=== instr_fetch_stage ===
==> instr_fetch_stage/clocks.png <==
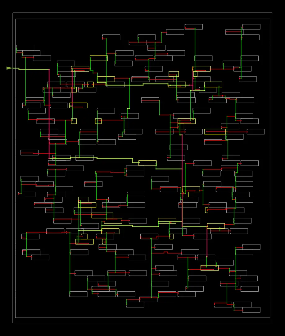
==> instr_fetch_stage/wires.png <==
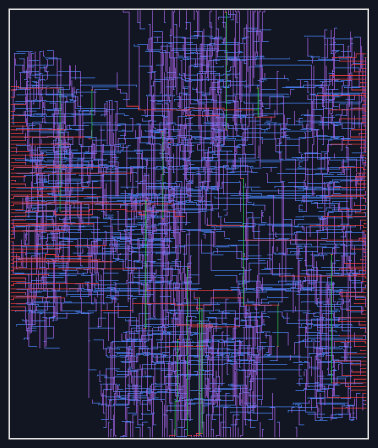
$ cat config.mk
export PLATFORM = sky130hd
export DESIGN_NAME = instr_fetch_stage
export DESIGN_NICKNAME = d
export VERILOG_FILES = /design/src/rtl/fetch_defs_pkg.sv /design/src/rtl/fetch_pc_gen.sv /design/src/rtl/instr_fetch_stage.sv
export SDC_FILE = /design/constraint.sdc
export NUM_CORES = 1
export LEC_CHECK = 0
export ABC_AREA = 0
export CAP_MARGIN = 20
export CELL_PAD_IN_SITES_DETAIL_PLACEMENT = 1
export CELL_PAD_IN_SITES_GLOBAL_PLACEMENT = 1
export CORE_ASPECT_RATIO = 1.2
export CORE_UTILIZATION = 35
export CTS_CLUSTER_DIAMETER = 40
export DETAILED_ROUTE_END_ITERATION = 7
export HOLD_SLACK_MARGIN = 0.1
export PLACE_DENSITY = 0.9
export SYNTH_ARGS = -nofsm -noshare
export SYNTH_HDL_FRONTEND = slang
export SYNTH_SLANG_ARGS = --single-unit
$ cat constraint.sdc
create_clock -name clk -period 3 [get_ports clk]
set_input_delay 0.75 -clock clk [delete_from_list [all_inputs] [get_ports clk]]
set_output_delay 0.75 -clock clk [all_outputs]
set_load 0.01 [all_outputs]
$ cat src/rtl/fetch_defs_pkg.sv
// Shared definitions for the instruction fetch stage: FSM encodings, word width and PC defaults.
package fetch_defs_pkg;

    localparam int WORD_W = 32;

    localparam logic [WORD_W-1:0] DEF_RESET_PC = 32'h0000_0000;
    localparam logic [WORD_W-1:0] DEF_PC_STEP  = 32'd4;

    typedef enum logic [1:0] {
        ST_BOOT = 2'd0,
        ST_RUN  = 2'd1,
        ST_HALT = 2'd2
    } fetch_state_e;

endpackage

$ cat src/rtl/fetch_pc_gen.sv
// Program counter register with next-PC selection: redirect target, sequential step, or hold.
module fetch_pc_gen
    import fetch_defs_pkg::*;
#(
    parameter logic [WORD_W-1:0] RESET_PC = DEF_RESET_PC,
    parameter logic [WORD_W-1:0] PC_STEP  = DEF_PC_STEP
) (
    input  logic              clk,
    input  logic              rst_n,
    input  logic              load,
    input  logic [WORD_W-1:0] load_pc,
    input  logic              step,
    output logic [WORD_W-1:0] pc_q
);

    logic [WORD_W-1:0] pc_r;
    logic [WORD_W-1:0] pc_nxt_s;

    // Next-PC mux; a redirect overrides a sequential step, arithmetic wraps at 2^32.
    always_comb begin
        pc_nxt_s = pc_r;
        if (load) begin
            pc_nxt_s = load_pc;
        end else if (step) begin
            pc_nxt_s = pc_r + PC_STEP;
        end else begin
            pc_nxt_s = pc_r;
        end
    end

    // PC register.
    always_ff @(posedge clk or negedge rst_n) begin
        if (!rst_n) begin
            pc_r <= RESET_PC;
        end else begin
            pc_r <= pc_nxt_s;
        end
    end

    assign pc_q = pc_r;

endmodule

$ cat src/rtl/instr_fetch_stage.sv
// Fetch stage: owns the PC, captures Instruction_MEM data into the IF/ID register, BOOT/RUN/HALT control.
// Optional FETCH_ALIGN_CHECK_EN adds a sticky fetch_misalign output that halts on unaligned redirects.
module instr_fetch_stage
    import fetch_defs_pkg::*;
#(
    parameter logic [WORD_W-1:0] RESET_PC = DEF_RESET_PC,
    parameter logic [WORD_W-1:0] PC_STEP  = DEF_PC_STEP,
    parameter int                CNT_W    = 32
) (
    input  logic              clk,
    input  logic              rst_n,
`ifdef FETCH_ALIGN_CHECK_EN
    output logic              fetch_misalign,
`endif
    output logic [WORD_W-1:0] imem_a,
    input  logic [WORD_W-1:0] imem_rd,
    input  logic              redirect_valid,
    input  logic [WORD_W-1:0] redirect_pc,
    input  logic              halt_req,
    input  logic              resume,
    output logic              out_valid,
    input  logic              out_ready,
    output logic [WORD_W-1:0] out_instr,
    output logic [WORD_W-1:0] out_pc,
    output logic [WORD_W-1:0] out_pc_plus4,
    output logic [CNT_W-1:0]  fetch_cnt,
    output logic              halted
);

    fetch_state_e      state_r;
    fetch_state_e      state_nxt_s;
    logic [WORD_W-1:0] pc_q_s;
    logic              redirect_s;
    logic              capture_s;
    logic              clear_s;
    logic              xfer_s;
    logic              misalign_set_s;
    logic              resume_ok_s;
    logic              out_valid_r;
    logic [WORD_W-1:0] out_instr_r;
    logic [WORD_W-1:0] out_pc_r;
    logic [WORD_W-1:0] out_pc_plus4_r;
    logic [CNT_W-1:0]  fetch_cnt_r;

    // Redirects are ignored during BOOT so nothing happens on the reset-release edge.
    assign redirect_s = redirect_valid && (state_r != ST_BOOT);

`ifdef FETCH_ALIGN_CHECK_EN
    logic fetch_misalign_r;

    assign misalign_set_s = redirect_s && (redirect_pc[1:0] != 2'b00);
    assign resume_ok_s    = !fetch_misalign_r;

    // Sticky misalignment flag, cleared only by reset.
    always_ff @(posedge clk or negedge rst_n) begin
        if (!rst_n) begin
            fetch_misalign_r <= 1'b0;
        end else if (misalign_set_s) begin
            fetch_misalign_r <= 1'b1;
        end else begin
            fetch_misalign_r <= fetch_misalign_r;
        end
    end

    assign fetch_misalign = fetch_misalign_r;
`else
    assign misalign_set_s = 1'b0;
    assign resume_ok_s    = 1'b1;
`endif

    // Next-state and datapath control; a redirect flushes the entry in flight even if decode accepts it.
    always_comb begin
        state_nxt_s = state_r;
        capture_s   = 1'b0;
        clear_s     = 1'b0;
        xfer_s      = 1'b0;
        case (state_r)
            ST_BOOT: begin
                state_nxt_s = ST_RUN;
            end
            ST_RUN, ST_HALT: begin
                if (redirect_s) begin
                    clear_s = 1'b1;
                end else begin
                    xfer_s = out_valid_r && out_ready;
                    if ((state_r == ST_RUN) && !halt_req) begin
                        capture_s = !out_valid_r || out_ready;
                    end else begin
                        clear_s = out_valid_r && out_ready;
                    end
                end
                if (misalign_set_s || halt_req) begin
                    state_nxt_s = ST_HALT;
                end else if (state_r == ST_HALT) begin
                    state_nxt_s = (resume && resume_ok_s) ? ST_RUN : ST_HALT;
                end else begin
                    state_nxt_s = ST_RUN;
                end
            end
            default: begin
                state_nxt_s = ST_BOOT;
            end
        endcase
    end

    // FSM state register.
    always_ff @(posedge clk or negedge rst_n) begin
        if (!rst_n) begin
            state_r <= ST_BOOT;
        end else begin
            state_r <= state_nxt_s;
        end
    end

    fetch_pc_gen #(
        .RESET_PC (RESET_PC),
        .PC_STEP  (PC_STEP)
    ) u_pc_gen (
        .clk     (clk),
        .rst_n   (rst_n),
        .load    (redirect_s),
        .load_pc (redirect_pc),
        .step    (capture_s),
        .pc_q    (pc_q_s)
    );

    // IF/ID register and accepted-instruction counter.
    always_ff @(posedge clk or negedge rst_n) begin
        if (!rst_n) begin
            out_valid_r    <= 1'b0;
            out_instr_r    <= 32'h0000_0000;
            out_pc_r       <= 32'h0000_0000;
            out_pc_plus4_r <= 32'h0000_0000;
            fetch_cnt_r    <= {CNT_W{1'b0}};
        end else begin
            if (capture_s) begin
                out_valid_r    <= 1'b1;
                out_instr_r    <= imem_rd;
                out_pc_r       <= pc_q_s;
                out_pc_plus4_r <= pc_q_s + PC_STEP;
            end else if (clear_s) begin
                out_valid_r <= 1'b0;
            end else begin
                out_valid_r <= out_valid_r;
            end
            if (xfer_s) begin
                fetch_cnt_r <= fetch_cnt_r + {{(CNT_W-1){1'b0}}, 1'b1};
            end else begin
                fetch_cnt_r <= fetch_cnt_r;
            end
        end
    end

    assign imem_a       = pc_q_s;
    assign out_valid    = out_valid_r;
    assign out_instr    = out_instr_r;
    assign out_pc       = out_pc_r;
    assign out_pc_plus4 = out_pc_plus4_r;
    assign fetch_cnt    = fetch_cnt_r;
    assign halted       = (state_r == ST_HALT);

endmodule

==> impl_metrics.toml <==
# implementation run metrics
[job]
tool_warnings = 29

[timing]
min_period_ns = 2.48
worst_slew_pin_slew_ns = 0.603

[setup_path]
endpoint = "imem_a[15]"
path_depth = 1
crit_chain = "clkdlybuf4s50_1"
r2r-end = "fetch_cnt[15]"
worstSetupPathType = "register to primary output"
cp-end-kind = "primary output"
path_buffers = 1

[cells_and_area]
stdcell_count = 1291
dominant-cell-class = "sequential cells"
n_antenna_cell = 0
comb_area_share_pct = 29.3

[yosys]
yosys.area.top_type = "dfrtp_1"
synth_top_flop_cell = "dfrtp_1"

[power]
power_frac_seq_pct = 37.9
ir_drop_mv = 0.420

[detailed_routing]
wl_met3_um = 1850

[run_status]
outcome = "completed"

[floorplanning]
die_w_um = 134
## Picture notes: instr_fetch_stage/clocks.png
clk sink count: 161
Num CTS Buffers: 17
clk latency of the worst-skew pair: 0.42 ns
Clk. pwr: 2.19 mW
clk_buf instances: 20

## Picture notes: instr_fetch_stage/wires.png
legend:
  red:
    layer: metal 3
    wire_length: 1,850 um
  blue:
    layer: metal 1
    wire_length: 9,460 um
  green:
    layer: metal 4
    wire_length: 513 um
  purple:
    layer: metal 2
    wire_length: 11,500 um
Routed WL: 23,400 um
Tot GR Track Use: 22.1%
DR WL/cell: 18.1 um


=== mage_kernel_sequencer ===
==> mage_kernel_sequencer/io_placement.png <==
Pins as bars across the die edge, other pins in gray.
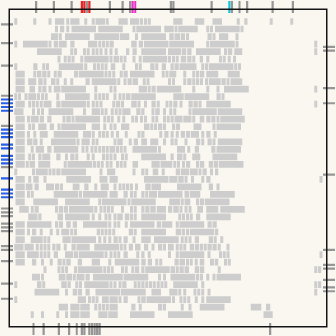
## config.mk

```make
export PLATFORM = sky130hd
export DESIGN_NAME = mage_kernel_sequencer
export DESIGN_NICKNAME = d
export VERILOG_FILES = /design/src/rtl/mage_kernel_sequencer.sv
export SDC_FILE = /design/constraint.sdc
export NUM_CORES = 1
export LEC_CHECK = 0
export ABC_AREA = 1
export ABC_CLOCK_PERIOD_IN_PS = 8400
export CAP_MARGIN = 5
export CORE_UTILIZATION = 45
export DETAILED_ROUTE_END_ITERATION = 10
export HOLD_SLACK_MARGIN = 0.03
export PLACE_DENSITY = 0.79
export RECOVER_POWER = 50
export SLEW_MARGIN = 20
export SYNTH_ARGS = -nofsm -noshare
export SYNTH_HDL_FRONTEND = slang
export SYNTH_SLANG_ARGS = --single-unit
```

## constraint.sdc

```tcl
create_clock -name clk_i -period 8.4 [get_ports clk_i]
set_clock_uncertainty 0.2 [all_clocks]
set_input_delay 1.26 -clock clk_i [delete_from_list [all_inputs] [get_ports clk_i]]
set_output_delay 1.26 -clock clk_i [all_outputs]
set_load 0.05 [all_outputs]
```

## src/rtl/mage_kernel_sequencer.sv

```systemverilog
// Kernel launch sequencer: warm-up, Pea start pulse, configuration stepping over
// iterations and repetitions, drain and done. Optional RUN-cycle counter under MAGE_KSEQ_PERF_CNT_EN.
module mage_kernel_sequencer #(
    parameter int unsigned N_CFG        = 4,
    parameter int unsigned CNT_W        = 16,
    parameter int unsigned START_DELAY  = 5,
    parameter int unsigned DRAIN_CYCLES = 4
) (
    input  logic                       clk_i,
    input  logic                       rst_i,
    input  logic                       start_i,
    input  logic                       abort_i,
    input  logic [CNT_W-1:0]           k_i,
    input  logic [CNT_W-1:0]           reps_i,
    input  logic [$clog2(N_CFG):0]     n_cfg_i,
    output logic                       pea_start_o,
    output logic                       pea_en_o,
    output logic [$clog2(N_CFG)-1:0]   cfg_addr_o,
    output logic                       iter_last_o,
    output logic                       busy_o,
    output logic                       done_o,
    output logic [31:0]                perf_cycles_o
);

    localparam int unsigned AW         = $clog2(N_CFG);
    localparam int unsigned NW         = AW + 1;
    localparam int unsigned WW         = $clog2(START_DELAY + 1);
    localparam int unsigned DW         = (DRAIN_CYCLES > 0) ? $clog2(DRAIN_CYCLES + 1) : 1;
    localparam int unsigned DRAIN_LAST = (DRAIN_CYCLES > 0) ? DRAIN_CYCLES - 1 : 0;

    typedef enum logic [2:0] {
        S_IDLE, S_WARMUP, S_RUN, S_DRAIN, S_DONE
    } state_t;

    state_t           state_q, state_d;
    logic [WW-1:0]    warm_q, warm_d;
    logic [DW-1:0]    drain_q, drain_d;
    logic [AW-1:0]    addr_q, addr_d;
    logic [CNT_W-1:0] iter_q, iter_d;
    logic [CNT_W-1:0] rep_q, rep_d;
    logic [CNT_W-1:0] k_last_q, k_last_d;
    logic [CNT_W-1:0] reps_last_q, reps_last_d;
    logic [AW-1:0]    ncfg_last_q, ncfg_last_d;
    logic [NW-1:0]    n_sat;
    logic             pea_start_d, pea_en_d, iter_last_d, busy_d, done_d;

    // Clamp requested configuration count into 1..N_CFG
    always_comb begin
        n_sat = n_cfg_i;
        if (n_cfg_i == '0) begin
            n_sat = NW'(1);
        end else if (n_cfg_i > NW'(N_CFG)) begin
            n_sat = NW'(N_CFG);
        end
    end

    // Next-state, counter and next-output logic
    always_comb begin
        state_d     = state_q;
        warm_d      = warm_q;
        drain_d     = drain_q;
        addr_d      = addr_q;
        iter_d      = iter_q;
        rep_d       = rep_q;
        k_last_d    = k_last_q;
        reps_last_d = reps_last_q;
        ncfg_last_d = ncfg_last_q;

        case (state_q)
            S_IDLE: begin
                if (start_i) begin
                    k_last_d    = k_i - CNT_W'(1);
                    reps_last_d = reps_i - CNT_W'(1);
                    ncfg_last_d = AW'(n_sat - NW'(1));
                    warm_d      = '0;
                    state_d     = (k_i == '0 || reps_i == '0) ? S_DONE : S_WARMUP;
                end
            end
            S_WARMUP: begin
                if (warm_q == WW'(START_DELAY - 1)) begin
                    state_d = S_RUN;
                    addr_d  = '0;
                    iter_d  = '0;
                    rep_d   = '0;
                end else begin
                    warm_d = warm_q + WW'(1);
                end
            end
            S_RUN: begin
                if (addr_q == ncfg_last_q) begin
                    addr_d = '0;
                    if (iter_q == k_last_q) begin
                        iter_d = '0;
                        if (rep_q == reps_last_q) begin
                            rep_d   = '0;
                            drain_d = '0;
                            state_d = (DRAIN_CYCLES == 0) ? S_DONE : S_DRAIN;
                        end else begin
                            rep_d = rep_q + CNT_W'(1);
                        end
                    end else begin
                        iter_d = iter_q + CNT_W'(1);
                    end
                end else begin
                    addr_d = addr_q + AW'(1);
                end
            end
            S_DRAIN: begin
                if (drain_q == DW'(DRAIN_LAST)) begin
                    state_d = S_DONE;
                end else begin
                    drain_d = drain_q + DW'(1);
                end
            end
            S_DONE:  state_d = S_IDLE;
            default: state_d = S_IDLE;
        endcase

        // Abort overrides every other transition
        if (abort_i && state_q != S_IDLE) begin
            state_d = S_IDLE;
            warm_d  = '0;
            drain_d = '0;
            addr_d  = '0;
            iter_d  = '0;
            rep_d   = '0;
        end

        pea_start_d = (state_d == S_WARMUP) && (warm_d == WW'(START_DELAY - 1));
        pea_en_d    = (state_d == S_RUN);
        iter_last_d = (state_d == S_RUN) && (addr_d == ncfg_last_d);
        busy_d      = (state_d != S_IDLE);
        done_d      = (state_d == S_DONE);
    end

    always_ff @(posedge clk_i or posedge rst_i) begin
        if (rst_i) begin
            state_q     <= S_IDLE;
            warm_q      <= '0;
            drain_q     <= '0;
            addr_q      <= '0;
            iter_q      <= '0;
            rep_q       <= '0;
            k_last_q    <= '0;
            reps_last_q <= '0;
            ncfg_last_q <= '0;
            pea_start_o <= 1'b0;
            pea_en_o    <= 1'b0;
            iter_last_o <= 1'b0;
            busy_o      <= 1'b0;
            done_o      <= 1'b0;
        end else begin
            state_q     <= state_d;
            warm_q      <= warm_d;
            drain_q     <= drain_d;
            addr_q      <= addr_d;
            iter_q      <= iter_d;
            rep_q       <= rep_d;
            k_last_q    <= k_last_d;
            reps_last_q <= reps_last_d;
            ncfg_last_q <= ncfg_last_d;
            pea_start_o <= pea_start_d;
            pea_en_o    <= pea_en_d;
            iter_last_o <= iter_last_d;
            busy_o      <= busy_d;
            done_o      <= done_d;
        end
    end

    // Address register is held at 0 whenever the sequencer is outside RUN
    assign cfg_addr_o = addr_q;

`ifdef MAGE_KSEQ_PERF_CNT_EN
    logic [31:0] perf_q;

    always_ff @(posedge clk_i or posedge rst_i) begin
        if (rst_i) begin
            perf_q <= '0;
        end else if (state_q == S_IDLE && start_i) begin
            perf_q <= '0;
        end else if (state_q == S_RUN && perf_q != '1) begin
            perf_q <= perf_q + 32'd1;
        end
    end

    assign perf_cycles_o = perf_q;
`else
    assign perf_cycles_o = '0;
`endif

endmodule

```

==> impl_metrics.toml <==
# implementation run metrics
[yosys]
ys_cells = 829
syn_inst = 829
adder_share_pct = 2.20
yosysMostFrequentCell = "nand2_1"

[cts]
clock_sinks = 82
clk_latency_ns = 0.35

[detailed_routing]
drt-total-wl_um = 12200
wl_met1_um = 5960

[run_status]
outcome = "complete, but fails checks"
violations = "max-capacitance violations, max-slew violations"

[min_path]
hp-start = "k_last_q[7]"

[cells_and_area]
buffers_excl_clock = 47
final_cell_mix = "246 x nand2_1, 102 x inv_1, 98 x nor2_1"
drive_above_1_share_pct = 4.95

[timing]
min_period_ns = 4.88
setup_viol = 0
drv_slew = 52

[setup_path]
crit_chain = "dlygate4sd3_1, nand3_1, clkbuf_1, inv_1, nand2_1, a21oi_1, nor2_1, inv_1, nor2_1"
cp.arrival_ns = 4.95
startpoint_type = "input port"
startpoint = "start_i"

[job]
max-cap-violations = 1

[floorplanning]
rows = 40

[placement]
pre_cts_slack_ns = 4.86

[global_routing]
top_usage_layer = "met2"

[power]
powerComb_uw = 535
About mage_kernel_sequencer/io_placement.png:
legend:
  blue:
    port: reps_i
    pins: 16
    direction: input
    edge: left
  magenta:
    port: cfg_addr_o
    pins: 2
    direction: output
    edge: top
  red:
    port: n_cfg_i
    pins: 3
    direction: input
    edge: top
  cyan:
    port: done_o
    pins: 1
    direction: output
    edge: top
all pins by edge: 33 left, 21 top, 13 bottom, 11 right
die height: 114 um
Die X-Extent: 114 um
Buffers on Ports: 45


=== pc_sequencer ===
$ cat src/rtl/pc_seq_pkg.sv
// Shared types and constants for the MIPS program-counter sequencer.
// Optional exception redirect on misaligned jr targets: define PC_EXC_EN.
package pc_seq_pkg;

  typedef enum logic [2:0] {
    IDLE,
    FETCH,
    WAIT,
    EXEC,
    HALTED
  } state_e;

  typedef enum logic [2:0] {
    SEL_SEQ,
    SEL_BR,
    SEL_J,
    SEL_JR,
    SEL_EXC
  } sel_e;

  localparam logic [31:0] DEF_RESET_VECTOR = 32'h0000_0000;
  localparam logic [31:0] DEF_EXC_VECTOR   = 32'h0000_0080;

  function automatic logic [31:0] br_disp(input logic [15:0] off);
    return {{14{off[15]}}, off, 2'b00};
  endfunction

endpackage

$ cat src/rtl/next_pc_calc.sv
// Combinational next-PC resolution: jr > jump > branch > sequential.
// With PC_EXC_EN a misaligned jr target selects the exception vector.
module next_pc_calc
  import pc_seq_pkg::*;
#(
  parameter logic [31:0] EXC_VECTOR = DEF_EXC_VECTOR
) (
  input  logic [31:0] pc,
  input  logic        branch_taken,
  input  logic [15:0] branch_offset,
  input  logic        jump,
  input  logic [25:0] jump_target,
  input  logic        jr,
  input  logic [31:0] jr_target,
  output logic [31:0] pc_plus4,
  output logic [31:0] next_pc,
  output sel_e        sel
);

  logic [31:0] br_tgt;
  logic [31:0] j_tgt;
  logic [31:0] jr_tgt;

  assign pc_plus4 = pc + 32'd4;
  assign br_tgt   = pc_plus4 + br_disp(branch_offset);
  assign j_tgt    = {pc_plus4[31:28], jump_target, 2'b00};
  assign jr_tgt   = jr_target & 32'hFFFF_FFFC;

  always_comb begin
    sel = SEL_SEQ;
    if (jr) begin
`ifdef PC_EXC_EN
      sel = (|jr_target[1:0]) ? SEL_EXC : SEL_JR;
`else
      sel = SEL_JR;
`endif
    end else if (jump) begin
      sel = SEL_J;
    end else if (branch_taken) begin
      sel = SEL_BR;
    end
  end

  always_comb begin
    next_pc = pc_plus4;
    unique case (sel)
      SEL_SEQ: next_pc = pc_plus4;
      SEL_BR:  next_pc = br_tgt;
      SEL_J:   next_pc = j_tgt;
      SEL_JR:  next_pc = jr_tgt;
      SEL_EXC: next_pc = EXC_VECTOR;
      default: next_pc = pc_plus4;
    endcase
  end

endmodule

$ cat src/rtl/pc_sequencer.sv
// PC sequencer: fetch handshake, execute window, next-PC load, halt.
// Define PC_EXC_EN to add epc/exc_pulse and misaligned-jr redirect.
module pc_sequencer
  import pc_seq_pkg::*;
#(
  parameter logic [31:0] RESET_VECTOR = DEF_RESET_VECTOR,
  parameter logic [31:0] EXC_VECTOR   = DEF_EXC_VECTOR
) (
  input  logic        clock,
  input  logic        reset,
  output logic        imem_req,
  output logic [31:0] imem_addr,
  input  logic        imem_ready,
  output logic        instr_valid,
  output logic [31:0] pc,
  output logic [31:0] pc_plus4,
  input  logic        stall,
  input  logic        halt,
  input  logic        branch_taken,
  input  logic [15:0] branch_offset,
  input  logic        jump,
  input  logic [25:0] jump_target,
  input  logic        jr,
  input  logic [31:0] jr_target,
  output logic        halted
`ifdef PC_EXC_EN
  ,
  output logic [31:0] epc,
  output logic        exc_pulse
`endif
);

  state_e      state;
  sel_e        sel;
  logic [31:0] next_pc;
  logic        exc_hit;

  next_pc_calc #(
    .EXC_VECTOR(EXC_VECTOR)
  ) u_calc (
    .pc           (pc),
    .branch_taken (branch_taken),
    .branch_offset(branch_offset),
    .jump         (jump),
    .jump_target  (jump_target),
    .jr           (jr),
    .jr_target    (jr_target),
    .pc_plus4     (pc_plus4),
    .next_pc      (next_pc),
    .sel          (sel)
  );

  assign exc_hit   = (sel == SEL_EXC);
  assign imem_addr = pc;

`ifdef PC_EXC_EN
  assign exc_pulse = instr_valid && exc_hit;
`endif

  always_ff @(posedge clock or negedge reset) begin
    if (!reset) begin
      state       <= IDLE;
      pc          <= RESET_VECTOR;
      imem_req    <= 1'b0;
      instr_valid <= 1'b0;
      halted      <= 1'b0;
`ifdef PC_EXC_EN
      epc         <= 32'h0;
`endif
    end else begin
      unique case (state)
        IDLE: begin
          state    <= FETCH;
          imem_req <= 1'b1;
        end
        FETCH, WAIT: begin
          if (imem_ready) begin
            state       <= EXEC;
            imem_req    <= 1'b0;
            instr_valid <= 1'b1;
          end else begin
            state <= WAIT;
          end
        end
        EXEC: begin
          // A faulting jr outranks halt and stall.
          if (exc_hit || (!halt && !stall)) begin
            pc          <= next_pc;
            state       <= FETCH;
            imem_req    <= 1'b1;
            instr_valid <= 1'b0;
`ifdef PC_EXC_EN
            if (exc_hit) epc <= jr_target;
`endif
          end else if (halt) begin
            state       <= HALTED;
            instr_valid <= 1'b0;
            halted      <= 1'b1;
          end
        end
        HALTED: begin
          state <= HALTED;
        end
        default: begin
          state       <= IDLE;
          imem_req    <= 1'b0;
          instr_valid <= 1'b0;
        end
      endcase
    end
  end

endmodule

$ cat config.mk
export PLATFORM = sky130hd
export DESIGN_NAME = pc_sequencer
export DESIGN_NICKNAME = d
export VERILOG_FILES = /design/src/rtl/pc_seq_pkg.sv /design/src/rtl/next_pc_calc.sv /design/src/rtl/pc_sequencer.sv
export SDC_FILE = /design/constraint.sdc
export NUM_CORES = 1
export LEC_CHECK = 0
export CORE_ASPECT_RATIO = 1.5
export CORE_MARGIN = 2
export CORE_UTILIZATION = 45
export CTS_BUF_LIST = sky130_fd_sc_hd__clkbuf_16
export CTS_CLUSTER_DIAMETER = 150
export CTS_CLUSTER_SIZE = 12
export DETAILED_ROUTE_END_ITERATION = 16
export PLACE_DENSITY_LB_ADDON = 0.05
export SLEW_MARGIN = 20
export SYNTH_ARGS = -nofsm -noshare
export SYNTH_HDL_FRONTEND = slang
export SYNTH_SLANG_ARGS = --single-unit
export TNS_END_PERCENT = 10
$ cat constraint.sdc
create_clock -name clock -period 4.4 [get_ports clock]
set_input_delay 0.44 -clock clock [delete_from_list [all_inputs] [get_ports clock]]
set_output_delay 0.44 -clock clock [all_outputs]
set_load 0.005 [all_outputs]
==> pc_sequencer/flops_by_reg.png <==
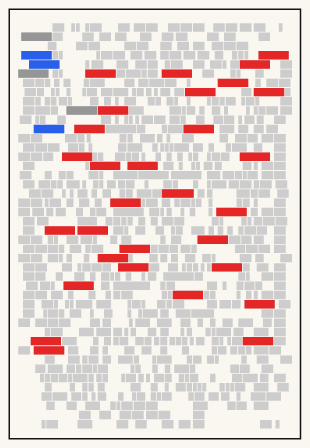
legend:
  red:
    name_in_the_netlist: imem_addr
    flops: 30
  blue:
    name_in_the_netlist: state
    flops: 3
not colored: 3
sequential power: 757 uW
Reg area: 902 sq um

==> pc_sequencer/wires.png <==
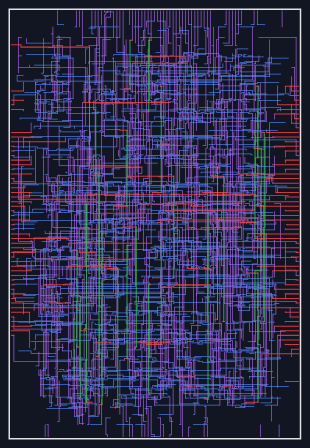
legend:
  green:
    layer: metal 4
    wire_length: 931 um
  red:
    layer: metal 3
    wire_length: 1,190 um
  blue:
    layer: metal 1
    wire_length: 6,320 um
  purple:
    layer: metal 2
    wire_length: 8,240 um
DR WL/cell: 19.8 um
routed vias: 5,132
Routed WL: 16,700 um
Tot GR Track Use: 30.2%

==> pc_sequencer/io_placement.png <==
Pins as bars across the die edge, other pins in gray.
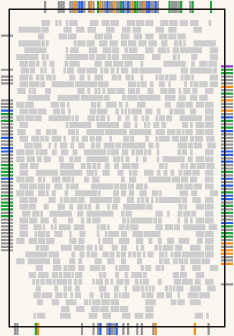
legend:
  green:
    port: imem_addr
    pins: 32
    direction: output
    edge: 12 right, 11 left, 8 top, 1 bottom
  orange:
    port: branch_offset
    pins: 16
    direction: input
    edge: 7 right, 6 top, 3 bottom
  purple:
    port: reset
    pins: 1
    direction: input
    edge: right
  blue:
    port: jump_target
    pins: 26
    direction: input
    edge: 10 right, 8 top, 5 left, 3 bottom
Buffers on Ports: 172
die height: 126 um
Die X-Extent: 85.5 um

==> impl_metrics.toml <==
# implementation run metrics
[setup_path]
reg2reg_slack_ns = 0.18
cp-end-kind = "register"
cp.arrival_ns = 4.40
path_depth = 14
slowest_delay_ns = 0.46

[power]
pwr-share-comb_pct = 71.9
switchingPower_mw = 1.87
power_frac_seq_pct = 18.0
p_per_area_nw_per_um2 = 660

[yosys]
common_cells = "58 x nand2_1, 45 x nor2_1, 44 x a21oi_1"
async_flop_share_pct = 100
ys_seq_share_pct = 20.1
synth.distinct_cells = 70
synth.top_cell.area_share_pct = 20.1
edf_count = 0

[global_routing]
grt_use_met3_pct = 4.26

[cts]
post-cts-setup-buffers = 0
postCtsHoldBufs = 0
htree_levels = 2
root_buffer = "clkbuf_16"
clkSlewWorstSetupHoldPaths_ns = 0.06

[floorplanning]
taps = 115

[detailed_routing]
route.detailed.drc = 0

[job]
max-cap-violations = 0

[cells_and_area]
buffers_excl_clock = 195

[timing]
rsz0062_at_grt = "true"
setup_viol = 0

[run_status]
outcome = "completed"

=== os_tx_scheduler_flat ===
==> os_tx_scheduler_flat/clocks.png <==
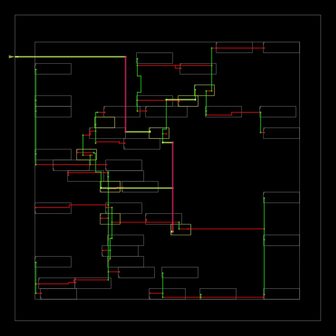
==> os_tx_scheduler_flat/flops_by_reg.png <==
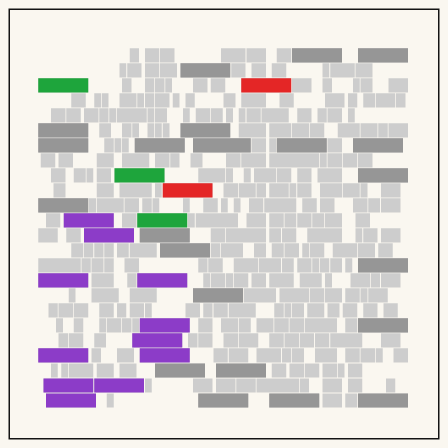
--- config.mk ---
export PLATFORM = sky130hd
export DESIGN_NAME = os_tx_scheduler_flat
export DESIGN_NICKNAME = d
export VERILOG_FILES = /design/src/rtl/os_sched_pkg.sv /design/src/rtl/os_tx_scheduler_if.sv /design/src/rtl/os_skp_timer.sv /design/src/rtl/os_tx_scheduler.sv /design/src/flat_wrapper.sv
export SDC_FILE = /design/constraint.sdc
export NUM_CORES = 1
export LEC_CHECK = 0
export CORE_MARGIN = 5
export CORE_UTILIZATION = 51
export CTS_BUF_LIST = sky130_fd_sc_hd__clkbuf_8
export CTS_CLUSTER_DIAMETER = 60
export DETAILED_ROUTE_END_ITERATION = 8
export PLACE_DENSITY_LB_ADDON = 0.12
export SKIP_CTS_REPAIR_TIMING = 1
export SLEW_MARGIN = 5
export SYNTH_ARGS = -nofsm -noshare
export SYNTH_HDL_FRONTEND = slang
export SYNTH_HIERARCHICAL = 1
export SYNTH_SLANG_ARGS = --single-unit
--- constraint.sdc ---
create_clock -name clk -period 2.28 [get_ports clk]
set_clock_uncertainty 0.1 [all_clocks]
set_input_delay 0.456 -clock clk [delete_from_list [all_inputs] [get_ports clk]]
set_output_delay 0.456 -clock clk [all_outputs]
set_load 0.1 [all_outputs]
--- src/rtl/os_sched_pkg.sv ---
// Shared definitions for the TX ordered-set scheduler and the RX ordered-set decoder:
// ordered-set command encodings, the scheduler state encoding, the EIOS count per
// generation and the 8b/10b / 128b/130b symbol constants.
package os_sched_pkg;

  typedef enum logic [2:0] {
    OS_NONE = 3'd0,
    OS_TS1  = 3'd1,
    OS_TS2  = 3'd2,
    OS_SKP  = 3'd3,
    OS_EIOS = 3'd4
  } os_type_e;

  typedef enum logic [1:0] {
    ST_IDLE = 2'd0,
    ST_TS   = 2'd1,
    ST_SKP  = 2'd2,
    ST_EIOS = 2'd3
  } state_e;

  localparam logic [1:0] EIOS_CNT_LOW  = 2'd1;  // gen 1-2
  localparam logic [1:0] EIOS_CNT_HIGH = 2'd2;  // gen 3 and above

  // Symbol constants shared with the RX decoder
  localparam logic [7:0] COM      = 8'hBC;
  localparam logic [7:0] gen3TS1  = 8'h1E;
  localparam logic [7:0] gen3TS2  = 8'h2D;
  localparam logic [7:0] gen3SKIP = 8'hAA;

  // Number of EIOS to send before electrical idle for a given generation
  function automatic logic [1:0] eios_count(input logic [2:0] gen);
    return (gen >= 3'd3) ? EIOS_CNT_HIGH : EIOS_CNT_LOW;
  endfunction

endpackage

--- src/rtl/os_tx_scheduler_if.sv ---
// Ordered-set command bus between the scheduler (master) and the TX ordered-set
// generator (slave).
//   osValid  : command valid
//   osType   : command type, stable while osValid is high until transfer
//   genReady : generator accepts the command this cycle
interface os_tx_scheduler_if;
  import os_sched_pkg::*;

  logic     osValid;
  os_type_e osType;
  logic     genReady;

  modport master (output osValid, output osType, input genReady);
  modport slave  (input osValid, input osType, output genReady);

endinterface

--- src/rtl/os_skp_timer.sv ---
// SKP schedule timer: counts while the link is up and raises skpPending every
// SKP_INTERVAL cycles; flags an overrun when an interval expires with a SKP still owed.
//   clk, reset (async, active-low), linkUp : timer enable, skpTaken : SKP transferred
//   skpPending : SKP owed, skpOverrun : one-cycle overrun pulse
module os_skp_timer #(
  parameter int unsigned SKP_INTERVAL = 1180
) (
  input  logic clk,
  input  logic reset,
  input  logic linkUp,
  input  logic skpTaken,
  output logic skpPending,
  output logic skpOverrun
);

  localparam int unsigned TW = (SKP_INTERVAL > 1) ? $clog2(SKP_INTERVAL) : 1;
  localparam logic [TW-1:0] LAST = TW'(SKP_INTERVAL - 1);

  logic [TW-1:0] cnt;
  logic          expire;

  assign expire = linkUp && (cnt == LAST);

  // Interval counter and owed-SKP flag; an expiry on the same edge as a take keeps it set
  always_ff @(posedge clk or negedge reset) begin
    if (!reset) begin
      cnt        <= '0;
      skpPending <= 1'b0;
      skpOverrun <= 1'b0;
    end else if (!linkUp) begin
      cnt        <= '0;
      skpPending <= 1'b0;
      skpOverrun <= 1'b0;
    end else begin
      cnt        <= expire ? '0 : cnt + TW'(1);
      skpOverrun <= expire && skpPending && !skpTaken;
      if (expire) begin
        skpPending <= 1'b1;
      end else if (skpTaken) begin
        skpPending <= 1'b0;
      end
    end
  end

endmodule

--- src/rtl/os_tx_scheduler.sv ---
// TX ordered-set scheduler: arbitrates LTSSM TS1/TS2 bursts, periodic SKP and EIOS
// entry onto a single valid/ready command bus to the ordered-set generator.
//   clk, reset (async, active-low), gen : current generation, linkUp : SKP timer enable
//   tsReq/tsType/tsCount : burst request, eiosReq : EIOS request
//   bus (master) : osValid/osType out, genReady in
//   tsAck, tsAbort, eiosDone, skpOverrun : one-cycle pulses
//   skpPending : SKP owed, busy : scheduler not idle
module os_tx_scheduler
  import os_sched_pkg::*;
#(
  parameter int unsigned SKP_INTERVAL = 1180,
  parameter int unsigned CNT_W        = 11
) (
  input  logic                 clk,
  input  logic                 reset,
  input  logic [2:0]           gen,
  input  logic                 linkUp,
  input  logic                 tsReq,
  input  logic                 tsType,
  input  logic [CNT_W-1:0]     tsCount,
  input  logic                 eiosReq,
  os_tx_scheduler_if.master    bus,
  output logic                 tsAck,
  output logic                 tsAbort,
  output logic                 eiosDone,
  output logic                 skpPending,
  output logic                 skpOverrun,
  output logic                 busy
);

  state_e           state, state_n;
  logic             os_valid, valid_n;
  os_type_e         os_type, type_n;
  logic [CNT_W-1:0] remaining, rem_n;
  logic             ts_type, ts_type_n;
  logic             eios_pending, eios_pend_n;
  logic [1:0]       eios_left, eios_left_n;
  logic             ack_n, abort_n, done_n, busy_n;
  logic             xfer, skp_taken;

  assign bus.osValid = os_valid;
  assign bus.osType  = os_type;
  assign xfer        = os_valid && bus.genReady;
  assign skp_taken   = xfer && (state == ST_SKP);

  os_skp_timer #(.SKP_INTERVAL(SKP_INTERVAL)) u_skp_timer (
    .clk        (clk),
    .reset      (reset),
    .linkUp     (linkUp),
    .skpTaken   (skp_taken),
    .skpPending (skpPending),
    .skpOverrun (skpOverrun)
  );

  // State and registered outputs
  always_ff @(posedge clk or negedge reset) begin
    if (!reset) begin
      state        <= ST_IDLE;
      os_valid     <= 1'b0;
      os_type      <= OS_NONE;
      remaining    <= '0;
      ts_type      <= 1'b0;
      eios_pending <= 1'b0;
      eios_left    <= '0;
      tsAck        <= 1'b0;
      tsAbort      <= 1'b0;
      eiosDone     <= 1'b0;
      busy         <= 1'b0;
    end else begin
      state        <= state_n;
      os_valid     <= valid_n;
      os_type      <= type_n;
      remaining    <= rem_n;
      ts_type      <= ts_type_n;
      eios_pending <= eios_pend_n;
      eios_left    <= eios_left_n;
      tsAck        <= ack_n;
      tsAbort      <= abort_n;
      eiosDone     <= done_n;
      busy         <= busy_n;
    end
  end

  // Request capture, burst/EIOS bookkeeping and next-command selection
  always_comb begin
    state_n     = state;
    valid_n     = os_valid;
    type_n      = os_type;
    rem_n       = remaining;
    ts_type_n   = ts_type;
    eios_pend_n = eios_pending;
    eios_left_n = eios_left;
    ack_n       = 1'b0;
    abort_n     = 1'b0;
    done_n      = 1'b0;

    if (eiosReq && (state != ST_EIOS)) begin
      eios_pend_n = 1'b1;
    end

    // A new burst is only taken when none is active and no EIOS is owed or arriving
    if (tsReq && (remaining == '0) && !eios_pending && !eiosReq) begin
      ts_type_n = tsType;
      rem_n     = tsCount;
      ack_n     = (tsCount == '0);
    end

    if (xfer && (state == ST_TS)) begin
      rem_n = remaining - CNT_W'(1);
      ack_n = (remaining == CNT_W'(1));
    end

    if (xfer && (state == ST_EIOS)) begin
      if (eios_left == 2'd1) begin
        done_n      = 1'b1;
        eios_pend_n = 1'b0;
        state_n     = ST_IDLE;
        valid_n     = 1'b0;
        type_n      = OS_NONE;
      end else begin
        eios_left_n = eios_left - 2'd1;
      end
    end else if ((state == ST_IDLE) || xfer) begin
      // Decision point: EIOS > SKP > remaining TS > idle
      if (eios_pend_n) begin
        state_n     = ST_EIOS;
        valid_n     = 1'b1;
        type_n      = OS_EIOS;
        eios_left_n = eios_count(gen);
        if (rem_n != '0) begin
          rem_n   = '0;
          abort_n = 1'b1;
        end
      end else if (skpPending && !skp_taken) begin
        state_n = ST_SKP;
        valid_n = 1'b1;
        type_n  = OS_SKP;
      end else if (rem_n != '0) begin
        state_n = ST_TS;
        valid_n = 1'b1;
        type_n  = ts_type_n ? OS_TS2 : OS_TS1;
      end else begin
        state_n = ST_IDLE;
        valid_n = 1'b0;
        type_n  = OS_NONE;
      end
    end

    busy_n = (state_n != ST_IDLE);
  end

endmodule

--- src/flat_wrapper.sv ---
// flat-port wrapper written by rule: the top's interface ports become plain ports
module os_tx_scheduler_flat import os_sched_pkg::*;
#(
  parameter int unsigned SKP_INTERVAL = 1180,
  parameter int unsigned CNT_W        = 11
)
  (clk, reset, gen, linkUp, tsReq, tsType, tsCount, eiosReq, tsAck, tsAbort, eiosDone, skpPending, skpOverrun, busy, bus_osValid, bus_osType, bus_genReady);
  os_tx_scheduler_if bus_i ();
  input  logic clk;
  input  logic reset;
  input  logic [2:0] gen;
  input  logic linkUp;
  input  logic tsReq;
  input  logic tsType;
  input  logic [CNT_W-1:0] tsCount;
  input  logic eiosReq;
  output logic tsAck;
  output logic tsAbort;
  output logic eiosDone;
  output logic skpPending;
  output logic skpOverrun;
  output logic busy;
  output wire logic [$bits(bus_i.osValid)-1:0] bus_osValid;
  output wire logic [$bits(bus_i.osType)-1:0] bus_osType;
  input wire logic [$bits(bus_i.genReady)-1:0] bus_genReady;
  assign bus_osValid = bus_i.osValid;
  assign bus_osType = bus_i.osType;
  assign bus_i.genReady = bus_genReady;
  os_tx_scheduler #(.SKP_INTERVAL(SKP_INTERVAL), .CNT_W(CNT_W)) u_core (.clk(clk), .reset(reset), .gen(gen), .linkUp(linkUp), .tsReq(tsReq), .tsType(tsType), .tsCount(tsCount), .eiosReq(eiosReq), .bus(bus_i), .tsAck(tsAck), .tsAbort(tsAbort), .eiosDone(eiosDone), .skpPending(skpPending), .skpOverrun(skpOverrun), .busy(busy));
endmodule
==> impl_metrics.toml <==
# implementation run metrics
[power]
power_top_consumer = "combinational logic"
clkPwrFrac_pct = 16.7

[timing]
fin_ws_ns = -0.136
setup_viol = 6
hold_ws_ns = 0.162

[setup_path]
path_buffers = 3
worstRegToRegCells = 7

[cells_and_area]
buffers_excl_clock = 89
dominant-cell-class = "multi-input combinational cells"
logic_gates = 189
stdcell_count = 384
n_antenna_cell = 0

[yosys]
edf_count = 0
yosys.area_share.xor_xnor_pct = 2.26

[detailed_routing]
ant_nets = 0
vias = 2271
wl_met3_um = 267

[placement]
pre_cts_slack_ns = -0.474

[cts]
root_buffer = "clkbuf_8"

[run_status]
outcome = "complete, but fails checks"
violations = "negative setup slack"
Notes on os_tx_scheduler_flat/clocks.png above:
clk sink count: 38
seq_cells: 38

Notes on os_tx_scheduler_flat/flops_by_reg.png above:
legend:
  red:
    name_in_the_netlist: u_core/state
    flops: 2
  green:
    name_in_the_netlist: u_core/bus.osType
    flops: 3
  purple:
    name_in_the_netlist: u_core/u_skp_timer/cnt
    flops: 11
not colored: 22
sequential power: 956 uW
Final Util: 74.2%
Reg area: 955 sq um
flop share of the area: 29.3%


=== breath_multi ===
## config.mk

```make
export PLATFORM = sky130hd
export DESIGN_NAME = breath_multi
export DESIGN_NICKNAME = d
export VERILOG_FILES = /design/src/rtl/breath_multi.sv
export SDC_FILE = /design/constraint.sdc
export NUM_CORES = 1
export LEC_CHECK = 0
export CAP_MARGIN = 20
export CORE_UTILIZATION = 45
export CTS_BUF_LIST = sky130_fd_sc_hd__clkbuf_4
export DETAILED_ROUTE_END_ITERATION = 8
export PLACE_DENSITY = 0.59
export SLEW_MARGIN = 15
export SYNTH_ARGS = -nofsm -noshare
export SYNTH_HDL_FRONTEND = slang
export SYNTH_SLANG_ARGS = --single-unit
export TNS_END_PERCENT = 5
```

## constraint.sdc

```tcl
create_clock -name clock -period 5.5 [get_ports clock]
set_clock_uncertainty 0.05 [all_clocks]
set_input_delay 0.825 -clock clock [delete_from_list [all_inputs] [get_ports clock]]
set_output_delay 0.825 -clock clock [all_outputs]
set_load 0.02 [all_outputs]
```

## src/rtl/breath_multi.sv

```systemverilog
// Multi-channel breathing-LED driver: one triangle-wave phase generator feeding
// CHANNELS PWM outputs, in lockstep or as a phase-shifted chase, with frame-aligned mode/period changes.
`timescale 1ns/1ps
module breath_multi #(
  parameter int CHANNELS    = 8,
  parameter int PWM_BITS    = 8,
  parameter int PERIOD_BITS = 2,
  parameter int BASE_DIV    = 1
) (
  input  logic                   clock,
  input  logic                   reset,
  input  logic [PERIOD_BITS-1:0] io_period,
  input  logic [1:0]             io_mode,
  output logic [CHANNELS-1:0]    io_out
);

  typedef enum logic [1:0] {
    MODE_SYNC  = 2'd0,
    MODE_CHASE = 2'd1,
    MODE_OFF   = 2'd2,
    MODE_ON    = 2'd3
  } mode_t;

  localparam int PH_W    = PWM_BITS + 1;
  localparam int MAX_DIV = BASE_DIV << ((1 << PERIOD_BITS) - 1);
  localparam int PR_W    = ($clog2(MAX_DIV) > 0) ? $clog2(MAX_DIV) : 1;
  // A power-of-two channel count makes the chase offset an exact fraction of one breath.
  localparam logic [PH_W-1:0] OFF_CHASE = PH_W'((1 << PH_W) / CHANNELS);

  logic [PWM_BITS-1:0]    pwm_cnt;
  logic                   fb;
  mode_t                  mode_q;
  logic [PERIOD_BITS-1:0] period_q;
  logic [PR_W-1:0]        presc;
  logic [PR_W-1:0]        presc_lim;
  logic [PH_W-1:0]        phase;
  logic [PH_W-1:0]        off;
  logic [CHANNELS-1:0]    out_d;

  assign fb        = &pwm_cnt;
  assign presc_lim = PR_W'((BASE_DIV << period_q) - 1);

  always_comb begin
    logic [PH_W-1:0]     p;
    logic [PWM_BITS-1:0] lvl;
    off   = (mode_q == MODE_CHASE) ? OFF_CHASE : '0;
    out_d = '0;
    p     = '0;
    lvl   = '0;
    for (int i = 0; i < CHANNELS; i++) begin
      p   = phase + PH_W'(i) * off;
      // Upper half of the phase range is the falling slope of the triangle.
      lvl = p[PH_W-1] ? ~p[PWM_BITS-1:0] : p[PWM_BITS-1:0];
      case (mode_q)
        MODE_OFF: out_d[i] = 1'b0;
        MODE_ON:  out_d[i] = 1'b1;
        default:  out_d[i] = (pwm_cnt < lvl);
      endcase
    end
  end

  always_ff @(posedge clock or posedge reset) begin
    if (reset) begin
      pwm_cnt  <= '0;
      mode_q   <= MODE_SYNC;
      period_q <= '0;
      presc    <= '0;
      phase    <= '0;
      io_out   <= '0;
    end else begin
      pwm_cnt <= pwm_cnt + 1'b1;
      io_out  <= out_d;
      if (fb) begin
        mode_q   <= mode_t'(io_mode);
        period_q <= io_period;
        // A period change restarts the prescaler so the new rate begins cleanly.
        if (io_period != period_q) begin
          presc <= '0;
        end else if (presc == presc_lim) begin
          presc <= '0;
          phase <= phase + 1'b1;
        end else begin
          presc <= presc + 1'b1;
        end
      end
    end
  end

endmodule

```

==> breath_multi/clocks.png <==
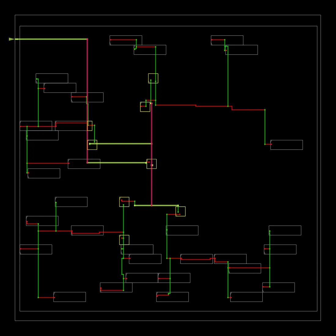
Num CTS Buffers: 5
seq_cells: 32
Clk. pwr: 142 uW

==> breath_multi/flops_by_reg.png <==
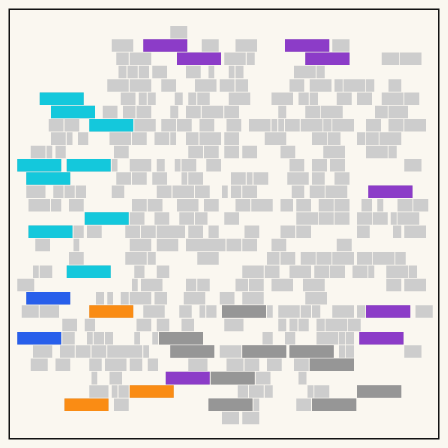
legend:
  blue:
    name_in_the_netlist: period_q
    flops: 2
  purple:
    name_in_the_netlist: io_out
    flops: 8
  cyan:
    name_in_the_netlist: phase
    flops: 9
  orange:
    name_in_the_netlist: presc
    flops: 3
not colored: 10

==> impl_metrics.toml <==
# implementation run metrics
[placement]
globalplace.congestion = 0.871
placed_cell_area_sq_um = 3490

[cells_and_area]
dominant-cell-class = "multi-input combinational cells"
comb_area_sq_um = 2410
fillCellCount = 659
buf_share_pct = 4.09
final_util_pct = 51.1
nets = 407
drive_above_1_share_pct = 4.99
reg_top3 = "phase (9), io_out (8), pwm_cnt (8)"
register_area_sq_um = 801
final_area_sq_um = 3550

[yosys]
adder_share_pct = 23.2
synth_top_flop_cell = "dfrtp_1"
simple_gate_share_pct = 10.9

[run_status]
outcome = "completed"

[setup_path]
reg2reg_slack_ns = 1.77
startpoint_type = "register"

[min_path]
min-delay-path-class = "register to register"

[timing]
max_slew_margin_pct = 42.2

[power]
ir_drop_mv = 0.0832
seq-power_uw = 247

[detailed_routing]
wl_met1_um = 3520

[global_routing]
overflow = 0
grt_max_degree = 33

=== bcd_chain_counter_flat ===
`src/rtl/bcd_chain_counter_if.sv`:
```
// Signal bundle for one bcd_chain_counter: the count controls in and the
// count value and status flags out.
interface bcd_chain_counter_if #(
  parameter int DIGITS = 4
);
  // cin/cout are level-qualified enables, not a valid/ready handshake. A
  // count happens on every rising edge where cin is high. cout is high in
  // the same cycle when that count leaves the chain from its terminal state,
  // so the next chain counts on the same edge.
  logic                  cin;
  logic                  dn;
  logic                  load;
  logic [4*DIGITS-1:0]   din;
  logic [4*DIGITS-1:0]   q;
  logic                  cout;
  logic                  zero;
  logic                  ovf;

  modport master (
    output cin, dn, load, din,
    input  q, cout, zero, ovf
  );

  modport slave (
    input  cin, dn, load, din,
    output q, cout, zero, ovf
  );
endinterface

```
`src/rtl/bcd_chain_counter.sv`:
```
// Cascaded multi-digit modulo counter with up/down counting, clamped load,
// wrap or saturate behaviour at the terminal count, and a sticky overflow flag.
module bcd_chain_counter #(
  parameter int          DIGITS = 4,
  parameter logic [31:0] MAXVEC = 32'h0000_5959,
  parameter int          WRAP   = 1
) (
  input  logic                clk,
  input  logic                clr,
  bcd_chain_counter_if.slave  bus
);

  logic [DIGITS-1:0][3:0] r_q;
  logic                   r_ovf;

  logic [DIGITS-1:0][3:0] w_nxt_q;
  logic [DIGITS-1:0][3:0] w_load_q;
  logic [3:0]             w_max_d;
  logic                   w_carry;
  logic                   w_terminal;
  logic                   w_count;

  // w_carry ripples from digit 0 upward. It stays high only while every lower
  // digit sits at its terminal value for the current direction. Once it has
  // passed all digits, it is the chain-wide terminal condition.
  always_comb begin
    w_nxt_q  = r_q;
    w_load_q = '0;
    w_carry  = 1'b1;
    w_max_d  = '0;
    for (int i = 0; i < DIGITS; i++) begin
      w_max_d     = MAXVEC[4*i +: 4];
      w_load_q[i] = (bus.din[4*i +: 4] > w_max_d) ? w_max_d : bus.din[4*i +: 4];
      if (w_carry) begin
        if (bus.dn) begin
          w_nxt_q[i] = (r_q[i] == 4'd0) ? w_max_d : r_q[i] - 4'd1;
        end else begin
          w_nxt_q[i] = (r_q[i] == w_max_d) ? 4'd0 : r_q[i] + 4'd1;
        end
      end
      w_carry = w_carry & (bus.dn ? (r_q[i] == 4'd0) : (r_q[i] == w_max_d));
    end
    w_terminal = w_carry;
  end

  assign w_count = bus.cin & ~bus.load & ~clr;

  always_ff @(posedge clk) begin
    if (clr) begin
      r_q   <= '0;
      r_ovf <= 1'b0;
    end else if (bus.load) begin
      r_q   <= w_load_q;
      r_ovf <= 1'b0;
    end else if (bus.cin) begin
      if (w_terminal) begin
        r_ovf <= 1'b1;
      end
      // Saturating chains freeze at the terminal value instead of wrapping.
      if (!(w_terminal && (WRAP == 0))) begin
        r_q <= w_nxt_q;
      end
    end
  end

  assign bus.q    = r_q;
  assign bus.cout = w_count & w_terminal;
  assign bus.zero = (r_q == '0);
  assign bus.ovf  = r_ovf;

endmodule

```
`src/flat_wrapper.sv`:
```
// flat-port wrapper written by rule: the top's interface ports become plain ports
module bcd_chain_counter_flat 
#(
  parameter int          DIGITS = 4,
  parameter logic [31:0] MAXVEC = 32'h0000_5959,
  parameter int          WRAP   = 1
)
  (clk, clr, bus_cin, bus_dn, bus_load, bus_din, bus_q, bus_cout, bus_zero, bus_ovf);
  bcd_chain_counter_if #(.DIGITS(DIGITS)) bus_i ();
  input  logic clk;
  input  logic clr;
  input wire logic [$bits(bus_i.cin)-1:0] bus_cin;
  input wire logic [$bits(bus_i.dn)-1:0] bus_dn;
  input wire logic [$bits(bus_i.load)-1:0] bus_load;
  input wire logic [$bits(bus_i.din)-1:0] bus_din;
  output wire logic [$bits(bus_i.q)-1:0] bus_q;
  output wire logic [$bits(bus_i.cout)-1:0] bus_cout;
  output wire logic [$bits(bus_i.zero)-1:0] bus_zero;
  output wire logic [$bits(bus_i.ovf)-1:0] bus_ovf;
  assign bus_i.cin = bus_cin;
  assign bus_i.dn = bus_dn;
  assign bus_i.load = bus_load;
  assign bus_i.din = bus_din;
  assign bus_q = bus_i.q;
  assign bus_cout = bus_i.cout;
  assign bus_zero = bus_i.zero;
  assign bus_ovf = bus_i.ovf;
  bcd_chain_counter #(.DIGITS(DIGITS), .MAXVEC(MAXVEC), .WRAP(WRAP)) u_core (.clk(clk), .clr(clr), .bus(bus_i));
endmodule
```
`config.mk`:
```
export PLATFORM = sky130hd
export DESIGN_NAME = bcd_chain_counter_flat
export DESIGN_NICKNAME = d
export VERILOG_FILES = /design/src/rtl/bcd_chain_counter_if.sv /design/src/rtl/bcd_chain_counter.sv /design/src/flat_wrapper.sv
export SDC_FILE = /design/constraint.sdc
export NUM_CORES = 1
export LEC_CHECK = 0
export CAP_MARGIN = 20
export CORE_MARGIN = 5
export CORE_UTILIZATION = 52
export CTS_CLUSTER_DIAMETER = 80
export CTS_CLUSTER_SIZE = 12
export DETAILED_ROUTE_END_ITERATION = 10
export PLACE_DENSITY = 0.85
export SETUP_SLACK_MARGIN = 0.5
export SLEW_MARGIN = 20
export SYNTH_ARGS = -nofsm -noshare
export SYNTH_HDL_FRONTEND = slang
export SYNTH_SLANG_ARGS = --single-unit
```
`constraint.sdc`:
```
create_clock -name clk -period 4.56 [get_ports clk]
set_input_delay 0.456 -clock clk [delete_from_list [all_inputs] [get_ports clk]]
set_output_delay 0.456 -clock clk [all_outputs]
set_load 0.02 [all_outputs]
```
==> impl_metrics.toml <==
# implementation run metrics
[cells_and_area]
inverters = 6
comb_area_sq_um = 1020

[floorplanning]
rows = 19

[placement]
port_buffers = 39
pre_cts_slack_ns = 1.07

[yosys]
yosys-stat-area_sq_um = 1480
synth_top_flop_cell = "dfxtp_1"
yosys.area_share.xor_xnor_pct = 4.75

[power]
seq-power_uw = 181

[setup_path]
slowest_stage = "clkdlybuf4s50_1"
endpoint = "bus_cout"

[timing]
fin_ws_ns = 1.06

[global_routing]
grt_use_met3_pct = 4.62
grt_pass1_vias = 1541

[run_status]
outcome = "completed"
==> bcd_chain_counter_flat/wires.png <==
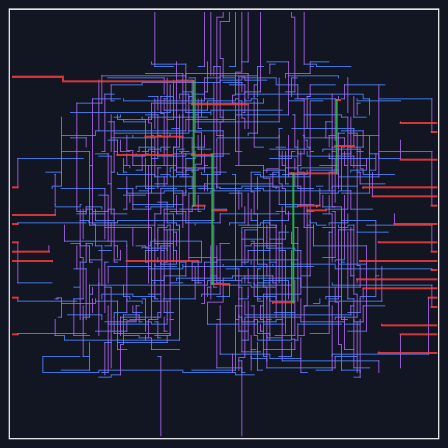
legend:
  red:
    layer: metal 3
    wire_length: 214 um
  purple:
    layer: metal 2
    wire_length: 1,950 um
  blue:
    layer: metal 1
    wire_length: 1,720 um
  green:
    layer: metal 4
    wire_length: 67.3 um
Routed WL: 3940 um
DR WL/cell: 16.0 um

==> bcd_chain_counter_flat/clocks.png <==
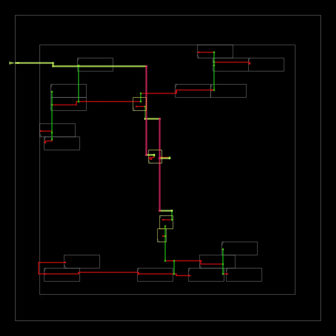
seq_cells: 17
clk latency of the worst-skew pair: 0.30 ns
Clk. pwr: 81.7 uW
clk sink count: 17

==> bcd_chain_counter_flat/metal_density.png <==
The die is cut into 13 by 13 equal tiles; dark blue is low, red is high, scaled to the fullest tile. Values are wire area over tile area, all layers added.
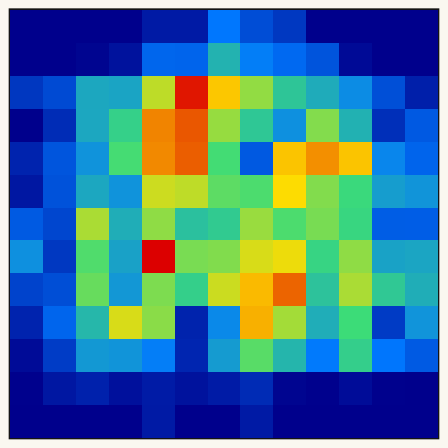
densest ninth of the die: middle
fullest tile: 0.50
tiles over half the peak: 26%
mean over tiles: 0.16
nearly empty tiles: 18%
Tot GR Track Use: 20.4%
routed vias: 1,547


=== bcd_join ===
[config.mk]
export PLATFORM = sky130hd
export DESIGN_NAME = bcd_join
export DESIGN_NICKNAME = d
export VERILOG_FILES = /design/src/rtl/bcd_join.sv
export SDC_FILE = /design/constraint.sdc
export NUM_CORES = 1
export LEC_CHECK = 0
export CAP_MARGIN = 10
export CORE_MARGIN = 1.5
export CORE_UTILIZATION = 52
export CTS_CLUSTER_SIZE = 24
export DETAILED_ROUTE_END_ITERATION = 16
export GPL_ROUTABILITY_DRIVEN = 0
export HOLD_SLACK_MARGIN = 0.1
export PLACE_DENSITY = 0.83
export SLEW_MARGIN = 5
export SYNTH_ARGS = -nofsm -noshare
export SYNTH_HDL_FRONTEND = slang
export SYNTH_SLANG_ARGS = --single-unit
[constraint.sdc]
create_clock -name clk -period 9.9 [get_ports clk]
set_input_delay 2.97 -clock clk [delete_from_list [all_inputs] [get_ports clk]]
set_output_delay 2.97 -clock clk [all_outputs]
set_load 0.005 [all_outputs]
[src/rtl/bcd_join.sv]
// Sequential BCD-to-binary converter: four latched BCD digits are folded into a
// binary value one digit per clock, most significant first, via acc*10 + digit.
module bcd_join #(
    parameter int OUT_W = 16
) (
    input  logic             clk,
    input  logic             rst_n,
    input  logic             start,
    input  logic [3:0]       thousands,
    input  logic [3:0]       hundreds,
    input  logic [3:0]       tens,
    input  logic [3:0]       ones,
    output logic             ready,
    output logic             busy,
    output logic             done,
    output logic             err,
    output logic [OUT_W-1:0] bin
);

    // 9999 needs 14 bits; narrower results would silently wrap.
    if (OUT_W < 14) begin : g_width_check
        $error("bcd_join: OUT_W must be at least 14");
    end

    localparam logic [0:0] S_IDLE = 1'b0;
    localparam logic [0:0] S_CALC = 1'b1;

    logic [0:0]       state;
    logic [1:0]       step;
    logic [OUT_W-1:0] acc;
    logic [OUT_W-1:0] acc_next;
    logic [3:0]       d_th;
    logic [3:0]       d_hu;
    logic [3:0]       d_te;
    logic [3:0]       d_on;
    logic [3:0]       digit;
    logic             bad_digit;

    // NOTE: every always_comb output gets a default first so no path can infer a latch.
    always_comb begin
        digit = d_th;
        case (step)
            2'd0:    digit = d_th;
            2'd1:    digit = d_hu;
            2'd2:    digit = d_te;
            default: digit = d_on;
        endcase
    end

    assign bad_digit = (d_th > 4'd9) || (d_hu > 4'd9) || (d_te > 4'd9) || (d_on > 4'd9);

    // Multiply by ten as two shifts; an out-of-range digit is still summed, then discarded.
    assign acc_next = (acc << 3) + (acc << 1) + {{(OUT_W-4){1'b0}}, digit};

    assign ready = (state == S_IDLE);
    assign busy  = (state == S_CALC);

    // NOTE: sequential state uses non-blocking assignments only, so every register
    // samples the pre-edge values regardless of statement order.
    always_ff @(posedge clk or negedge rst_n) begin
        if (!rst_n) begin
            state <= S_IDLE;
            step  <= 2'd0;
            acc   <= '0;
            d_th  <= 4'd0;
            d_hu  <= 4'd0;
            d_te  <= 4'd0;
            d_on  <= 4'd0;
            done  <= 1'b0;
            err   <= 1'b0;
            bin   <= '0;
        end else begin
            done <= 1'b0;
            case (state)
                S_IDLE: begin
                    if (start) begin
                        d_th  <= thousands;
                        d_hu  <= hundreds;
                        d_te  <= tens;
                        d_on  <= ones;
                        acc   <= '0;
                        step  <= 2'd0;
                        err   <= 1'b0;
                        state <= S_CALC;
                    end
                end
                S_CALC: begin
                    if (step == 2'd3) begin
                        done  <= 1'b1;
                        state <= S_IDLE;
                        acc   <= acc_next;
                        if (bad_digit) begin
                            bin <= '0;
                            err <= 1'b1;
                        end else begin
                            bin <= acc_next;
                            err <= 1'b0;
                        end
                    end else begin
                        acc  <= acc_next;
                        step <= step + 2'd1;
                    end
                end
                default: state <= S_IDLE;
            endcase
        end
    end

endmodule

==> bcd_join/io_placement.png <==
Pins as bars across the die edge, other pins in gray.
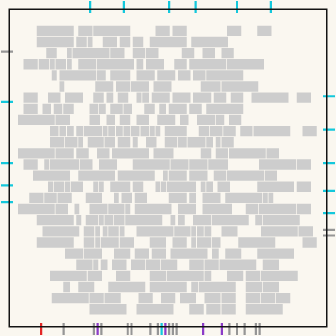
legend:
  red:
    port: clk
    pins: 1
    direction: input
    edge: bottom
  cyan:
    port: bin
    pins: 16
    direction: output
    edge: 6 top, 5 right, 4 left, 1 bottom
  purple:
    port: hundreds
    pins: 4
    direction: input
    edge: bottom
all pins by edge: 21 bottom, 7 right, 6 top, 5 left
Buffers on Ports: 38
die height: 77.2 um
Die X-Extent: 77.2 um

==> impl_metrics.toml <==
# implementation run metrics
[run_status]
outcome = "completed"

[setup_path]
crit_chain = "inv_1, clkdlybuf4s50_1"
slowest_stage = "dfrtp_1"
worstRegToRegCells = 12
critPathTopFamily = "flip-flops"

[power]
power_top_consumer = "combinational logic"
seq-power_uw = 398

[cts]
root_buffer = "clkbuf_8"

[yosys]
yosys.area_share.xor_xnor_pct = 3.06
synth_top_flop_cell = "dfrtp_1"

[cells_and_area]
clock_area_share_pct = 2.60
drive_above_1_share_pct = 10.0
layout_top_cell = "dfrtp_1"

[timing]
fmax_mhz = 206
rsz0062_at_grt = "false"

=== vec_pair_packer ===
==> vec_pair_packer/wires.png <==
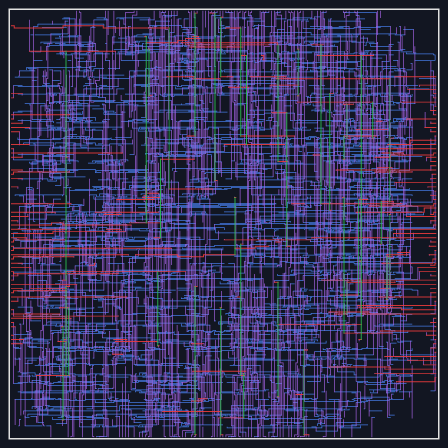
==> vec_pair_packer/flops_by_reg.png <==
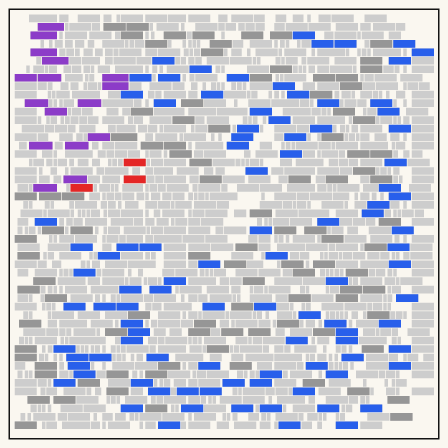
<file path="config.mk">
export PLATFORM = sky130hd
export DESIGN_NAME = vec_pair_packer
export DESIGN_NICKNAME = d
export VERILOG_FILES = /design/src/rtl/vec_pair_packer.sv
export SDC_FILE = /design/constraint.sdc
export NUM_CORES = 1
export LEC_CHECK = 0
export CAP_MARGIN = 40
export CORE_UTILIZATION = 41
export DETAILED_ROUTE_END_ITERATION = 8
export PLACE_DENSITY_LB_ADDON = 0.08
export SLEW_MARGIN = 20
export SYNTH_ARGS = -nofsm -noshare
export SYNTH_HDL_FRONTEND = slang
export SYNTH_SLANG_ARGS = --single-unit
</file>
<file path="constraint.sdc">
create_clock -name clock -period 1.46 [get_ports clock]
set_input_delay 0.292 -clock clock [delete_from_list [all_inputs] [get_ports clock]]
set_output_delay 0.292 -clock clock [all_outputs]
set_load 0.05 [all_outputs]
</file>
<file path="src/rtl/vec_pair_packer.sv">
// Gathers six scalar words from an FWFT FIFO into x[2:0]/y[2:0] and pushes the
// completed vector pair as a single write into the vector FIFO of the dot stage.
module vec_pair_packer #(
  parameter int DATA_WIDTH = 32,
  parameter int CNT_WIDTH  = 16
) (
  input  logic                    clock,
  input  logic                    reset,
  input  logic [DATA_WIDTH-1:0]   in_dout,
  input  logic                    in_empty,
  output logic                    in_rd_en,
  output logic [3*DATA_WIDTH-1:0] out_x,
  output logic [3*DATA_WIDTH-1:0] out_y,
  input  logic                    out_full,
  output logic                    out_wr_en,
  output logic [CNT_WIDTH-1:0]    pairs_written
);

  typedef enum logic {
    COLLECT = 1'b0,
    WRITE   = 1'b1
  } state_t;

  localparam logic [2:0] LAST_SLOT = 3'd5;

  state_t     state, state_nxt;
  logic [2:0] slot, slot_nxt;

  // NOTE: sequential state uses non-blocking assignments so every register
  // samples the pre-edge values of its inputs, independent of statement order.
  always_ff @(posedge clock) begin
    if (reset) begin
      state <= COLLECT;
      slot  <= 3'd0;
    end else begin
      state <= state_nxt;
      slot  <= slot_nxt;
    end
  end

  // NOTE: every output of this block gets a default before the case so no
  // path leaves a signal unassigned, which would otherwise infer a latch.
  always_comb begin
    state_nxt = state;
    slot_nxt  = slot;
    in_rd_en  = 1'b0;
    out_wr_en = 1'b0;
    if (!reset) begin
      unique case (state)
        COLLECT: begin
          if (!in_empty) begin
            in_rd_en = 1'b1;
            if (slot == LAST_SLOT) begin
              slot_nxt  = 3'd0;
              state_nxt = WRITE;
            end else begin
              slot_nxt = slot + 3'd1;
            end
          end
        end
        WRITE: begin
          if (!out_full) begin
            out_wr_en = 1'b1;
            state_nxt = COLLECT;
          end
        end
        default: state_nxt = COLLECT;
      endcase
    end
  end

  // Slots 0..2 land in x lanes 0..2, slots 3..5 in y lanes 0..2.
  always_ff @(posedge clock) begin
    if (reset) begin
      out_x         <= '0;
      out_y         <= '0;
      pairs_written <= '0;
    end else begin
      if (in_rd_en) begin
        for (int i = 0; i < 3; i++) begin
          if (slot == 3'(i))     out_x[i*DATA_WIDTH +: DATA_WIDTH] <= in_dout;
          if (slot == 3'(i + 3)) out_y[i*DATA_WIDTH +: DATA_WIDTH] <= in_dout;
        end
      end
      if (out_wr_en) pairs_written <= pairs_written + CNT_WIDTH'(1);
    end
  end

endmodule

</file>
==> impl_metrics.toml <==
# implementation run metrics
[power]
total_power_mw = 13.2
p_int_mw = 9.71
seq-power_mw = 5.98
leakagePower_nw = 5.82

[placement]
port_buffers = 245
pre_cts_slack_ns = -0.701
dp_hpwl_um = 16700

[cells_and_area]
n_antenna_cell = 0

[floorplanning]
initial_utilization_pct = 41.8

[run_status]
violations = "negative setup slack"
outcome = "complete, but fails checks"

[detailed_routing]
wl_met1_um = 11900
ant_nets = 0
route.detailed.drc = 0

[yosys]
syn-cell-area_sq_um = 7510
common_cells = "398 x nand2_1, 212 x dfxtp_1, 130 x a21oi_1"
ys_cells = 947
yosys-stat-area_sq_um = 7510

[cts]
clk_latency_ns = 0.52

[timing]
fin_ws_ns = -0.348
min_period_ns = 1.81
setup_viol = 200
## Picture notes: vec_pair_packer/wires.png
legend:
  green:
    layer: metal 4
    wire_length: 1,210 um
  blue:
    layer: metal 1
    wire_length: 11,900 um
  purple:
    layer: metal 2
    wire_length: 15,500 um
  red:
    layer: metal 3
    wire_length: 2,090 um
routed vias: 7,913
Routed WL: 30,700 um
DR WL/cell: 20.5 um

## Picture notes: vec_pair_packer/flops_by_reg.png
legend:
  red:
    name_in_the_netlist: slot
    flops: 3
  blue:
    name_in_the_netlist: out_y
    flops: 96
    where: spread over the die
  purple:
    name_in_the_netlist: pairs_written
    flops: 16
    where: top left


=== k10_axil_bridge ===
==> k10_axil_bridge/logic_types.png <==
Bar = 50 um.
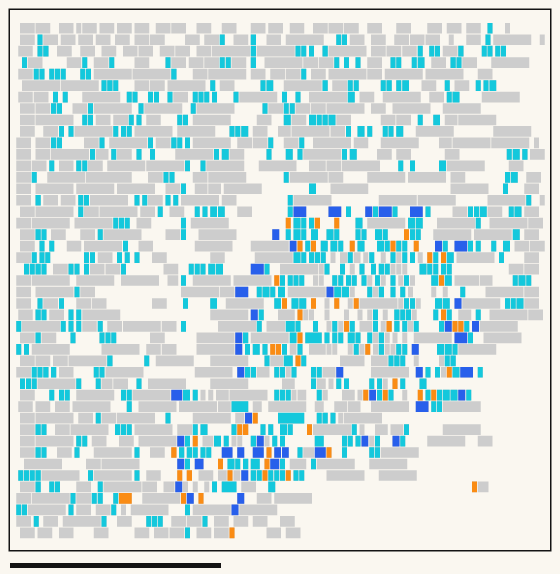
==> k10_axil_bridge/flops_by_reg.png <==
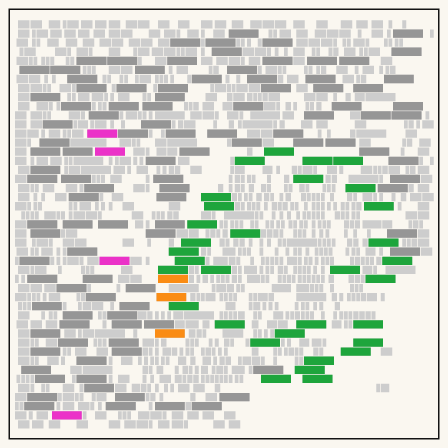
`src/rtl/k10_axil_bridge.sv`:
```
// ---------------------------------------------------------------------------
// k10_axil_bridge
// Turns the core's single-outstanding data-port protocol (req/gnt/rvalid)
// into AXI4-Lite master transactions. Only one transaction is in flight at a
// time. A response timeout keeps the core from hanging on a silent slave.
//
// Ports
//   i_clk, i_rst         clock (rising edge), asynchronous active-high reset
//   i_req/i_we/i_addr/   core request: valid, write flag, byte address,
//   i_wdata/i_be         write data, byte enables
//   o_gnt                request accepted (combinational, IDLE only)
//   o_rvalid/o_rdata/    one-cycle response pulse, read data, error flag;
//   o_err                data and error hold until the next pulse
//   m_axi_aw*/w*/b*      AXI4-Lite write address, write data, write response
//   m_axi_ar*/r*         AXI4-Lite read address, read data
// ---------------------------------------------------------------------------
module k10_axil_bridge #(
    parameter int unsigned TIMEOUT_CYCLES = 1024,
    parameter logic [2:0]  AXI_PROT       = 3'b000
) (
    input  logic        i_clk,
    input  logic        i_rst,
    input  logic        i_req,
    input  logic        i_we,
    input  logic [31:0] i_addr,
    input  logic [31:0] i_wdata,
    input  logic [3:0]  i_be,
    output logic        o_gnt,
    output logic        o_rvalid,
    output logic [31:0] o_rdata,
    output logic        o_err,
    output logic [31:0] m_axi_awaddr,
    output logic [2:0]  m_axi_awprot,
    output logic        m_axi_awvalid,
    input  logic        m_axi_awready,
    output logic [31:0] m_axi_wdata,
    output logic [3:0]  m_axi_wstrb,
    output logic        m_axi_wvalid,
    input  logic        m_axi_wready,
    input  logic [1:0]  m_axi_bresp,
    input  logic        m_axi_bvalid,
    output logic        m_axi_bready,
    output logic [31:0] m_axi_araddr,
    output logic [2:0]  m_axi_arprot,
    output logic        m_axi_arvalid,
    input  logic        m_axi_arready,
    input  logic [31:0] m_axi_rdata,
    input  logic [1:0]  m_axi_rresp,
    input  logic        m_axi_rvalid,
    output logic        m_axi_rready
);

    typedef enum logic [2:0] {
        S_IDLE         = 3'd0,
        S_WR_ADDR_DATA = 3'd1,
        S_WR_RESP      = 3'd2,
        S_RD_ADDR      = 3'd3,
        S_RD_RESP      = 3'd4,
        S_DRAIN        = 3'd5
    } state_t;

    // The timeout fires in the cycle whose increment would bring the wait
    // counter to TIMEOUT_CYCLES, i.e. after TIMEOUT_CYCLES cycles of waiting.
    localparam logic [31:0] C_TO_LIMIT = 32'(TIMEOUT_CYCLES) - 32'd1;

    state_t      r_state, w_state;
    logic [31:0] r_addr, w_addr;
    logic [31:0] r_wdata, w_wdata;
    logic [3:0]  r_be, w_be;
    logic        r_we, w_we;
    logic        r_awvalid, w_awvalid;
    logic        r_wvalid, w_wvalid;
    logic        r_aw_done, w_aw_done;
    logic        r_w_done, w_w_done;
    logic        r_arvalid, w_arvalid;
    logic        r_bready, w_bready;
    logic        r_rready, w_rready;
    logic        r_rvalid, w_rvalid;
    logic [31:0] r_rdata, w_rdata;
    logic        r_err, w_err;
    logic [31:0] r_cnt, w_cnt;
    logic        w_gnt;
    logic        w_timeout;
    logic        w_berr;
    logic        w_rerr;

    // SLVERR (10) and DECERR (11) are errors; OKAY and EXOKAY are not.
    assign w_berr    = (m_axi_bresp == 2'b10) || (m_axi_bresp == 2'b11);
    assign w_rerr    = (m_axi_rresp == 2'b10) || (m_axi_rresp == 2'b11);
    assign w_timeout = (TIMEOUT_CYCLES != 32'd0) && (r_cnt == C_TO_LIMIT);

    // Next-state and next-output computation for the transaction FSM.
    always_comb begin
        w_state   = r_state;
        w_addr    = r_addr;
        w_wdata   = r_wdata;
        w_be      = r_be;
        w_we      = r_we;
        w_awvalid = r_awvalid;
        w_wvalid  = r_wvalid;
        w_aw_done = r_aw_done;
        w_w_done  = r_w_done;
        w_arvalid = r_arvalid;
        w_rvalid  = 1'b0;
        w_rdata   = r_rdata;
        w_err     = r_err;
        w_cnt     = r_cnt;
        w_gnt     = 1'b0;
        case (r_state)
            S_IDLE: begin
                w_gnt = i_req;
                if (i_req) begin
                    w_addr  = i_addr;
                    w_wdata = i_wdata;
                    w_be    = i_be;
                    w_we    = i_we;
                    if (i_we) begin
                        w_state   = S_WR_ADDR_DATA;
                        w_awvalid = 1'b1;
                        w_wvalid  = 1'b1;
                        w_aw_done = 1'b0;
                        w_w_done  = 1'b0;
                    end else begin
                        w_state   = S_RD_ADDR;
                        w_arvalid = 1'b1;
                    end
                end else begin
                    w_state = S_IDLE;
                end
            end
            S_WR_ADDR_DATA: begin
                // AW and W channels complete independently of each other.
                if (r_awvalid && m_axi_awready) begin
                    w_awvalid = 1'b0;
                    w_aw_done = 1'b1;
                end else begin
                    w_awvalid = r_awvalid;
                end
                if (r_wvalid && m_axi_wready) begin
                    w_wvalid = 1'b0;
                    w_w_done = 1'b1;
                end else begin
                    w_wvalid = r_wvalid;
                end
                if (w_aw_done && w_w_done) begin
                    w_state = S_WR_RESP;
                    w_cnt   = 32'd0;
                end else begin
                    w_state = S_WR_ADDR_DATA;
                end
            end
            S_WR_RESP: begin
                // A response in the same cycle as the limit wins over timeout.
                if (m_axi_bvalid) begin
                    w_rvalid = 1'b1;
                    w_err    = w_berr;
                    w_rdata  = 32'd0;
                    w_state  = S_IDLE;
                end else if (w_timeout) begin
                    w_rvalid = 1'b1;
                    w_err    = 1'b1;
                    w_rdata  = 32'd0;
                    w_state  = S_DRAIN;
                end else begin
                    w_cnt = r_cnt + 32'd1;
                end
            end
            S_RD_ADDR: begin
                if (m_axi_arready) begin
                    w_arvalid = 1'b0;
                    w_state   = S_RD_RESP;
                    w_cnt     = 32'd0;
                end else begin
                    w_state = S_RD_ADDR;
                end
            end
            S_RD_RESP: begin
                if (m_axi_rvalid) begin
                    w_rvalid = 1'b1;
                    w_err    = w_rerr;
                    w_rdata  = m_axi_rdata;
                    w_state  = S_IDLE;
                end else if (w_timeout) begin
                    w_rvalid = 1'b1;
                    w_err    = 1'b1;
                    w_rdata  = 32'd0;
                    w_state  = S_DRAIN;
                end else begin
                    w_cnt = r_cnt + 32'd1;
                end
            end
            S_DRAIN: begin
                // The late response is swallowed without a core pulse.
                if (r_we ? m_axi_bvalid : m_axi_rvalid) begin
                    w_state = S_IDLE;
                end else begin
                    w_state = S_DRAIN;
                end
            end
            default: begin
                w_state = S_IDLE;
            end
        endcase
        // Response readies are registered from the state being entered.
        w_bready = (w_state == S_WR_RESP) || ((w_state == S_DRAIN) && w_we);
        w_rready = (w_state == S_RD_RESP) || ((w_state == S_DRAIN) && !w_we);
    end

    // State and output registers; reset aborts any transaction silently.
    always_ff @(posedge i_clk or posedge i_rst) begin
        if (i_rst) begin
            r_state   <= S_IDLE;
            r_addr    <= 32'd0;
            r_wdata   <= 32'd0;
            r_be      <= 4'd0;
            r_we      <= 1'b0;
            r_awvalid <= 1'b0;
            r_wvalid  <= 1'b0;
            r_aw_done <= 1'b0;
            r_w_done  <= 1'b0;
            r_arvalid <= 1'b0;
            r_bready  <= 1'b0;
            r_rready  <= 1'b0;
            r_rvalid  <= 1'b0;
            r_rdata   <= 32'd0;
            r_err     <= 1'b0;
            r_cnt     <= 32'd0;
        end else begin
            r_state   <= w_state;
            r_addr    <= w_addr;
            r_wdata   <= w_wdata;
            r_be      <= w_be;
            r_we      <= w_we;
            r_awvalid <= w_awvalid;
            r_wvalid  <= w_wvalid;
            r_aw_done <= w_aw_done;
            r_w_done  <= w_w_done;
            r_arvalid <= w_arvalid;
            r_bready  <= w_bready;
            r_rready  <= w_rready;
            r_rvalid  <= w_rvalid;
            r_rdata   <= w_rdata;
            r_err     <= w_err;
            r_cnt     <= w_cnt;
        end
    end

    // Grant is masked during reset so every output reads as reset value.
    assign o_gnt         = w_gnt && !i_rst;
    assign o_rvalid      = r_rvalid;
    assign o_rdata       = r_rdata;
    assign o_err         = r_err;
    assign m_axi_awaddr  = r_addr;
    assign m_axi_awprot  = AXI_PROT;
    assign m_axi_awvalid = r_awvalid;
    assign m_axi_wdata   = r_wdata;
    assign m_axi_wstrb   = r_be;
    assign m_axi_wvalid  = r_wvalid;
    assign m_axi_bready  = r_bready;
    assign m_axi_araddr  = r_addr;
    assign m_axi_arprot  = AXI_PROT;
    assign m_axi_arvalid = r_arvalid;
    assign m_axi_rready  = r_rready;

endmodule

```
`config.mk`:
```
export PLATFORM = sky130hd
export DESIGN_NAME = k10_axil_bridge
export DESIGN_NICKNAME = d
export VERILOG_FILES = /design/src/rtl/k10_axil_bridge.sv
export SDC_FILE = /design/constraint.sdc
export NUM_CORES = 1
export LEC_CHECK = 0
export ABC_AREA = 1
export CAP_MARGIN = 25
export CORE_MARGIN = 1
export CORE_UTILIZATION = 45
export CTS_CLUSTER_SIZE = 12
export DETAILED_ROUTE_END_ITERATION = 6
export GPL_ROUTABILITY_DRIVEN = 0
export PLACE_DENSITY = 0.81
export SLEW_MARGIN = 30
export SYNTH_ARGS = -nofsm -noshare
export SYNTH_HDL_FRONTEND = slang
export SYNTH_SLANG_ARGS = --single-unit
```
`constraint.sdc`:
```
create_clock -name i_clk -period 8.8 [get_ports i_clk]
set_input_delay 1.32 -clock i_clk [delete_from_list [all_inputs] [get_ports i_clk]]
set_output_delay 1.32 -clock i_clk [all_outputs]
set_load 0.005 [all_outputs]
```
==> impl_metrics.toml <==
# implementation run metrics
[cells_and_area]
fillCellCount = 1262
drive_above_1_share_pct = 5.68
buf_share_pct = 25.0
dominant-cell-class = "sequential cells"
comb_area_share_pct = 28.6
final_area_sq_um = 10100

[run_status]
outcome = "completed"

[power]
powerComb_mw = 1.26
power_frac_seq_pct = 34.9
power_top_consumer = "combinational logic"
clkPwrFrac_pct = 23.8

[yosys]
synth_top_flop_cell = "dfrtp_1"
synth.distinct_cells = 34
yosys-stat-area_sq_um = 7150
common_cells = "449 x nand2_1, 145 x dfrtp_1, 72 x nand3_1"
yosys.area.top_type = "dfrtp_1"

[placement]
port_buffers = 250
pre_cts_slack_ns = 4.95

[setup_path]
worstRegToRegCells = 10
path_buffers = 2
critPathTopFamily = "buffers and inverters"
worstSetupPathType = "input port to primary output"
startpoint_type = "input port"

[timing]
finalSetupTns_ns = 0

[cts]
clk_latency_ns = 0.43
cts_resized = 0
post-cts-setup-buffers = 0

[global_routing]
track_usage_pct = 26.2

[min_path]
min_path_cells = 2

[detailed_routing]
drtIter0Drc = 472
## Picture notes: k10_axil_bridge/logic_types.png
legend:
  cyan:
    family: NAND gates
    cells: 528
    most_used: nand2_1
    where: spread over the die
  orange:
    family: inverters
    cells: 54
    most_used: inv_1
  blue:
    family: inverting AOI/OAI gates
    cells: 47

## Picture notes: k10_axil_bridge/flops_by_reg.png
legend:
  magenta:
    name_in_the_netlist: m_axi_wstrb
    flops: 4
  orange:
    name_in_the_netlist: r_state
    flops: 3
  green:
    name_in_the_netlist: r_cnt
    flops: 32
not colored: 106
sequential power: 1.06 mW
Final Util: 65.9%
flop share of the area: 35.8%


=== mod_exp_ctrl ===
==> mod_exp_ctrl/metal_density.png <==
The die is cut into 17 by 17 equal tiles; dark blue is low, red is high, scaled to the fullest tile. Values are wire area over tile area, all layers added.
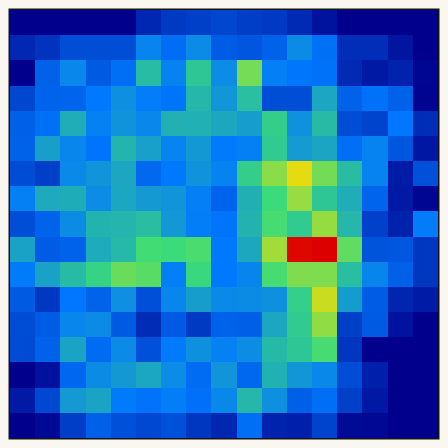
==> mod_exp_ctrl/wires.png <==
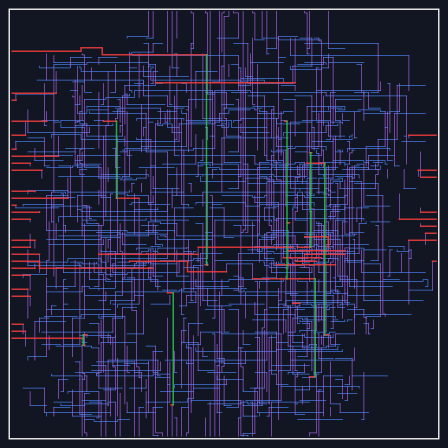
--- src/rtl/mod_arith_pkg.sv ---
// ============================================================================
// mod_arith_pkg : shared types and defaults for the modular-exponentiation slice
// Revision 1.0
// ============================================================================
`default_nettype none

package mod_arith_pkg;

  localparam int unsigned MOD_EXP_K_DEFAULT = 8;

  typedef enum logic [2:0] {
    S_IDLE     = 3'd0,
    S_CHK      = 3'd1,
    S_CONV_B   = 3'd2,
    S_CONV_1   = 3'd3,
    S_SQR      = 3'd4,
    S_MUL      = 3'd5,
    S_CONV_OUT = 3'd6,
    S_FIN      = 3'd7
  } state_e;

  // States that own one Montgomery multiplication each
  function automatic logic is_mm_state(input state_e s);
    return (s == S_CONV_B) || (s == S_CONV_1) || (s == S_SQR) ||
           (s == S_MUL) || (s == S_CONV_OUT);
  endfunction

endpackage

`default_nettype wire

--- src/rtl/mod_exp_ctrl.sv ---
// ============================================================================
// mod_exp_ctrl : left-to-right square-and-multiply sequencer driving an
//                external Montgomery multiplier
// Revision 1.0
// ============================================================================
`default_nettype none

module mod_exp_ctrl
  import mod_arith_pkg::*;
#(
  parameter int unsigned K = MOD_EXP_K_DEFAULT
) (
  input  logic         clk,
  input  logic         rst,
  input  logic         start,
  input  logic [K-1:0] base,
  input  logic [K-1:0] expo,
  input  logic [K-1:0] m,
  input  logic [K-1:0] r2_mod_m,
  output logic [K-1:0] result,
  output logic         done,
  output logic         busy,
  output logic         err,
  output logic         mm_start,
  output logic [K-1:0] mm_a,
  output logic [K-1:0] mm_b,
  output logic [K-1:0] mm_m,
  input  logic         mm_done,
  input  logic [K-1:0] mm_p
);

  localparam int unsigned CW      = (K > 1) ? $clog2(K) : 1;
  localparam logic [K-1:0] C_ONE   = K'(1);
  localparam logic [K-1:0] C_THREE = K'(3);
  localparam logic [CW-1:0] C_TOP  = CW'(K - 1);

  state_e        state_q, state_d;
  logic [K-1:0]  base_q, expo_q, m_q, r2_q;
  logic [K-1:0]  x_q, bm_q, result_q;
  logic          err_q;
  logic [CW-1:0] cnt_q;
  logic          first_q;
  logic          pend_q;
  logic          mm_ack;
  logic          m_bad;

  // Completions are honoured only while an operation is actually outstanding
  assign mm_ack = pend_q & mm_done;
  assign m_bad  = ~m_q[0] | (m_q < C_THREE);

  always_ff @(posedge clk or posedge rst) begin
    if (rst) begin
      state_q <= S_IDLE;
    end else begin
      state_q <= state_d;
    end
  end

  always_comb begin
    state_d = state_q;
    case (state_q)
      S_IDLE:     if (start) state_d = S_CHK;
      S_CHK:      state_d = m_bad ? S_FIN : S_CONV_B;
      S_CONV_B:   if (mm_ack) state_d = S_CONV_1;
      S_CONV_1:   if (mm_ack) state_d = S_SQR;
      S_SQR: begin
        if (mm_ack) begin
          if (expo_q[cnt_q])          state_d = S_MUL;
          else if (cnt_q == '0)       state_d = S_CONV_OUT;
          else                        state_d = S_SQR;
        end
      end
      S_MUL:      if (mm_ack) state_d = (cnt_q == '0) ? S_CONV_OUT : S_SQR;
      S_CONV_OUT: if (mm_ack) state_d = S_FIN;
      S_FIN:      state_d = S_IDLE;
      default:    state_d = S_IDLE;
    endcase
  end

  always_comb begin
    mm_start = first_q;
    busy     = (state_q != S_IDLE) && (state_q != S_FIN);
    done     = (state_q == S_FIN);
    mm_a     = '0;
    mm_b     = '0;
    case (state_q)
      S_CONV_B:   begin mm_a = base_q; mm_b = r2_q;  end
      S_CONV_1:   begin mm_a = C_ONE;  mm_b = r2_q;  end
      S_SQR:      begin mm_a = x_q;    mm_b = x_q;   end
      S_MUL:      begin mm_a = x_q;    mm_b = bm_q;  end
      S_CONV_OUT: begin mm_a = x_q;    mm_b = C_ONE; end
      default:    begin mm_a = '0;     mm_b = '0;    end
    endcase
  end

  assign mm_m   = m_q;
  assign result = result_q;
  assign err    = err_q;

  always_ff @(posedge clk or posedge rst) begin
    if (rst) begin
      base_q   <= '0;
      expo_q   <= '0;
      m_q      <= '0;
      r2_q     <= '0;
      x_q      <= '0;
      bm_q     <= '0;
      result_q <= '0;
      err_q    <= 1'b0;
      cnt_q    <= '0;
      first_q  <= 1'b0;
      pend_q   <= 1'b0;
    end else begin
      // SQR->SQR re-entry is a new operation, so a completion also re-arms
      first_q <= is_mm_state(state_d) && ((state_d != state_q) || mm_ack);

      if (first_q)     pend_q <= 1'b1;
      else if (mm_ack) pend_q <= 1'b0;

      if (state_q == S_IDLE && start) begin
        base_q   <= base;
        expo_q   <= expo;
        m_q      <= m;
        r2_q     <= r2_mod_m;
        err_q    <= 1'b0;
        result_q <= '0;
      end

      if (state_q == S_CHK && m_bad) begin
        err_q    <= 1'b1;
        result_q <= '0;
      end

      if (mm_ack) begin
        case (state_q)
          S_CONV_B: bm_q <= mm_p;
          S_CONV_1: begin
            x_q   <= mm_p;
            cnt_q <= C_TOP;
          end
          S_SQR: begin
            x_q <= mm_p;
            if (!expo_q[cnt_q] && cnt_q != '0) cnt_q <= cnt_q - 1'b1;
          end
          S_MUL: begin
            x_q <= mm_p;
            if (cnt_q != '0) cnt_q <= cnt_q - 1'b1;
          end
          S_CONV_OUT: result_q <= mm_p;
          default: ;
        endcase
      end
    end
  end

endmodule

`default_nettype wire

--- config.mk ---
export PLATFORM = sky130hd
export DESIGN_NAME = mod_exp_ctrl
export DESIGN_NICKNAME = d
export VERILOG_FILES = /design/src/rtl/mod_arith_pkg.sv /design/src/rtl/mod_exp_ctrl.sv
export SDC_FILE = /design/constraint.sdc
export NUM_CORES = 1
export LEC_CHECK = 0
export ABC_CLOCK_PERIOD_IN_PS = 2800
export CAP_MARGIN = 25
export CORE_MARGIN = 2
export CORE_UTILIZATION = 49
export CTS_CLUSTER_SIZE = 40
export DETAILED_ROUTE_END_ITERATION = 10
export PLACE_DENSITY_LB_ADDON = 0.3
export SETUP_SLACK_MARGIN = 0.15
export SYNTH_ARGS = -nofsm -noshare
export SYNTH_HDL_FRONTEND = slang
export SYNTH_SLANG_ARGS = --single-unit
--- constraint.sdc ---
create_clock -name clk -period 2.8 [get_ports clk]
set_input_delay 0.84 -clock clk [delete_from_list [all_inputs] [get_ports clk]]
set_output_delay 0.84 -clock clk [all_outputs]
set_load 0.05 [all_outputs]
==> impl_metrics.toml <==
# implementation run metrics
[yosys]
fp_nets = 293
simple_gate_share_pct = 7.98
ys_seq_share_pct = 53.0
ys_cells = 247

[cells_and_area]
final_cell_mix = "61 x dfrtp_1, 60 x clkdlybuf4s50_1, 49 x mux2_2"
comb_area_share_pct = 29.8
layout_top_cell = "dfrtp_1"

[job]
tool_warnings = 30
max-cap-violations = 0

[placement]
numPlacedInstances = 402

[detailed_routing]
maxUsedRoutingLayer = "met4"
route.detailed.drc = 0
wl_met3_um = 374

[run_status]
violations = "negative setup slack"
outcome = "complete, but fails checks"

[power]
p_per_area_nw_per_um2 = 1450
leakagePower_nw = 1.98

[timing]
rsz0062_at_grt = "true"
setup_viol = 1
fin_ws_ns = -0.0235

[cts]
cts_tree = "built"
post-cts-setup-buffers = 4

[global_routing]
grt_pass1_wl_um = 12500

[floorplanning]
coreArea_sq_um = 5990
rows = 28

[setup_path]
path_depth = 5
worstRegToRegCells = 6
Notes on mod_exp_ctrl/metal_density.png above:
nearly empty tiles: 9.7%
tiles over half the peak: 7.3%
fullest tile: 0.69
densest ninth of the die: middle
mean over tiles: 0.17
Routed WL: 7580 um
routed vias: 2,346
DR WL/cell: 17.8 um

Notes on mod_exp_ctrl/wires.png above:
legend:
  green:
    layer: metal 4
    wire_length: 181 um
  purple:
    layer: metal 2
    wire_length: 3,770 um
  blue:
    layer: metal 1
    wire_length: 3,250 um
  red:
    layer: metal 3
    wire_length: 374 um


=== uart_loader_flat ===
===== config.mk =====
export PLATFORM = sky130hd
export DESIGN_NAME = uart_loader_flat
export DESIGN_NICKNAME = d
export VERILOG_FILES = /design/src/rtl/uart_loader_pkg.sv /design/src/rtl/uart_loader_if.sv /design/src/rtl/uart_loader_fifo.sv /design/src/rtl/uart_loader.sv /design/src/flat_wrapper.sv
export SDC_FILE = /design/constraint.sdc
export NUM_CORES = 1
export LEC_CHECK = 0
export CORE_MARGIN = 4
export CORE_UTILIZATION = 55
export DETAILED_ROUTE_END_ITERATION = 12
export PLACE_DENSITY = 0.71
export SYNTH_ARGS = -nofsm -noshare
export SYNTH_HDL_FRONTEND = slang
export SYNTH_HIERARCHICAL = 1
export SYNTH_SLANG_ARGS = --single-unit
export TNS_END_PERCENT = 10

===== constraint.sdc =====
create_clock -name clk -period 8.3 [get_ports clk]
set_clock_uncertainty 0.15 [all_clocks]
set_input_delay 0.83 -clock clk [delete_from_list [all_inputs] [get_ports clk]]
set_output_delay 0.83 -clock clk [all_outputs]
set_load 0.01 [all_outputs]

===== src/rtl/uart_loader_pkg.sv =====
// Shared types and constants for the UART program loader.
package uart_loader_pkg;

    // Frame-level states of the loader.
    typedef enum logic [2:0] {
        IDLE,
        LEN,
        DATA,
        CSUM,
        DRAIN,
        DONE,
        ERR
    } loader_state_t;

    // 10 ms of silence at 50 MHz.
    localparam int UART_LOADER_TIMEOUT_DEFAULT = 500_000;

    // Number of UART bytes that make up one word.
    function automatic int loader_bytes(input int word_w);
        return word_w / 8;
    endfunction

endpackage


===== src/rtl/uart_loader_if.sv =====
// Memory write handshake between the loader and the memory controller.
interface uart_loader_if #(
    parameter int ADDR_W = 25,
    parameter int WORD_W = 16
);
    logic              wr_en;
    logic [ADDR_W-1:0] wr_addr;
    logic [WORD_W-1:0] wr_data;
    logic              wr_ack;

    // Loader side issues writes, memory side acknowledges them.
    modport master (output wr_en, output wr_addr, output wr_data, input wr_ack);
    modport slave  (input wr_en, input wr_addr, input wr_data, output wr_ack);
endinterface


===== src/rtl/uart_loader_fifo.sv =====
// Small synchronous word FIFO with registered read data and synchronous flush.
// A push into a full FIFO is accepted only if a pop happens in the same cycle.
module sync_fifo #(
    parameter int WIDTH = 16,
    parameter int DEPTH = 4
) (
    input  logic             clk,
    input  logic             rst,
    input  logic             flush,
    input  logic             push,
    input  logic [WIDTH-1:0] push_data,
    input  logic             pop,
    output logic [WIDTH-1:0] pop_data,
    output logic             full,
    output logic             empty
);
    localparam int PTR_W = $clog2(DEPTH);

    logic [WIDTH-1:0] mem [DEPTH];
    logic [PTR_W:0]   wr_ptr;
    logic [PTR_W:0]   rd_ptr;
    logic             do_push;
    logic             do_pop;

    // Extra pointer bit distinguishes full from empty when the indices match.
    assign empty   = (wr_ptr == rd_ptr);
    assign full    = (wr_ptr[PTR_W] != rd_ptr[PTR_W]) &&
                     (wr_ptr[PTR_W-1:0] == rd_ptr[PTR_W-1:0]);
    assign do_pop  = pop && !empty && !flush;
    assign do_push = push && !flush && (!full || do_pop);

    // Pointer bookkeeping; flush empties the FIFO in one cycle.
    // NOTE: sequential state uses non-blocking assignments so every register samples pre-edge values.
    always_ff @(posedge clk or negedge rst) begin
        if (!rst) begin
            wr_ptr <= '0;
            rd_ptr <= '0;
        end else if (flush) begin
            wr_ptr <= '0;
            rd_ptr <= '0;
        end else begin
            if (do_push) wr_ptr <= wr_ptr + (PTR_W+1)'(1);
            if (do_pop)  rd_ptr <= rd_ptr + (PTR_W+1)'(1);
        end
    end

    // Storage array write port.
    // NOTE: the storage array has no reset; the pointers alone define which entries are valid.
    always_ff @(posedge clk) begin
        if (do_push) mem[wr_ptr[PTR_W-1:0]] <= push_data;
    end

    // Registered read port, loaded only on a pop (no bypass from the write side).
    always_ff @(posedge clk or negedge rst) begin
        if (!rst) begin
            pop_data <= '0;
        end else if (do_pop) begin
            pop_data <= mem[rd_ptr[PTR_W-1:0]];
        end
    end

endmodule


===== src/rtl/uart_loader.sv =====
// Streaming program loader: assembles UART bytes into words, parses a
// length/payload/checksum frame and writes the payload to memory through a
// one-outstanding-write handshake.
module uart_loader
    import uart_loader_pkg::*;
#(
    parameter int                WORD_W      = 16,
    parameter int                ADDR_W      = 25,
    parameter logic [ADDR_W-1:0] BASE_ADDR   = '0,
    parameter bit                MSB_FIRST   = 1'b1,
    parameter int                FIFO_DEPTH  = 4,
    parameter int                TIMEOUT_CYC = UART_LOADER_TIMEOUT_DEFAULT
) (
    input  logic              clk,
    input  logic              rst,
    input  logic              en,
    input  logic              byte_valid,
    input  logic [7:0]        rx_byte,
    uart_loader_if.master     mem,
    output logic              busy,
    output logic              done,
    output logic              err,
    output logic [ADDR_W-1:0] word_count
);
    localparam int BYTES = loader_bytes(WORD_W);
    localparam int IDX_W = (BYTES > 1) ? $clog2(BYTES) : 1;
    localparam int TO_W  = $clog2(TIMEOUT_CYC + 1);

    loader_state_t     state;
    logic              en_q;
    logic              start_pend;
    logic              start;
    logic              active;
    logic              byte_take;
    logic              timeout;

    logic [IDX_W-1:0]  byte_idx;
    logic [WORD_W-1:0] shift_q;
    logic [WORD_W-1:0] word_q;
    logic [WORD_W-1:0] word_next;
    logic [WORD_W+7:0] word_cat;
    logic              word_valid;

    logic [ADDR_W-1:0] len_q;
    logic [ADDR_W-1:0] rx_count;
    logic [WORD_W-1:0] sum_q;
    logic [TO_W-1:0]   tcnt;

    logic              fifo_push;
    logic              fifo_pop;
    logic              fifo_full;
    logic              fifo_empty;
    logic              overflow;
    logic [WORD_W-1:0] fifo_data;

    assign active    = state inside {LEN, DATA, CSUM};
    // Bytes arriving while en is low (including the cycle it falls) are dropped.
    assign byte_take = byte_valid && en && active;
    assign timeout   = active && !byte_valid && (tcnt == TO_W'(TIMEOUT_CYC - 1));
    // A session starts on an en rise, deferred until an aborted write has been acknowledged.
    assign start     = (state == IDLE) && en && (start_pend || !en_q) && !mem.wr_en;
    assign fifo_push = word_valid && en && (state == DATA);
    assign fifo_pop  = en && !fifo_empty && !mem.wr_en;
    assign overflow  = fifo_push && fifo_full && !fifo_pop;
    assign busy      = (state inside {LEN, DATA, CSUM, DRAIN}) || mem.wr_en;
    assign mem.wr_data = fifo_data;

    // Merge the incoming byte into the partial word in the configured byte order.
    // NOTE: every always_comb output gets a value on every path, so no latch is inferred.
    always_comb begin
        word_cat  = '0;
        word_next = '0;
        if (MSB_FIRST) begin
            word_cat  = {shift_q, rx_byte};
            word_next = word_cat[WORD_W-1:0];
        end else begin
            word_cat  = {rx_byte, shift_q};
            word_next = word_cat[WORD_W+7:8];
        end
    end

    // Byte assembler: the completed word is presented to the FSM one cycle later.
    always_ff @(posedge clk or negedge rst) begin
        if (!rst) begin
            byte_idx   <= '0;
            shift_q    <= '0;
            word_q     <= '0;
            word_valid <= 1'b0;
        end else begin
            word_valid <= 1'b0;
            if (!en || timeout || !active) begin
                byte_idx <= '0;
            end else if (byte_take) begin
                shift_q <= word_next;
                if (byte_idx == IDX_W'(BYTES - 1)) begin
                    byte_idx   <= '0;
                    word_q     <= word_next;
                    word_valid <= 1'b1;
                end else begin
                    byte_idx <= byte_idx + IDX_W'(1);
                end
            end
        end
    end

    // Frame FSM with registered done/err, timeout counter and running checksum.
    always_ff @(posedge clk or negedge rst) begin
        if (!rst) begin
            state      <= IDLE;
            en_q       <= 1'b0;
            start_pend <= 1'b0;
            len_q      <= '0;
            rx_count   <= '0;
            sum_q      <= '0;
            tcnt       <= '0;
            done       <= 1'b0;
            err        <= 1'b0;
        end else begin
            en_q       <= en;
            start_pend <= en && (start_pend || !en_q) && !start;
            if (!en) begin
                state <= IDLE;
                done  <= 1'b0;
                err   <= 1'b0;
                tcnt  <= '0;
            end else begin
                case (state)
                    IDLE: begin
                        if (start) begin
                            state    <= LEN;
                            len_q    <= '0;
                            rx_count <= '0;
                            sum_q    <= '0;
                            tcnt     <= '0;
                            done     <= 1'b0;
                            err      <= 1'b0;
                        end
                    end
                    LEN, DATA, CSUM: begin
                        if (timeout) begin
                            state <= ERR;
                            err   <= 1'b1;
                        end else begin
                            tcnt <= byte_valid ? '0 : tcnt + TO_W'(1);
                            if (word_valid) begin
                                if (state == LEN) begin
                                    len_q <= ADDR_W'(word_q);
                                    state <= (word_q == '0) ? CSUM : DATA;
                                end else if (state == DATA) begin
                                    if (overflow) begin
                                        state <= ERR;
                                        err   <= 1'b1;
                                    end else begin
                                        sum_q    <= sum_q + word_q;
                                        rx_count <= rx_count + ADDR_W'(1);
                                        if (rx_count + ADDR_W'(1) == len_q) state <= CSUM;
                                    end
                                end else begin
                                    if (word_q == sum_q) begin
                                        state <= DRAIN;
                                    end else begin
                                        state <= ERR;
                                        err   <= 1'b1;
                                    end
                                end
                            end
                        end
                    end
                    DRAIN: begin
                        if (fifo_empty && !mem.wr_en) begin
                            state <= DONE;
                            done  <= 1'b1;
                        end
                    end
                    DONE, ERR: ;
                    default: state <= IDLE;
                endcase
            end
        end
    end

    // Writer: one outstanding write, held stable until acknowledged.
    always_ff @(posedge clk or negedge rst) begin
        if (!rst) begin
            mem.wr_en   <= 1'b0;
            mem.wr_addr <= '0;
            word_count  <= '0;
        end else if (mem.wr_en) begin
            if (mem.wr_ack) begin
                mem.wr_en  <= 1'b0;
                word_count <= word_count + ADDR_W'(1);
            end
        end else begin
            if (start) word_count <= '0;
            if (fifo_pop) begin
                mem.wr_en   <= 1'b1;
                mem.wr_addr <= BASE_ADDR + word_count;
            end
        end
    end

    // Payload word buffer between the assembler and the writer.
    sync_fifo #(
        .WIDTH (WORD_W),
        .DEPTH (FIFO_DEPTH)
    ) u_fifo (
        .clk       (clk),
        .rst       (rst),
        .flush     (!en),
        .push      (fifo_push),
        .push_data (word_q),
        .pop       (fifo_pop),
        .pop_data  (fifo_data),
        .full      (fifo_full),
        .empty     (fifo_empty)
    );

endmodule


===== src/flat_wrapper.sv =====
// flat-port wrapper written by rule: the top's interface ports become plain ports
module uart_loader_flat import uart_loader_pkg::*;
#(
    parameter int                WORD_W      = 16,
    parameter int                ADDR_W      = 25,
    parameter logic [ADDR_W-1:0] BASE_ADDR   = '0,
    parameter bit                MSB_FIRST   = 1'b1,
    parameter int                FIFO_DEPTH  = 4,
    parameter int                TIMEOUT_CYC = UART_LOADER_TIMEOUT_DEFAULT
)
  (clk, rst, en, byte_valid, rx_byte, busy, done, err, word_count, mem_wr_en, mem_wr_addr, mem_wr_data, mem_wr_ack);
  uart_loader_if #(.ADDR_W(ADDR_W), .WORD_W(WORD_W)) mem_i ();
  input  logic clk;
  input  logic rst;
  input  logic en;
  input  logic byte_valid;
  input  logic [7:0] rx_byte;
  output logic busy;
  output logic done;
  output logic err;
  output logic [ADDR_W-1:0] word_count;
  output wire logic [$bits(mem_i.wr_en)-1:0] mem_wr_en;
  output wire logic [$bits(mem_i.wr_addr)-1:0] mem_wr_addr;
  output wire logic [$bits(mem_i.wr_data)-1:0] mem_wr_data;
  input wire logic [$bits(mem_i.wr_ack)-1:0] mem_wr_ack;
  assign mem_wr_en = mem_i.wr_en;
  assign mem_wr_addr = mem_i.wr_addr;
  assign mem_wr_data = mem_i.wr_data;
  assign mem_i.wr_ack = mem_wr_ack;
  uart_loader #(.WORD_W(WORD_W), .ADDR_W(ADDR_W), .BASE_ADDR(BASE_ADDR), .MSB_FIRST(MSB_FIRST), .FIFO_DEPTH(FIFO_DEPTH), .TIMEOUT_CYC(TIMEOUT_CYC)) u_core (.clk(clk), .rst(rst), .en(en), .byte_valid(byte_valid), .rx_byte(rx_byte), .mem(mem_i), .busy(busy), .done(done), .err(err), .word_count(word_count));
endmodule

==> uart_loader_flat/io_placement.png <==
Pins as bars across the die edge, other pins in gray.
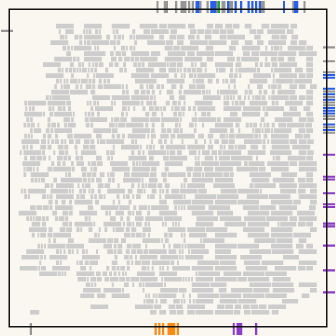
legend:
  purple:
    port: mem_wr_data
    pins: 16
    direction: output
    edge: 11 right, 5 bottom
  orange:
    port: rx_byte
    pins: 8
    direction: input
    edge: bottom
  blue:
    port: word_count
    pins: 25
    direction: output
    edge: 15 top, 10 right
  green:
    port: mem_wr_ack
    pins: 1
    direction: input
    edge: top

==> impl_metrics.toml <==
# implementation run metrics
[setup_path]
endpoint = "u_core/rx_count[6]"

[placement]
dp_hpwl_um = 17500
pre_cts_slack_ns = 3.07

[yosys]
simple_gate_share_pct = 16.4
yosys-stat-area_sq_um = 12100

[cells_and_area]
register_area_sq_um = 6480
n_antenna_cell = 0
buffers_excl_clock = 92

[timing]
max_slew_margin_pct = 16.8
setup_viol = 0

[global_routing]
track_usage_pct = 21.6

[run_status]
outcome = "completed"

[detailed_routing]
wl_met1_um = 12100

[cts]
clock_sinks = 246

[floorplanning]
die.size.y_um = 156
==> uart_loader_flat/logic_types.png <==
Bar = 50 um.
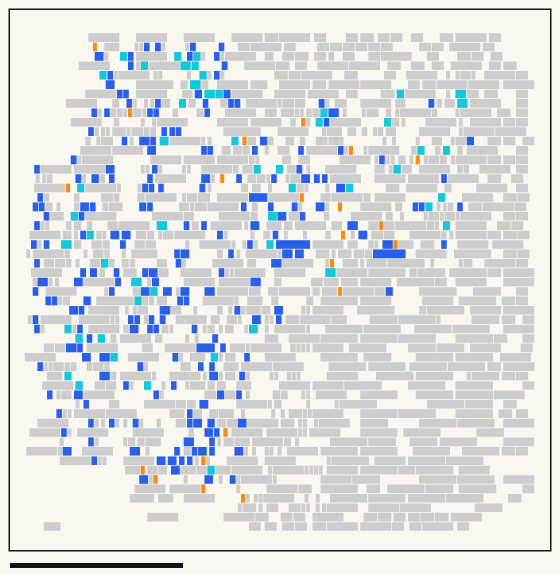
legend:
  blue:
    family: inverting AOI/OAI gates
    cells: 212
    most_used: o21ai_0
  orange:
    family: inverters
    cells: 21
    most_used: inv_1
  cyan:
    family: AND and OR gates
    cells: 52
    most_used: and3_1
combinational share of cell area: 38.1%
Commonest Layout Cell: dfrtp_1
Post-Layout Cell Count: 1,482


=== cp0_ctrl ===
==> cp0_ctrl/wires.png <==
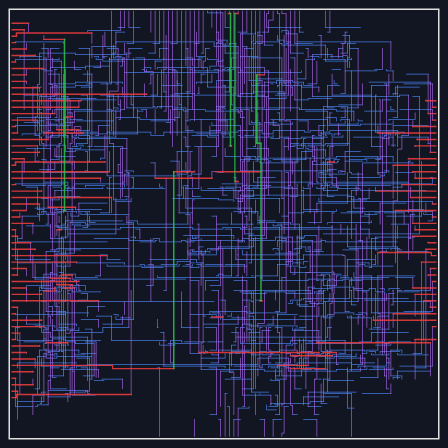
==> cp0_ctrl/logic_types.png <==
Bar = 20 um.
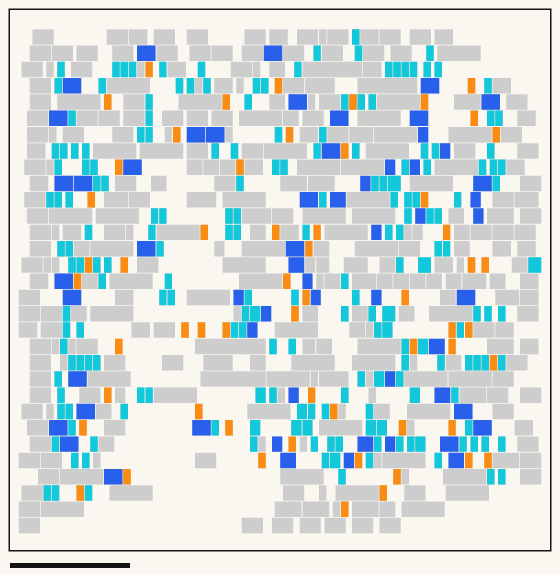
==> cp0_ctrl/clocks.png <==
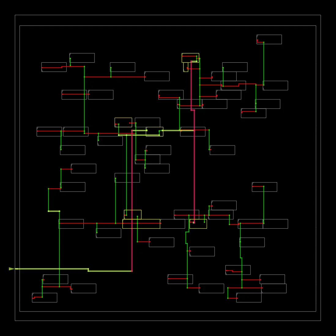
File: src/rtl/cp0_pkg.sv
// Shared CP0 definitions: register addresses, exception codes, SR/Cause
// bit positions and the processor ID value.
package cp0_pkg;

  // CP0 register addresses
  localparam logic [4:0] ADDR_SR    = 5'd12;
  localparam logic [4:0] ADDR_CAUSE = 5'd13;
  localparam logic [4:0] ADDR_EPC   = 5'd14;
  localparam logic [4:0] ADDR_PRID  = 5'd15;

  // Exception codes carried in Cause.ExcCode
  localparam logic [4:0] EXC_INT  = 5'd0;
  localparam logic [4:0] EXC_ADEL = 5'd4;
  localparam logic [4:0] EXC_ADES = 5'd5;
  localparam logic [4:0] EXC_RI   = 5'd10;
  localparam logic [4:0] EXC_OV   = 5'd12;

  // SR field positions
  localparam int SR_IE    = 0;
  localparam int SR_EXL   = 1;
  localparam int SR_IM_LO = 10;

  // Cause field positions
  localparam int CAUSE_EXC_LO = 2;
  localparam int CAUSE_IP_LO  = 10;
  localparam int CAUSE_BD     = 31;

  // Processor ID returned by mfc0 of PRId
  localparam logic [31:0] PRID_VALUE = 32'h0000_0007;

endpackage

File: src/rtl/cp0_irq_arb.sv
// Combinational interrupt/exception arbiter for CP0. Decides whether the
// M-stage victim is taken and which ExcCode is recorded; the interrupt
// outranks a synchronous exception. Holds no state.
module cp0_irq_arb
  import cp0_pkg::*;
(
  input  logic       i_reset,
  input  logic [5:0] i_hwint,
  input  logic [5:0] i_im,
  input  logic       i_ie,
  input  logic       i_exl,
  input  logic [4:0] i_exc_code,
  output logic       o_int_req,
  output logic       o_exc_req,
  output logic       o_req,
  output logic [4:0] o_exc_code_sel
);

  // Request terms, all masked while a handler is active (EXL = 1)
  assign o_int_req      = (|(i_hwint & i_im)) & i_ie & ~i_exl;
  assign o_exc_req      = (i_exc_code != 5'd0) & ~i_exl;
  assign o_req          = (o_int_req | o_exc_req) & ~i_reset;
  assign o_exc_code_sel = o_int_req ? EXC_INT : i_exc_code;

endmodule

File: src/rtl/cp0_ctrl.sv
// CP0 control block: SR, Cause, EPC and PRId with mtc0/mfc0 access,
// exception/interrupt entry and eret exit.
// Build option: define CP0_BD_EN to capture the branch-delay flag (Cause.BD)
// and rewind EPC by 4 for delay-slot victims; otherwise BDIn is ignored.
//
// Handshake: Req is a single-cycle combinational strobe with no ready side.
// The pipeline must flush/redirect in the cycle Req is high; CP0 commits
// the exception entry at the closing posedge of that same cycle.
module cp0_ctrl
  import cp0_pkg::*;
(
  input  logic        clk,
  input  logic        reset,
  input  logic        en,
  input  logic [4:0]  CP0Add,
  input  logic [31:0] CP0In,
  output logic [31:0] CP0Out,
  input  logic [31:0] VPC,
  input  logic        BDIn,
  input  logic [4:0]  ExcCodeIn,
  input  logic [5:0]  HWInt,
  input  logic        EXLClr,
  output logic [31:0] EPCOut,
  output logic        Req
);

  logic [5:0]  r_im;
  logic        r_exl;
  logic        r_ie;
  logic        r_bd;
  logic [5:0]  r_ip;
  logic [4:0]  r_exccode;
  logic [31:0] r_epc;

  logic        w_int_req;
  logic        w_exc_req;
  logic        w_req;
  logic [4:0]  w_exc_code_sel;
  logic        w_bd;
  logic [31:0] w_epc_next;
  logic [31:0] w_cp0_out;
  logic        w_wr_sr;
  logic        w_wr_epc;

`ifdef CP0_BD_EN
  assign w_bd = BDIn;
`else
  logic w_unused_bd;
  assign w_unused_bd = BDIn;
  assign w_bd        = 1'b0;
`endif

  // Delay-slot victims return to the branch, one word earlier
  assign w_epc_next = w_bd ? (VPC - 32'd4) : VPC;

  assign w_wr_sr  = en && (CP0Add == ADDR_SR);
  assign w_wr_epc = en && (CP0Add == ADDR_EPC);

  cp0_irq_arb u_arb (
    .i_reset        (reset),
    .i_hwint        (HWInt),
    .i_im           (r_im),
    .i_ie           (r_ie),
    .i_exl          (r_exl),
    .i_exc_code     (ExcCodeIn),
    .o_int_req      (w_int_req),
    .o_exc_req      (w_exc_req),
    .o_req          (w_req),
    .o_exc_code_sel (w_exc_code_sel)
  );

  // Register update: reset, then exception entry (drops any mtc0), else mtc0 and eret
  always_ff @(posedge clk) begin
    if (reset) begin
      r_im      <= '0;
      r_exl     <= 1'b0;
      r_ie      <= 1'b0;
      r_bd      <= 1'b0;
      r_ip      <= '0;
      r_exccode <= '0;
      r_epc     <= '0;
    end else begin
      r_ip <= HWInt;
      if (w_req) begin
        r_exl     <= 1'b1;
        r_exccode <= w_exc_code_sel;
        r_bd      <= w_bd;
        r_epc     <= w_epc_next;
      end else begin
        if (w_wr_sr) begin
          r_im  <= CP0In[SR_IM_LO +: 6];
          r_exl <= CP0In[SR_EXL];
          r_ie  <= CP0In[SR_IE];
        end
        if (w_wr_epc) begin
          r_epc <= CP0In;
        end
        // eret overrides a same-cycle SR write for the EXL bit only
        if (EXLClr) begin
          r_exl <= 1'b0;
        end
      end
    end
  end

  // mfc0 read mux straight from register contents
  always_comb begin
    w_cp0_out = '0;
    case (CP0Add)
      ADDR_SR: begin
        w_cp0_out[SR_IM_LO +: 6] = r_im;
        w_cp0_out[SR_EXL]        = r_exl;
        w_cp0_out[SR_IE]         = r_ie;
      end
      ADDR_CAUSE: begin
        w_cp0_out[CAUSE_BD]            = r_bd;
        w_cp0_out[CAUSE_IP_LO +: 6]    = r_ip;
        w_cp0_out[CAUSE_EXC_LO +: 5]   = r_exccode;
      end
      ADDR_EPC:  w_cp0_out = r_epc;
      ADDR_PRID: w_cp0_out = PRID_VALUE;
      default:   w_cp0_out = '0;
    endcase
  end

  assign CP0Out = w_cp0_out;
  assign EPCOut = w_wr_epc ? CP0In : r_epc;
  assign Req    = w_req;

endmodule

File: config.mk
export PLATFORM = sky130hd
export DESIGN_NAME = cp0_ctrl
export DESIGN_NICKNAME = d
export VERILOG_FILES = /design/src/rtl/cp0_pkg.sv /design/src/rtl/cp0_irq_arb.sv /design/src/rtl/cp0_ctrl.sv
export SDC_FILE = /design/constraint.sdc
export NUM_CORES = 1
export LEC_CHECK = 0
export ABC_AREA = 1
export ABC_CLOCK_PERIOD_IN_PS = 2200
export CORE_UTILIZATION = 35
export CTS_CLUSTER_SIZE = 16
export DETAILED_ROUTE_END_ITERATION = 10
export PLACE_DENSITY = 0.74
export SYNTH_ARGS = -nofsm -noshare
export SYNTH_HDL_FRONTEND = slang
export SYNTH_SLANG_ARGS = --single-unit
File: constraint.sdc
create_clock -name clk -period 2.2 [get_ports clk]
set_input_delay 0.33 -clock clk [delete_from_list [all_inputs] [get_ports clk]]
set_output_delay 0.33 -clock clk [all_outputs]
set_load 0.01 [all_outputs]
==> impl_metrics.toml <==
# implementation run metrics
[run_status]
outcome = "completed"

[cells_and_area]
buffers_excl_clock = 193
inverters = 57
reg_top3 = "r_epc (32), r_im (6), r_ip (6)"
comb_area_share_pct = 29.0
stdcell_count = 703
sh_seq_area_pct = 21.4

[setup_path]
startpoint_type = "input port"
required_ns = 1.87

[power]
p_int_mw = 1.65
powerComb_uw = 618
switchingPower_uw = 624
power_top_consumer = "sequential cells"

[placement]
pre_cts_slack_ns = -0.400

[detailed_routing]
maxUsedRoutingLayer = "met4"
drt_first_pass_iters = 5
avgViaCountPerCell = 4.64

[yosys]
netlist_logic_family_top = "simple AND/OR/NAND/NOR gates"
ys_seq_share_pct = 37.5
common_cells = "175 x nand2_1, 53 x inv_1, 51 x dfxtp_1"
edf_count = 0

[timing]
fmax_mhz = 469
worst_slew_pin_slew_ns = 0.368

[floorplanning]
coreArea_sq_um = 7370

[global_routing]
grtUsageMet2_pct = 40.0
Notes on cp0_ctrl/wires.png above:
legend:
  green:
    layer: metal 4
    wire_length: 189 um
  purple:
    layer: metal 2
    wire_length: 4,560 um
  blue:
    layer: metal 1
    wire_length: 4,010 um
  red:
    layer: metal 3
    wire_length: 761 um
routed vias: 3,264
DR WL/cell: 13.5 um
Tot GR Track Use: 23.2%
Routed WL: 9520 um

Notes on cp0_ctrl/logic_types.png above:
legend:
  blue:
    family: inverting AOI/OAI gates
    cells: 58
    most_used: o21ai_2
    where: spread over the die
  cyan:
    family: NAND gates
    cells: 192
    most_used: nand2_1
    where: spread over the die
  orange:
    family: inverters
    cells: 57
    most_used: inv_1
    where: spread over the die

Notes on cp0_ctrl/clocks.png above:
seq_cells: 51
clk_buf instances: 6
clk sink count: 51
clk latency of the worst-skew pair: 0.31 ns



==> notes/layouts.md <==
Pictures saved along the way, in no particular order.

Wiring by layer.
panel A
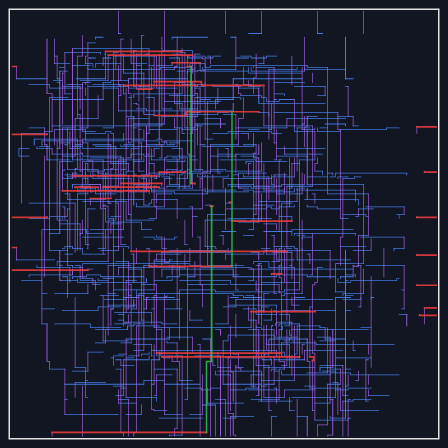
panel B
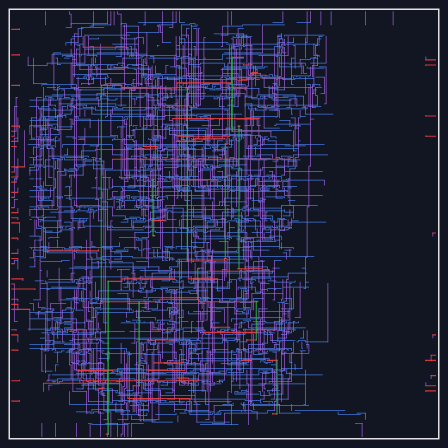
panel C
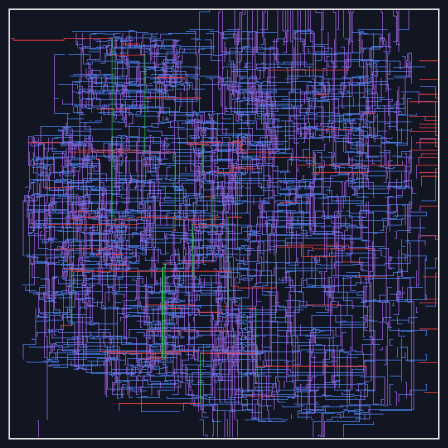
panel D
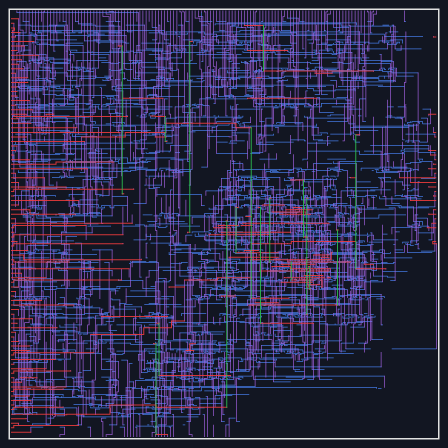
panel E
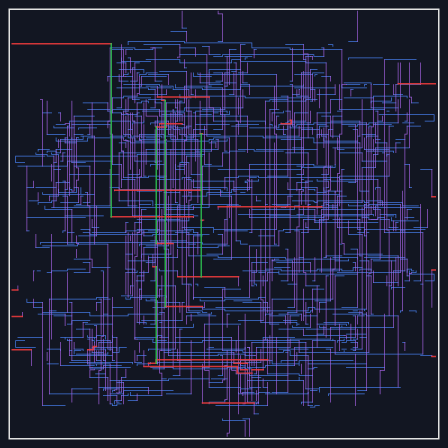
panel F
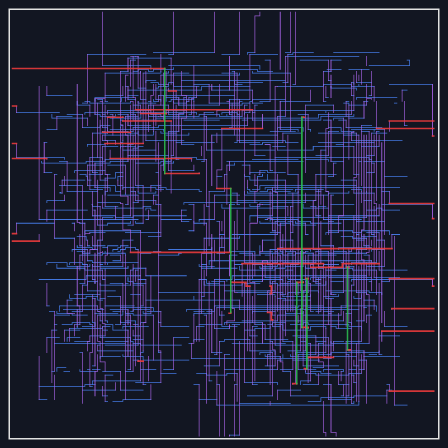
panel E: breath_multi
panel C: uart_loader_flat
panel F: os_tx_scheduler_flat
panel A: bcd_join
panel D: k10_axil_bridge
panel B: mage_kernel_sequencer


==> gallery <==
Pin placement.
Pins as bars across the die edge, other pins in gray.
shot_01.png
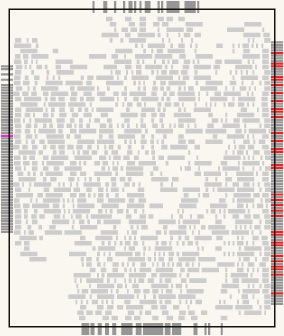
shot_02.png
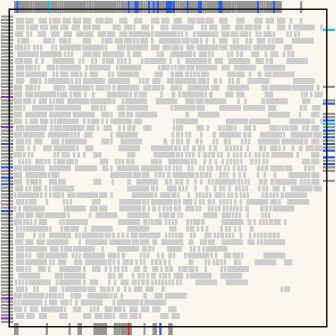
shot_03.png
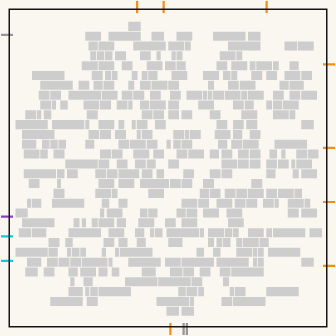
shot_04.png
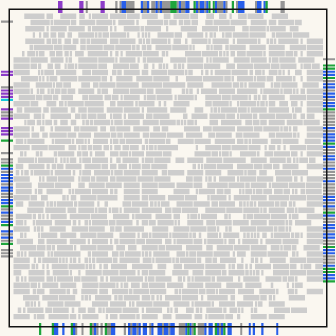
shot_05.png
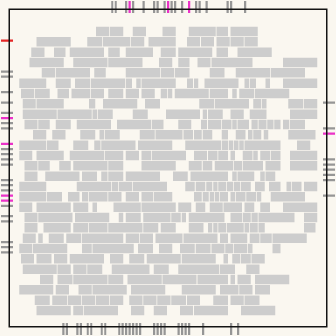
shot_06.png
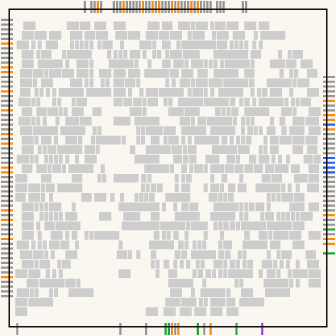
The one with the fewest pins is shot_03.png.
shot_05.png: mod_exp_ctrl
shot_04.png: vec_pair_packer
shot_06.png: cp0_ctrl
shot_01.png: instr_fetch_stage
shot_03.png: breath_multi
shot_02.png: k10_axil_bridge

Power and IR drop assume default switching activity.
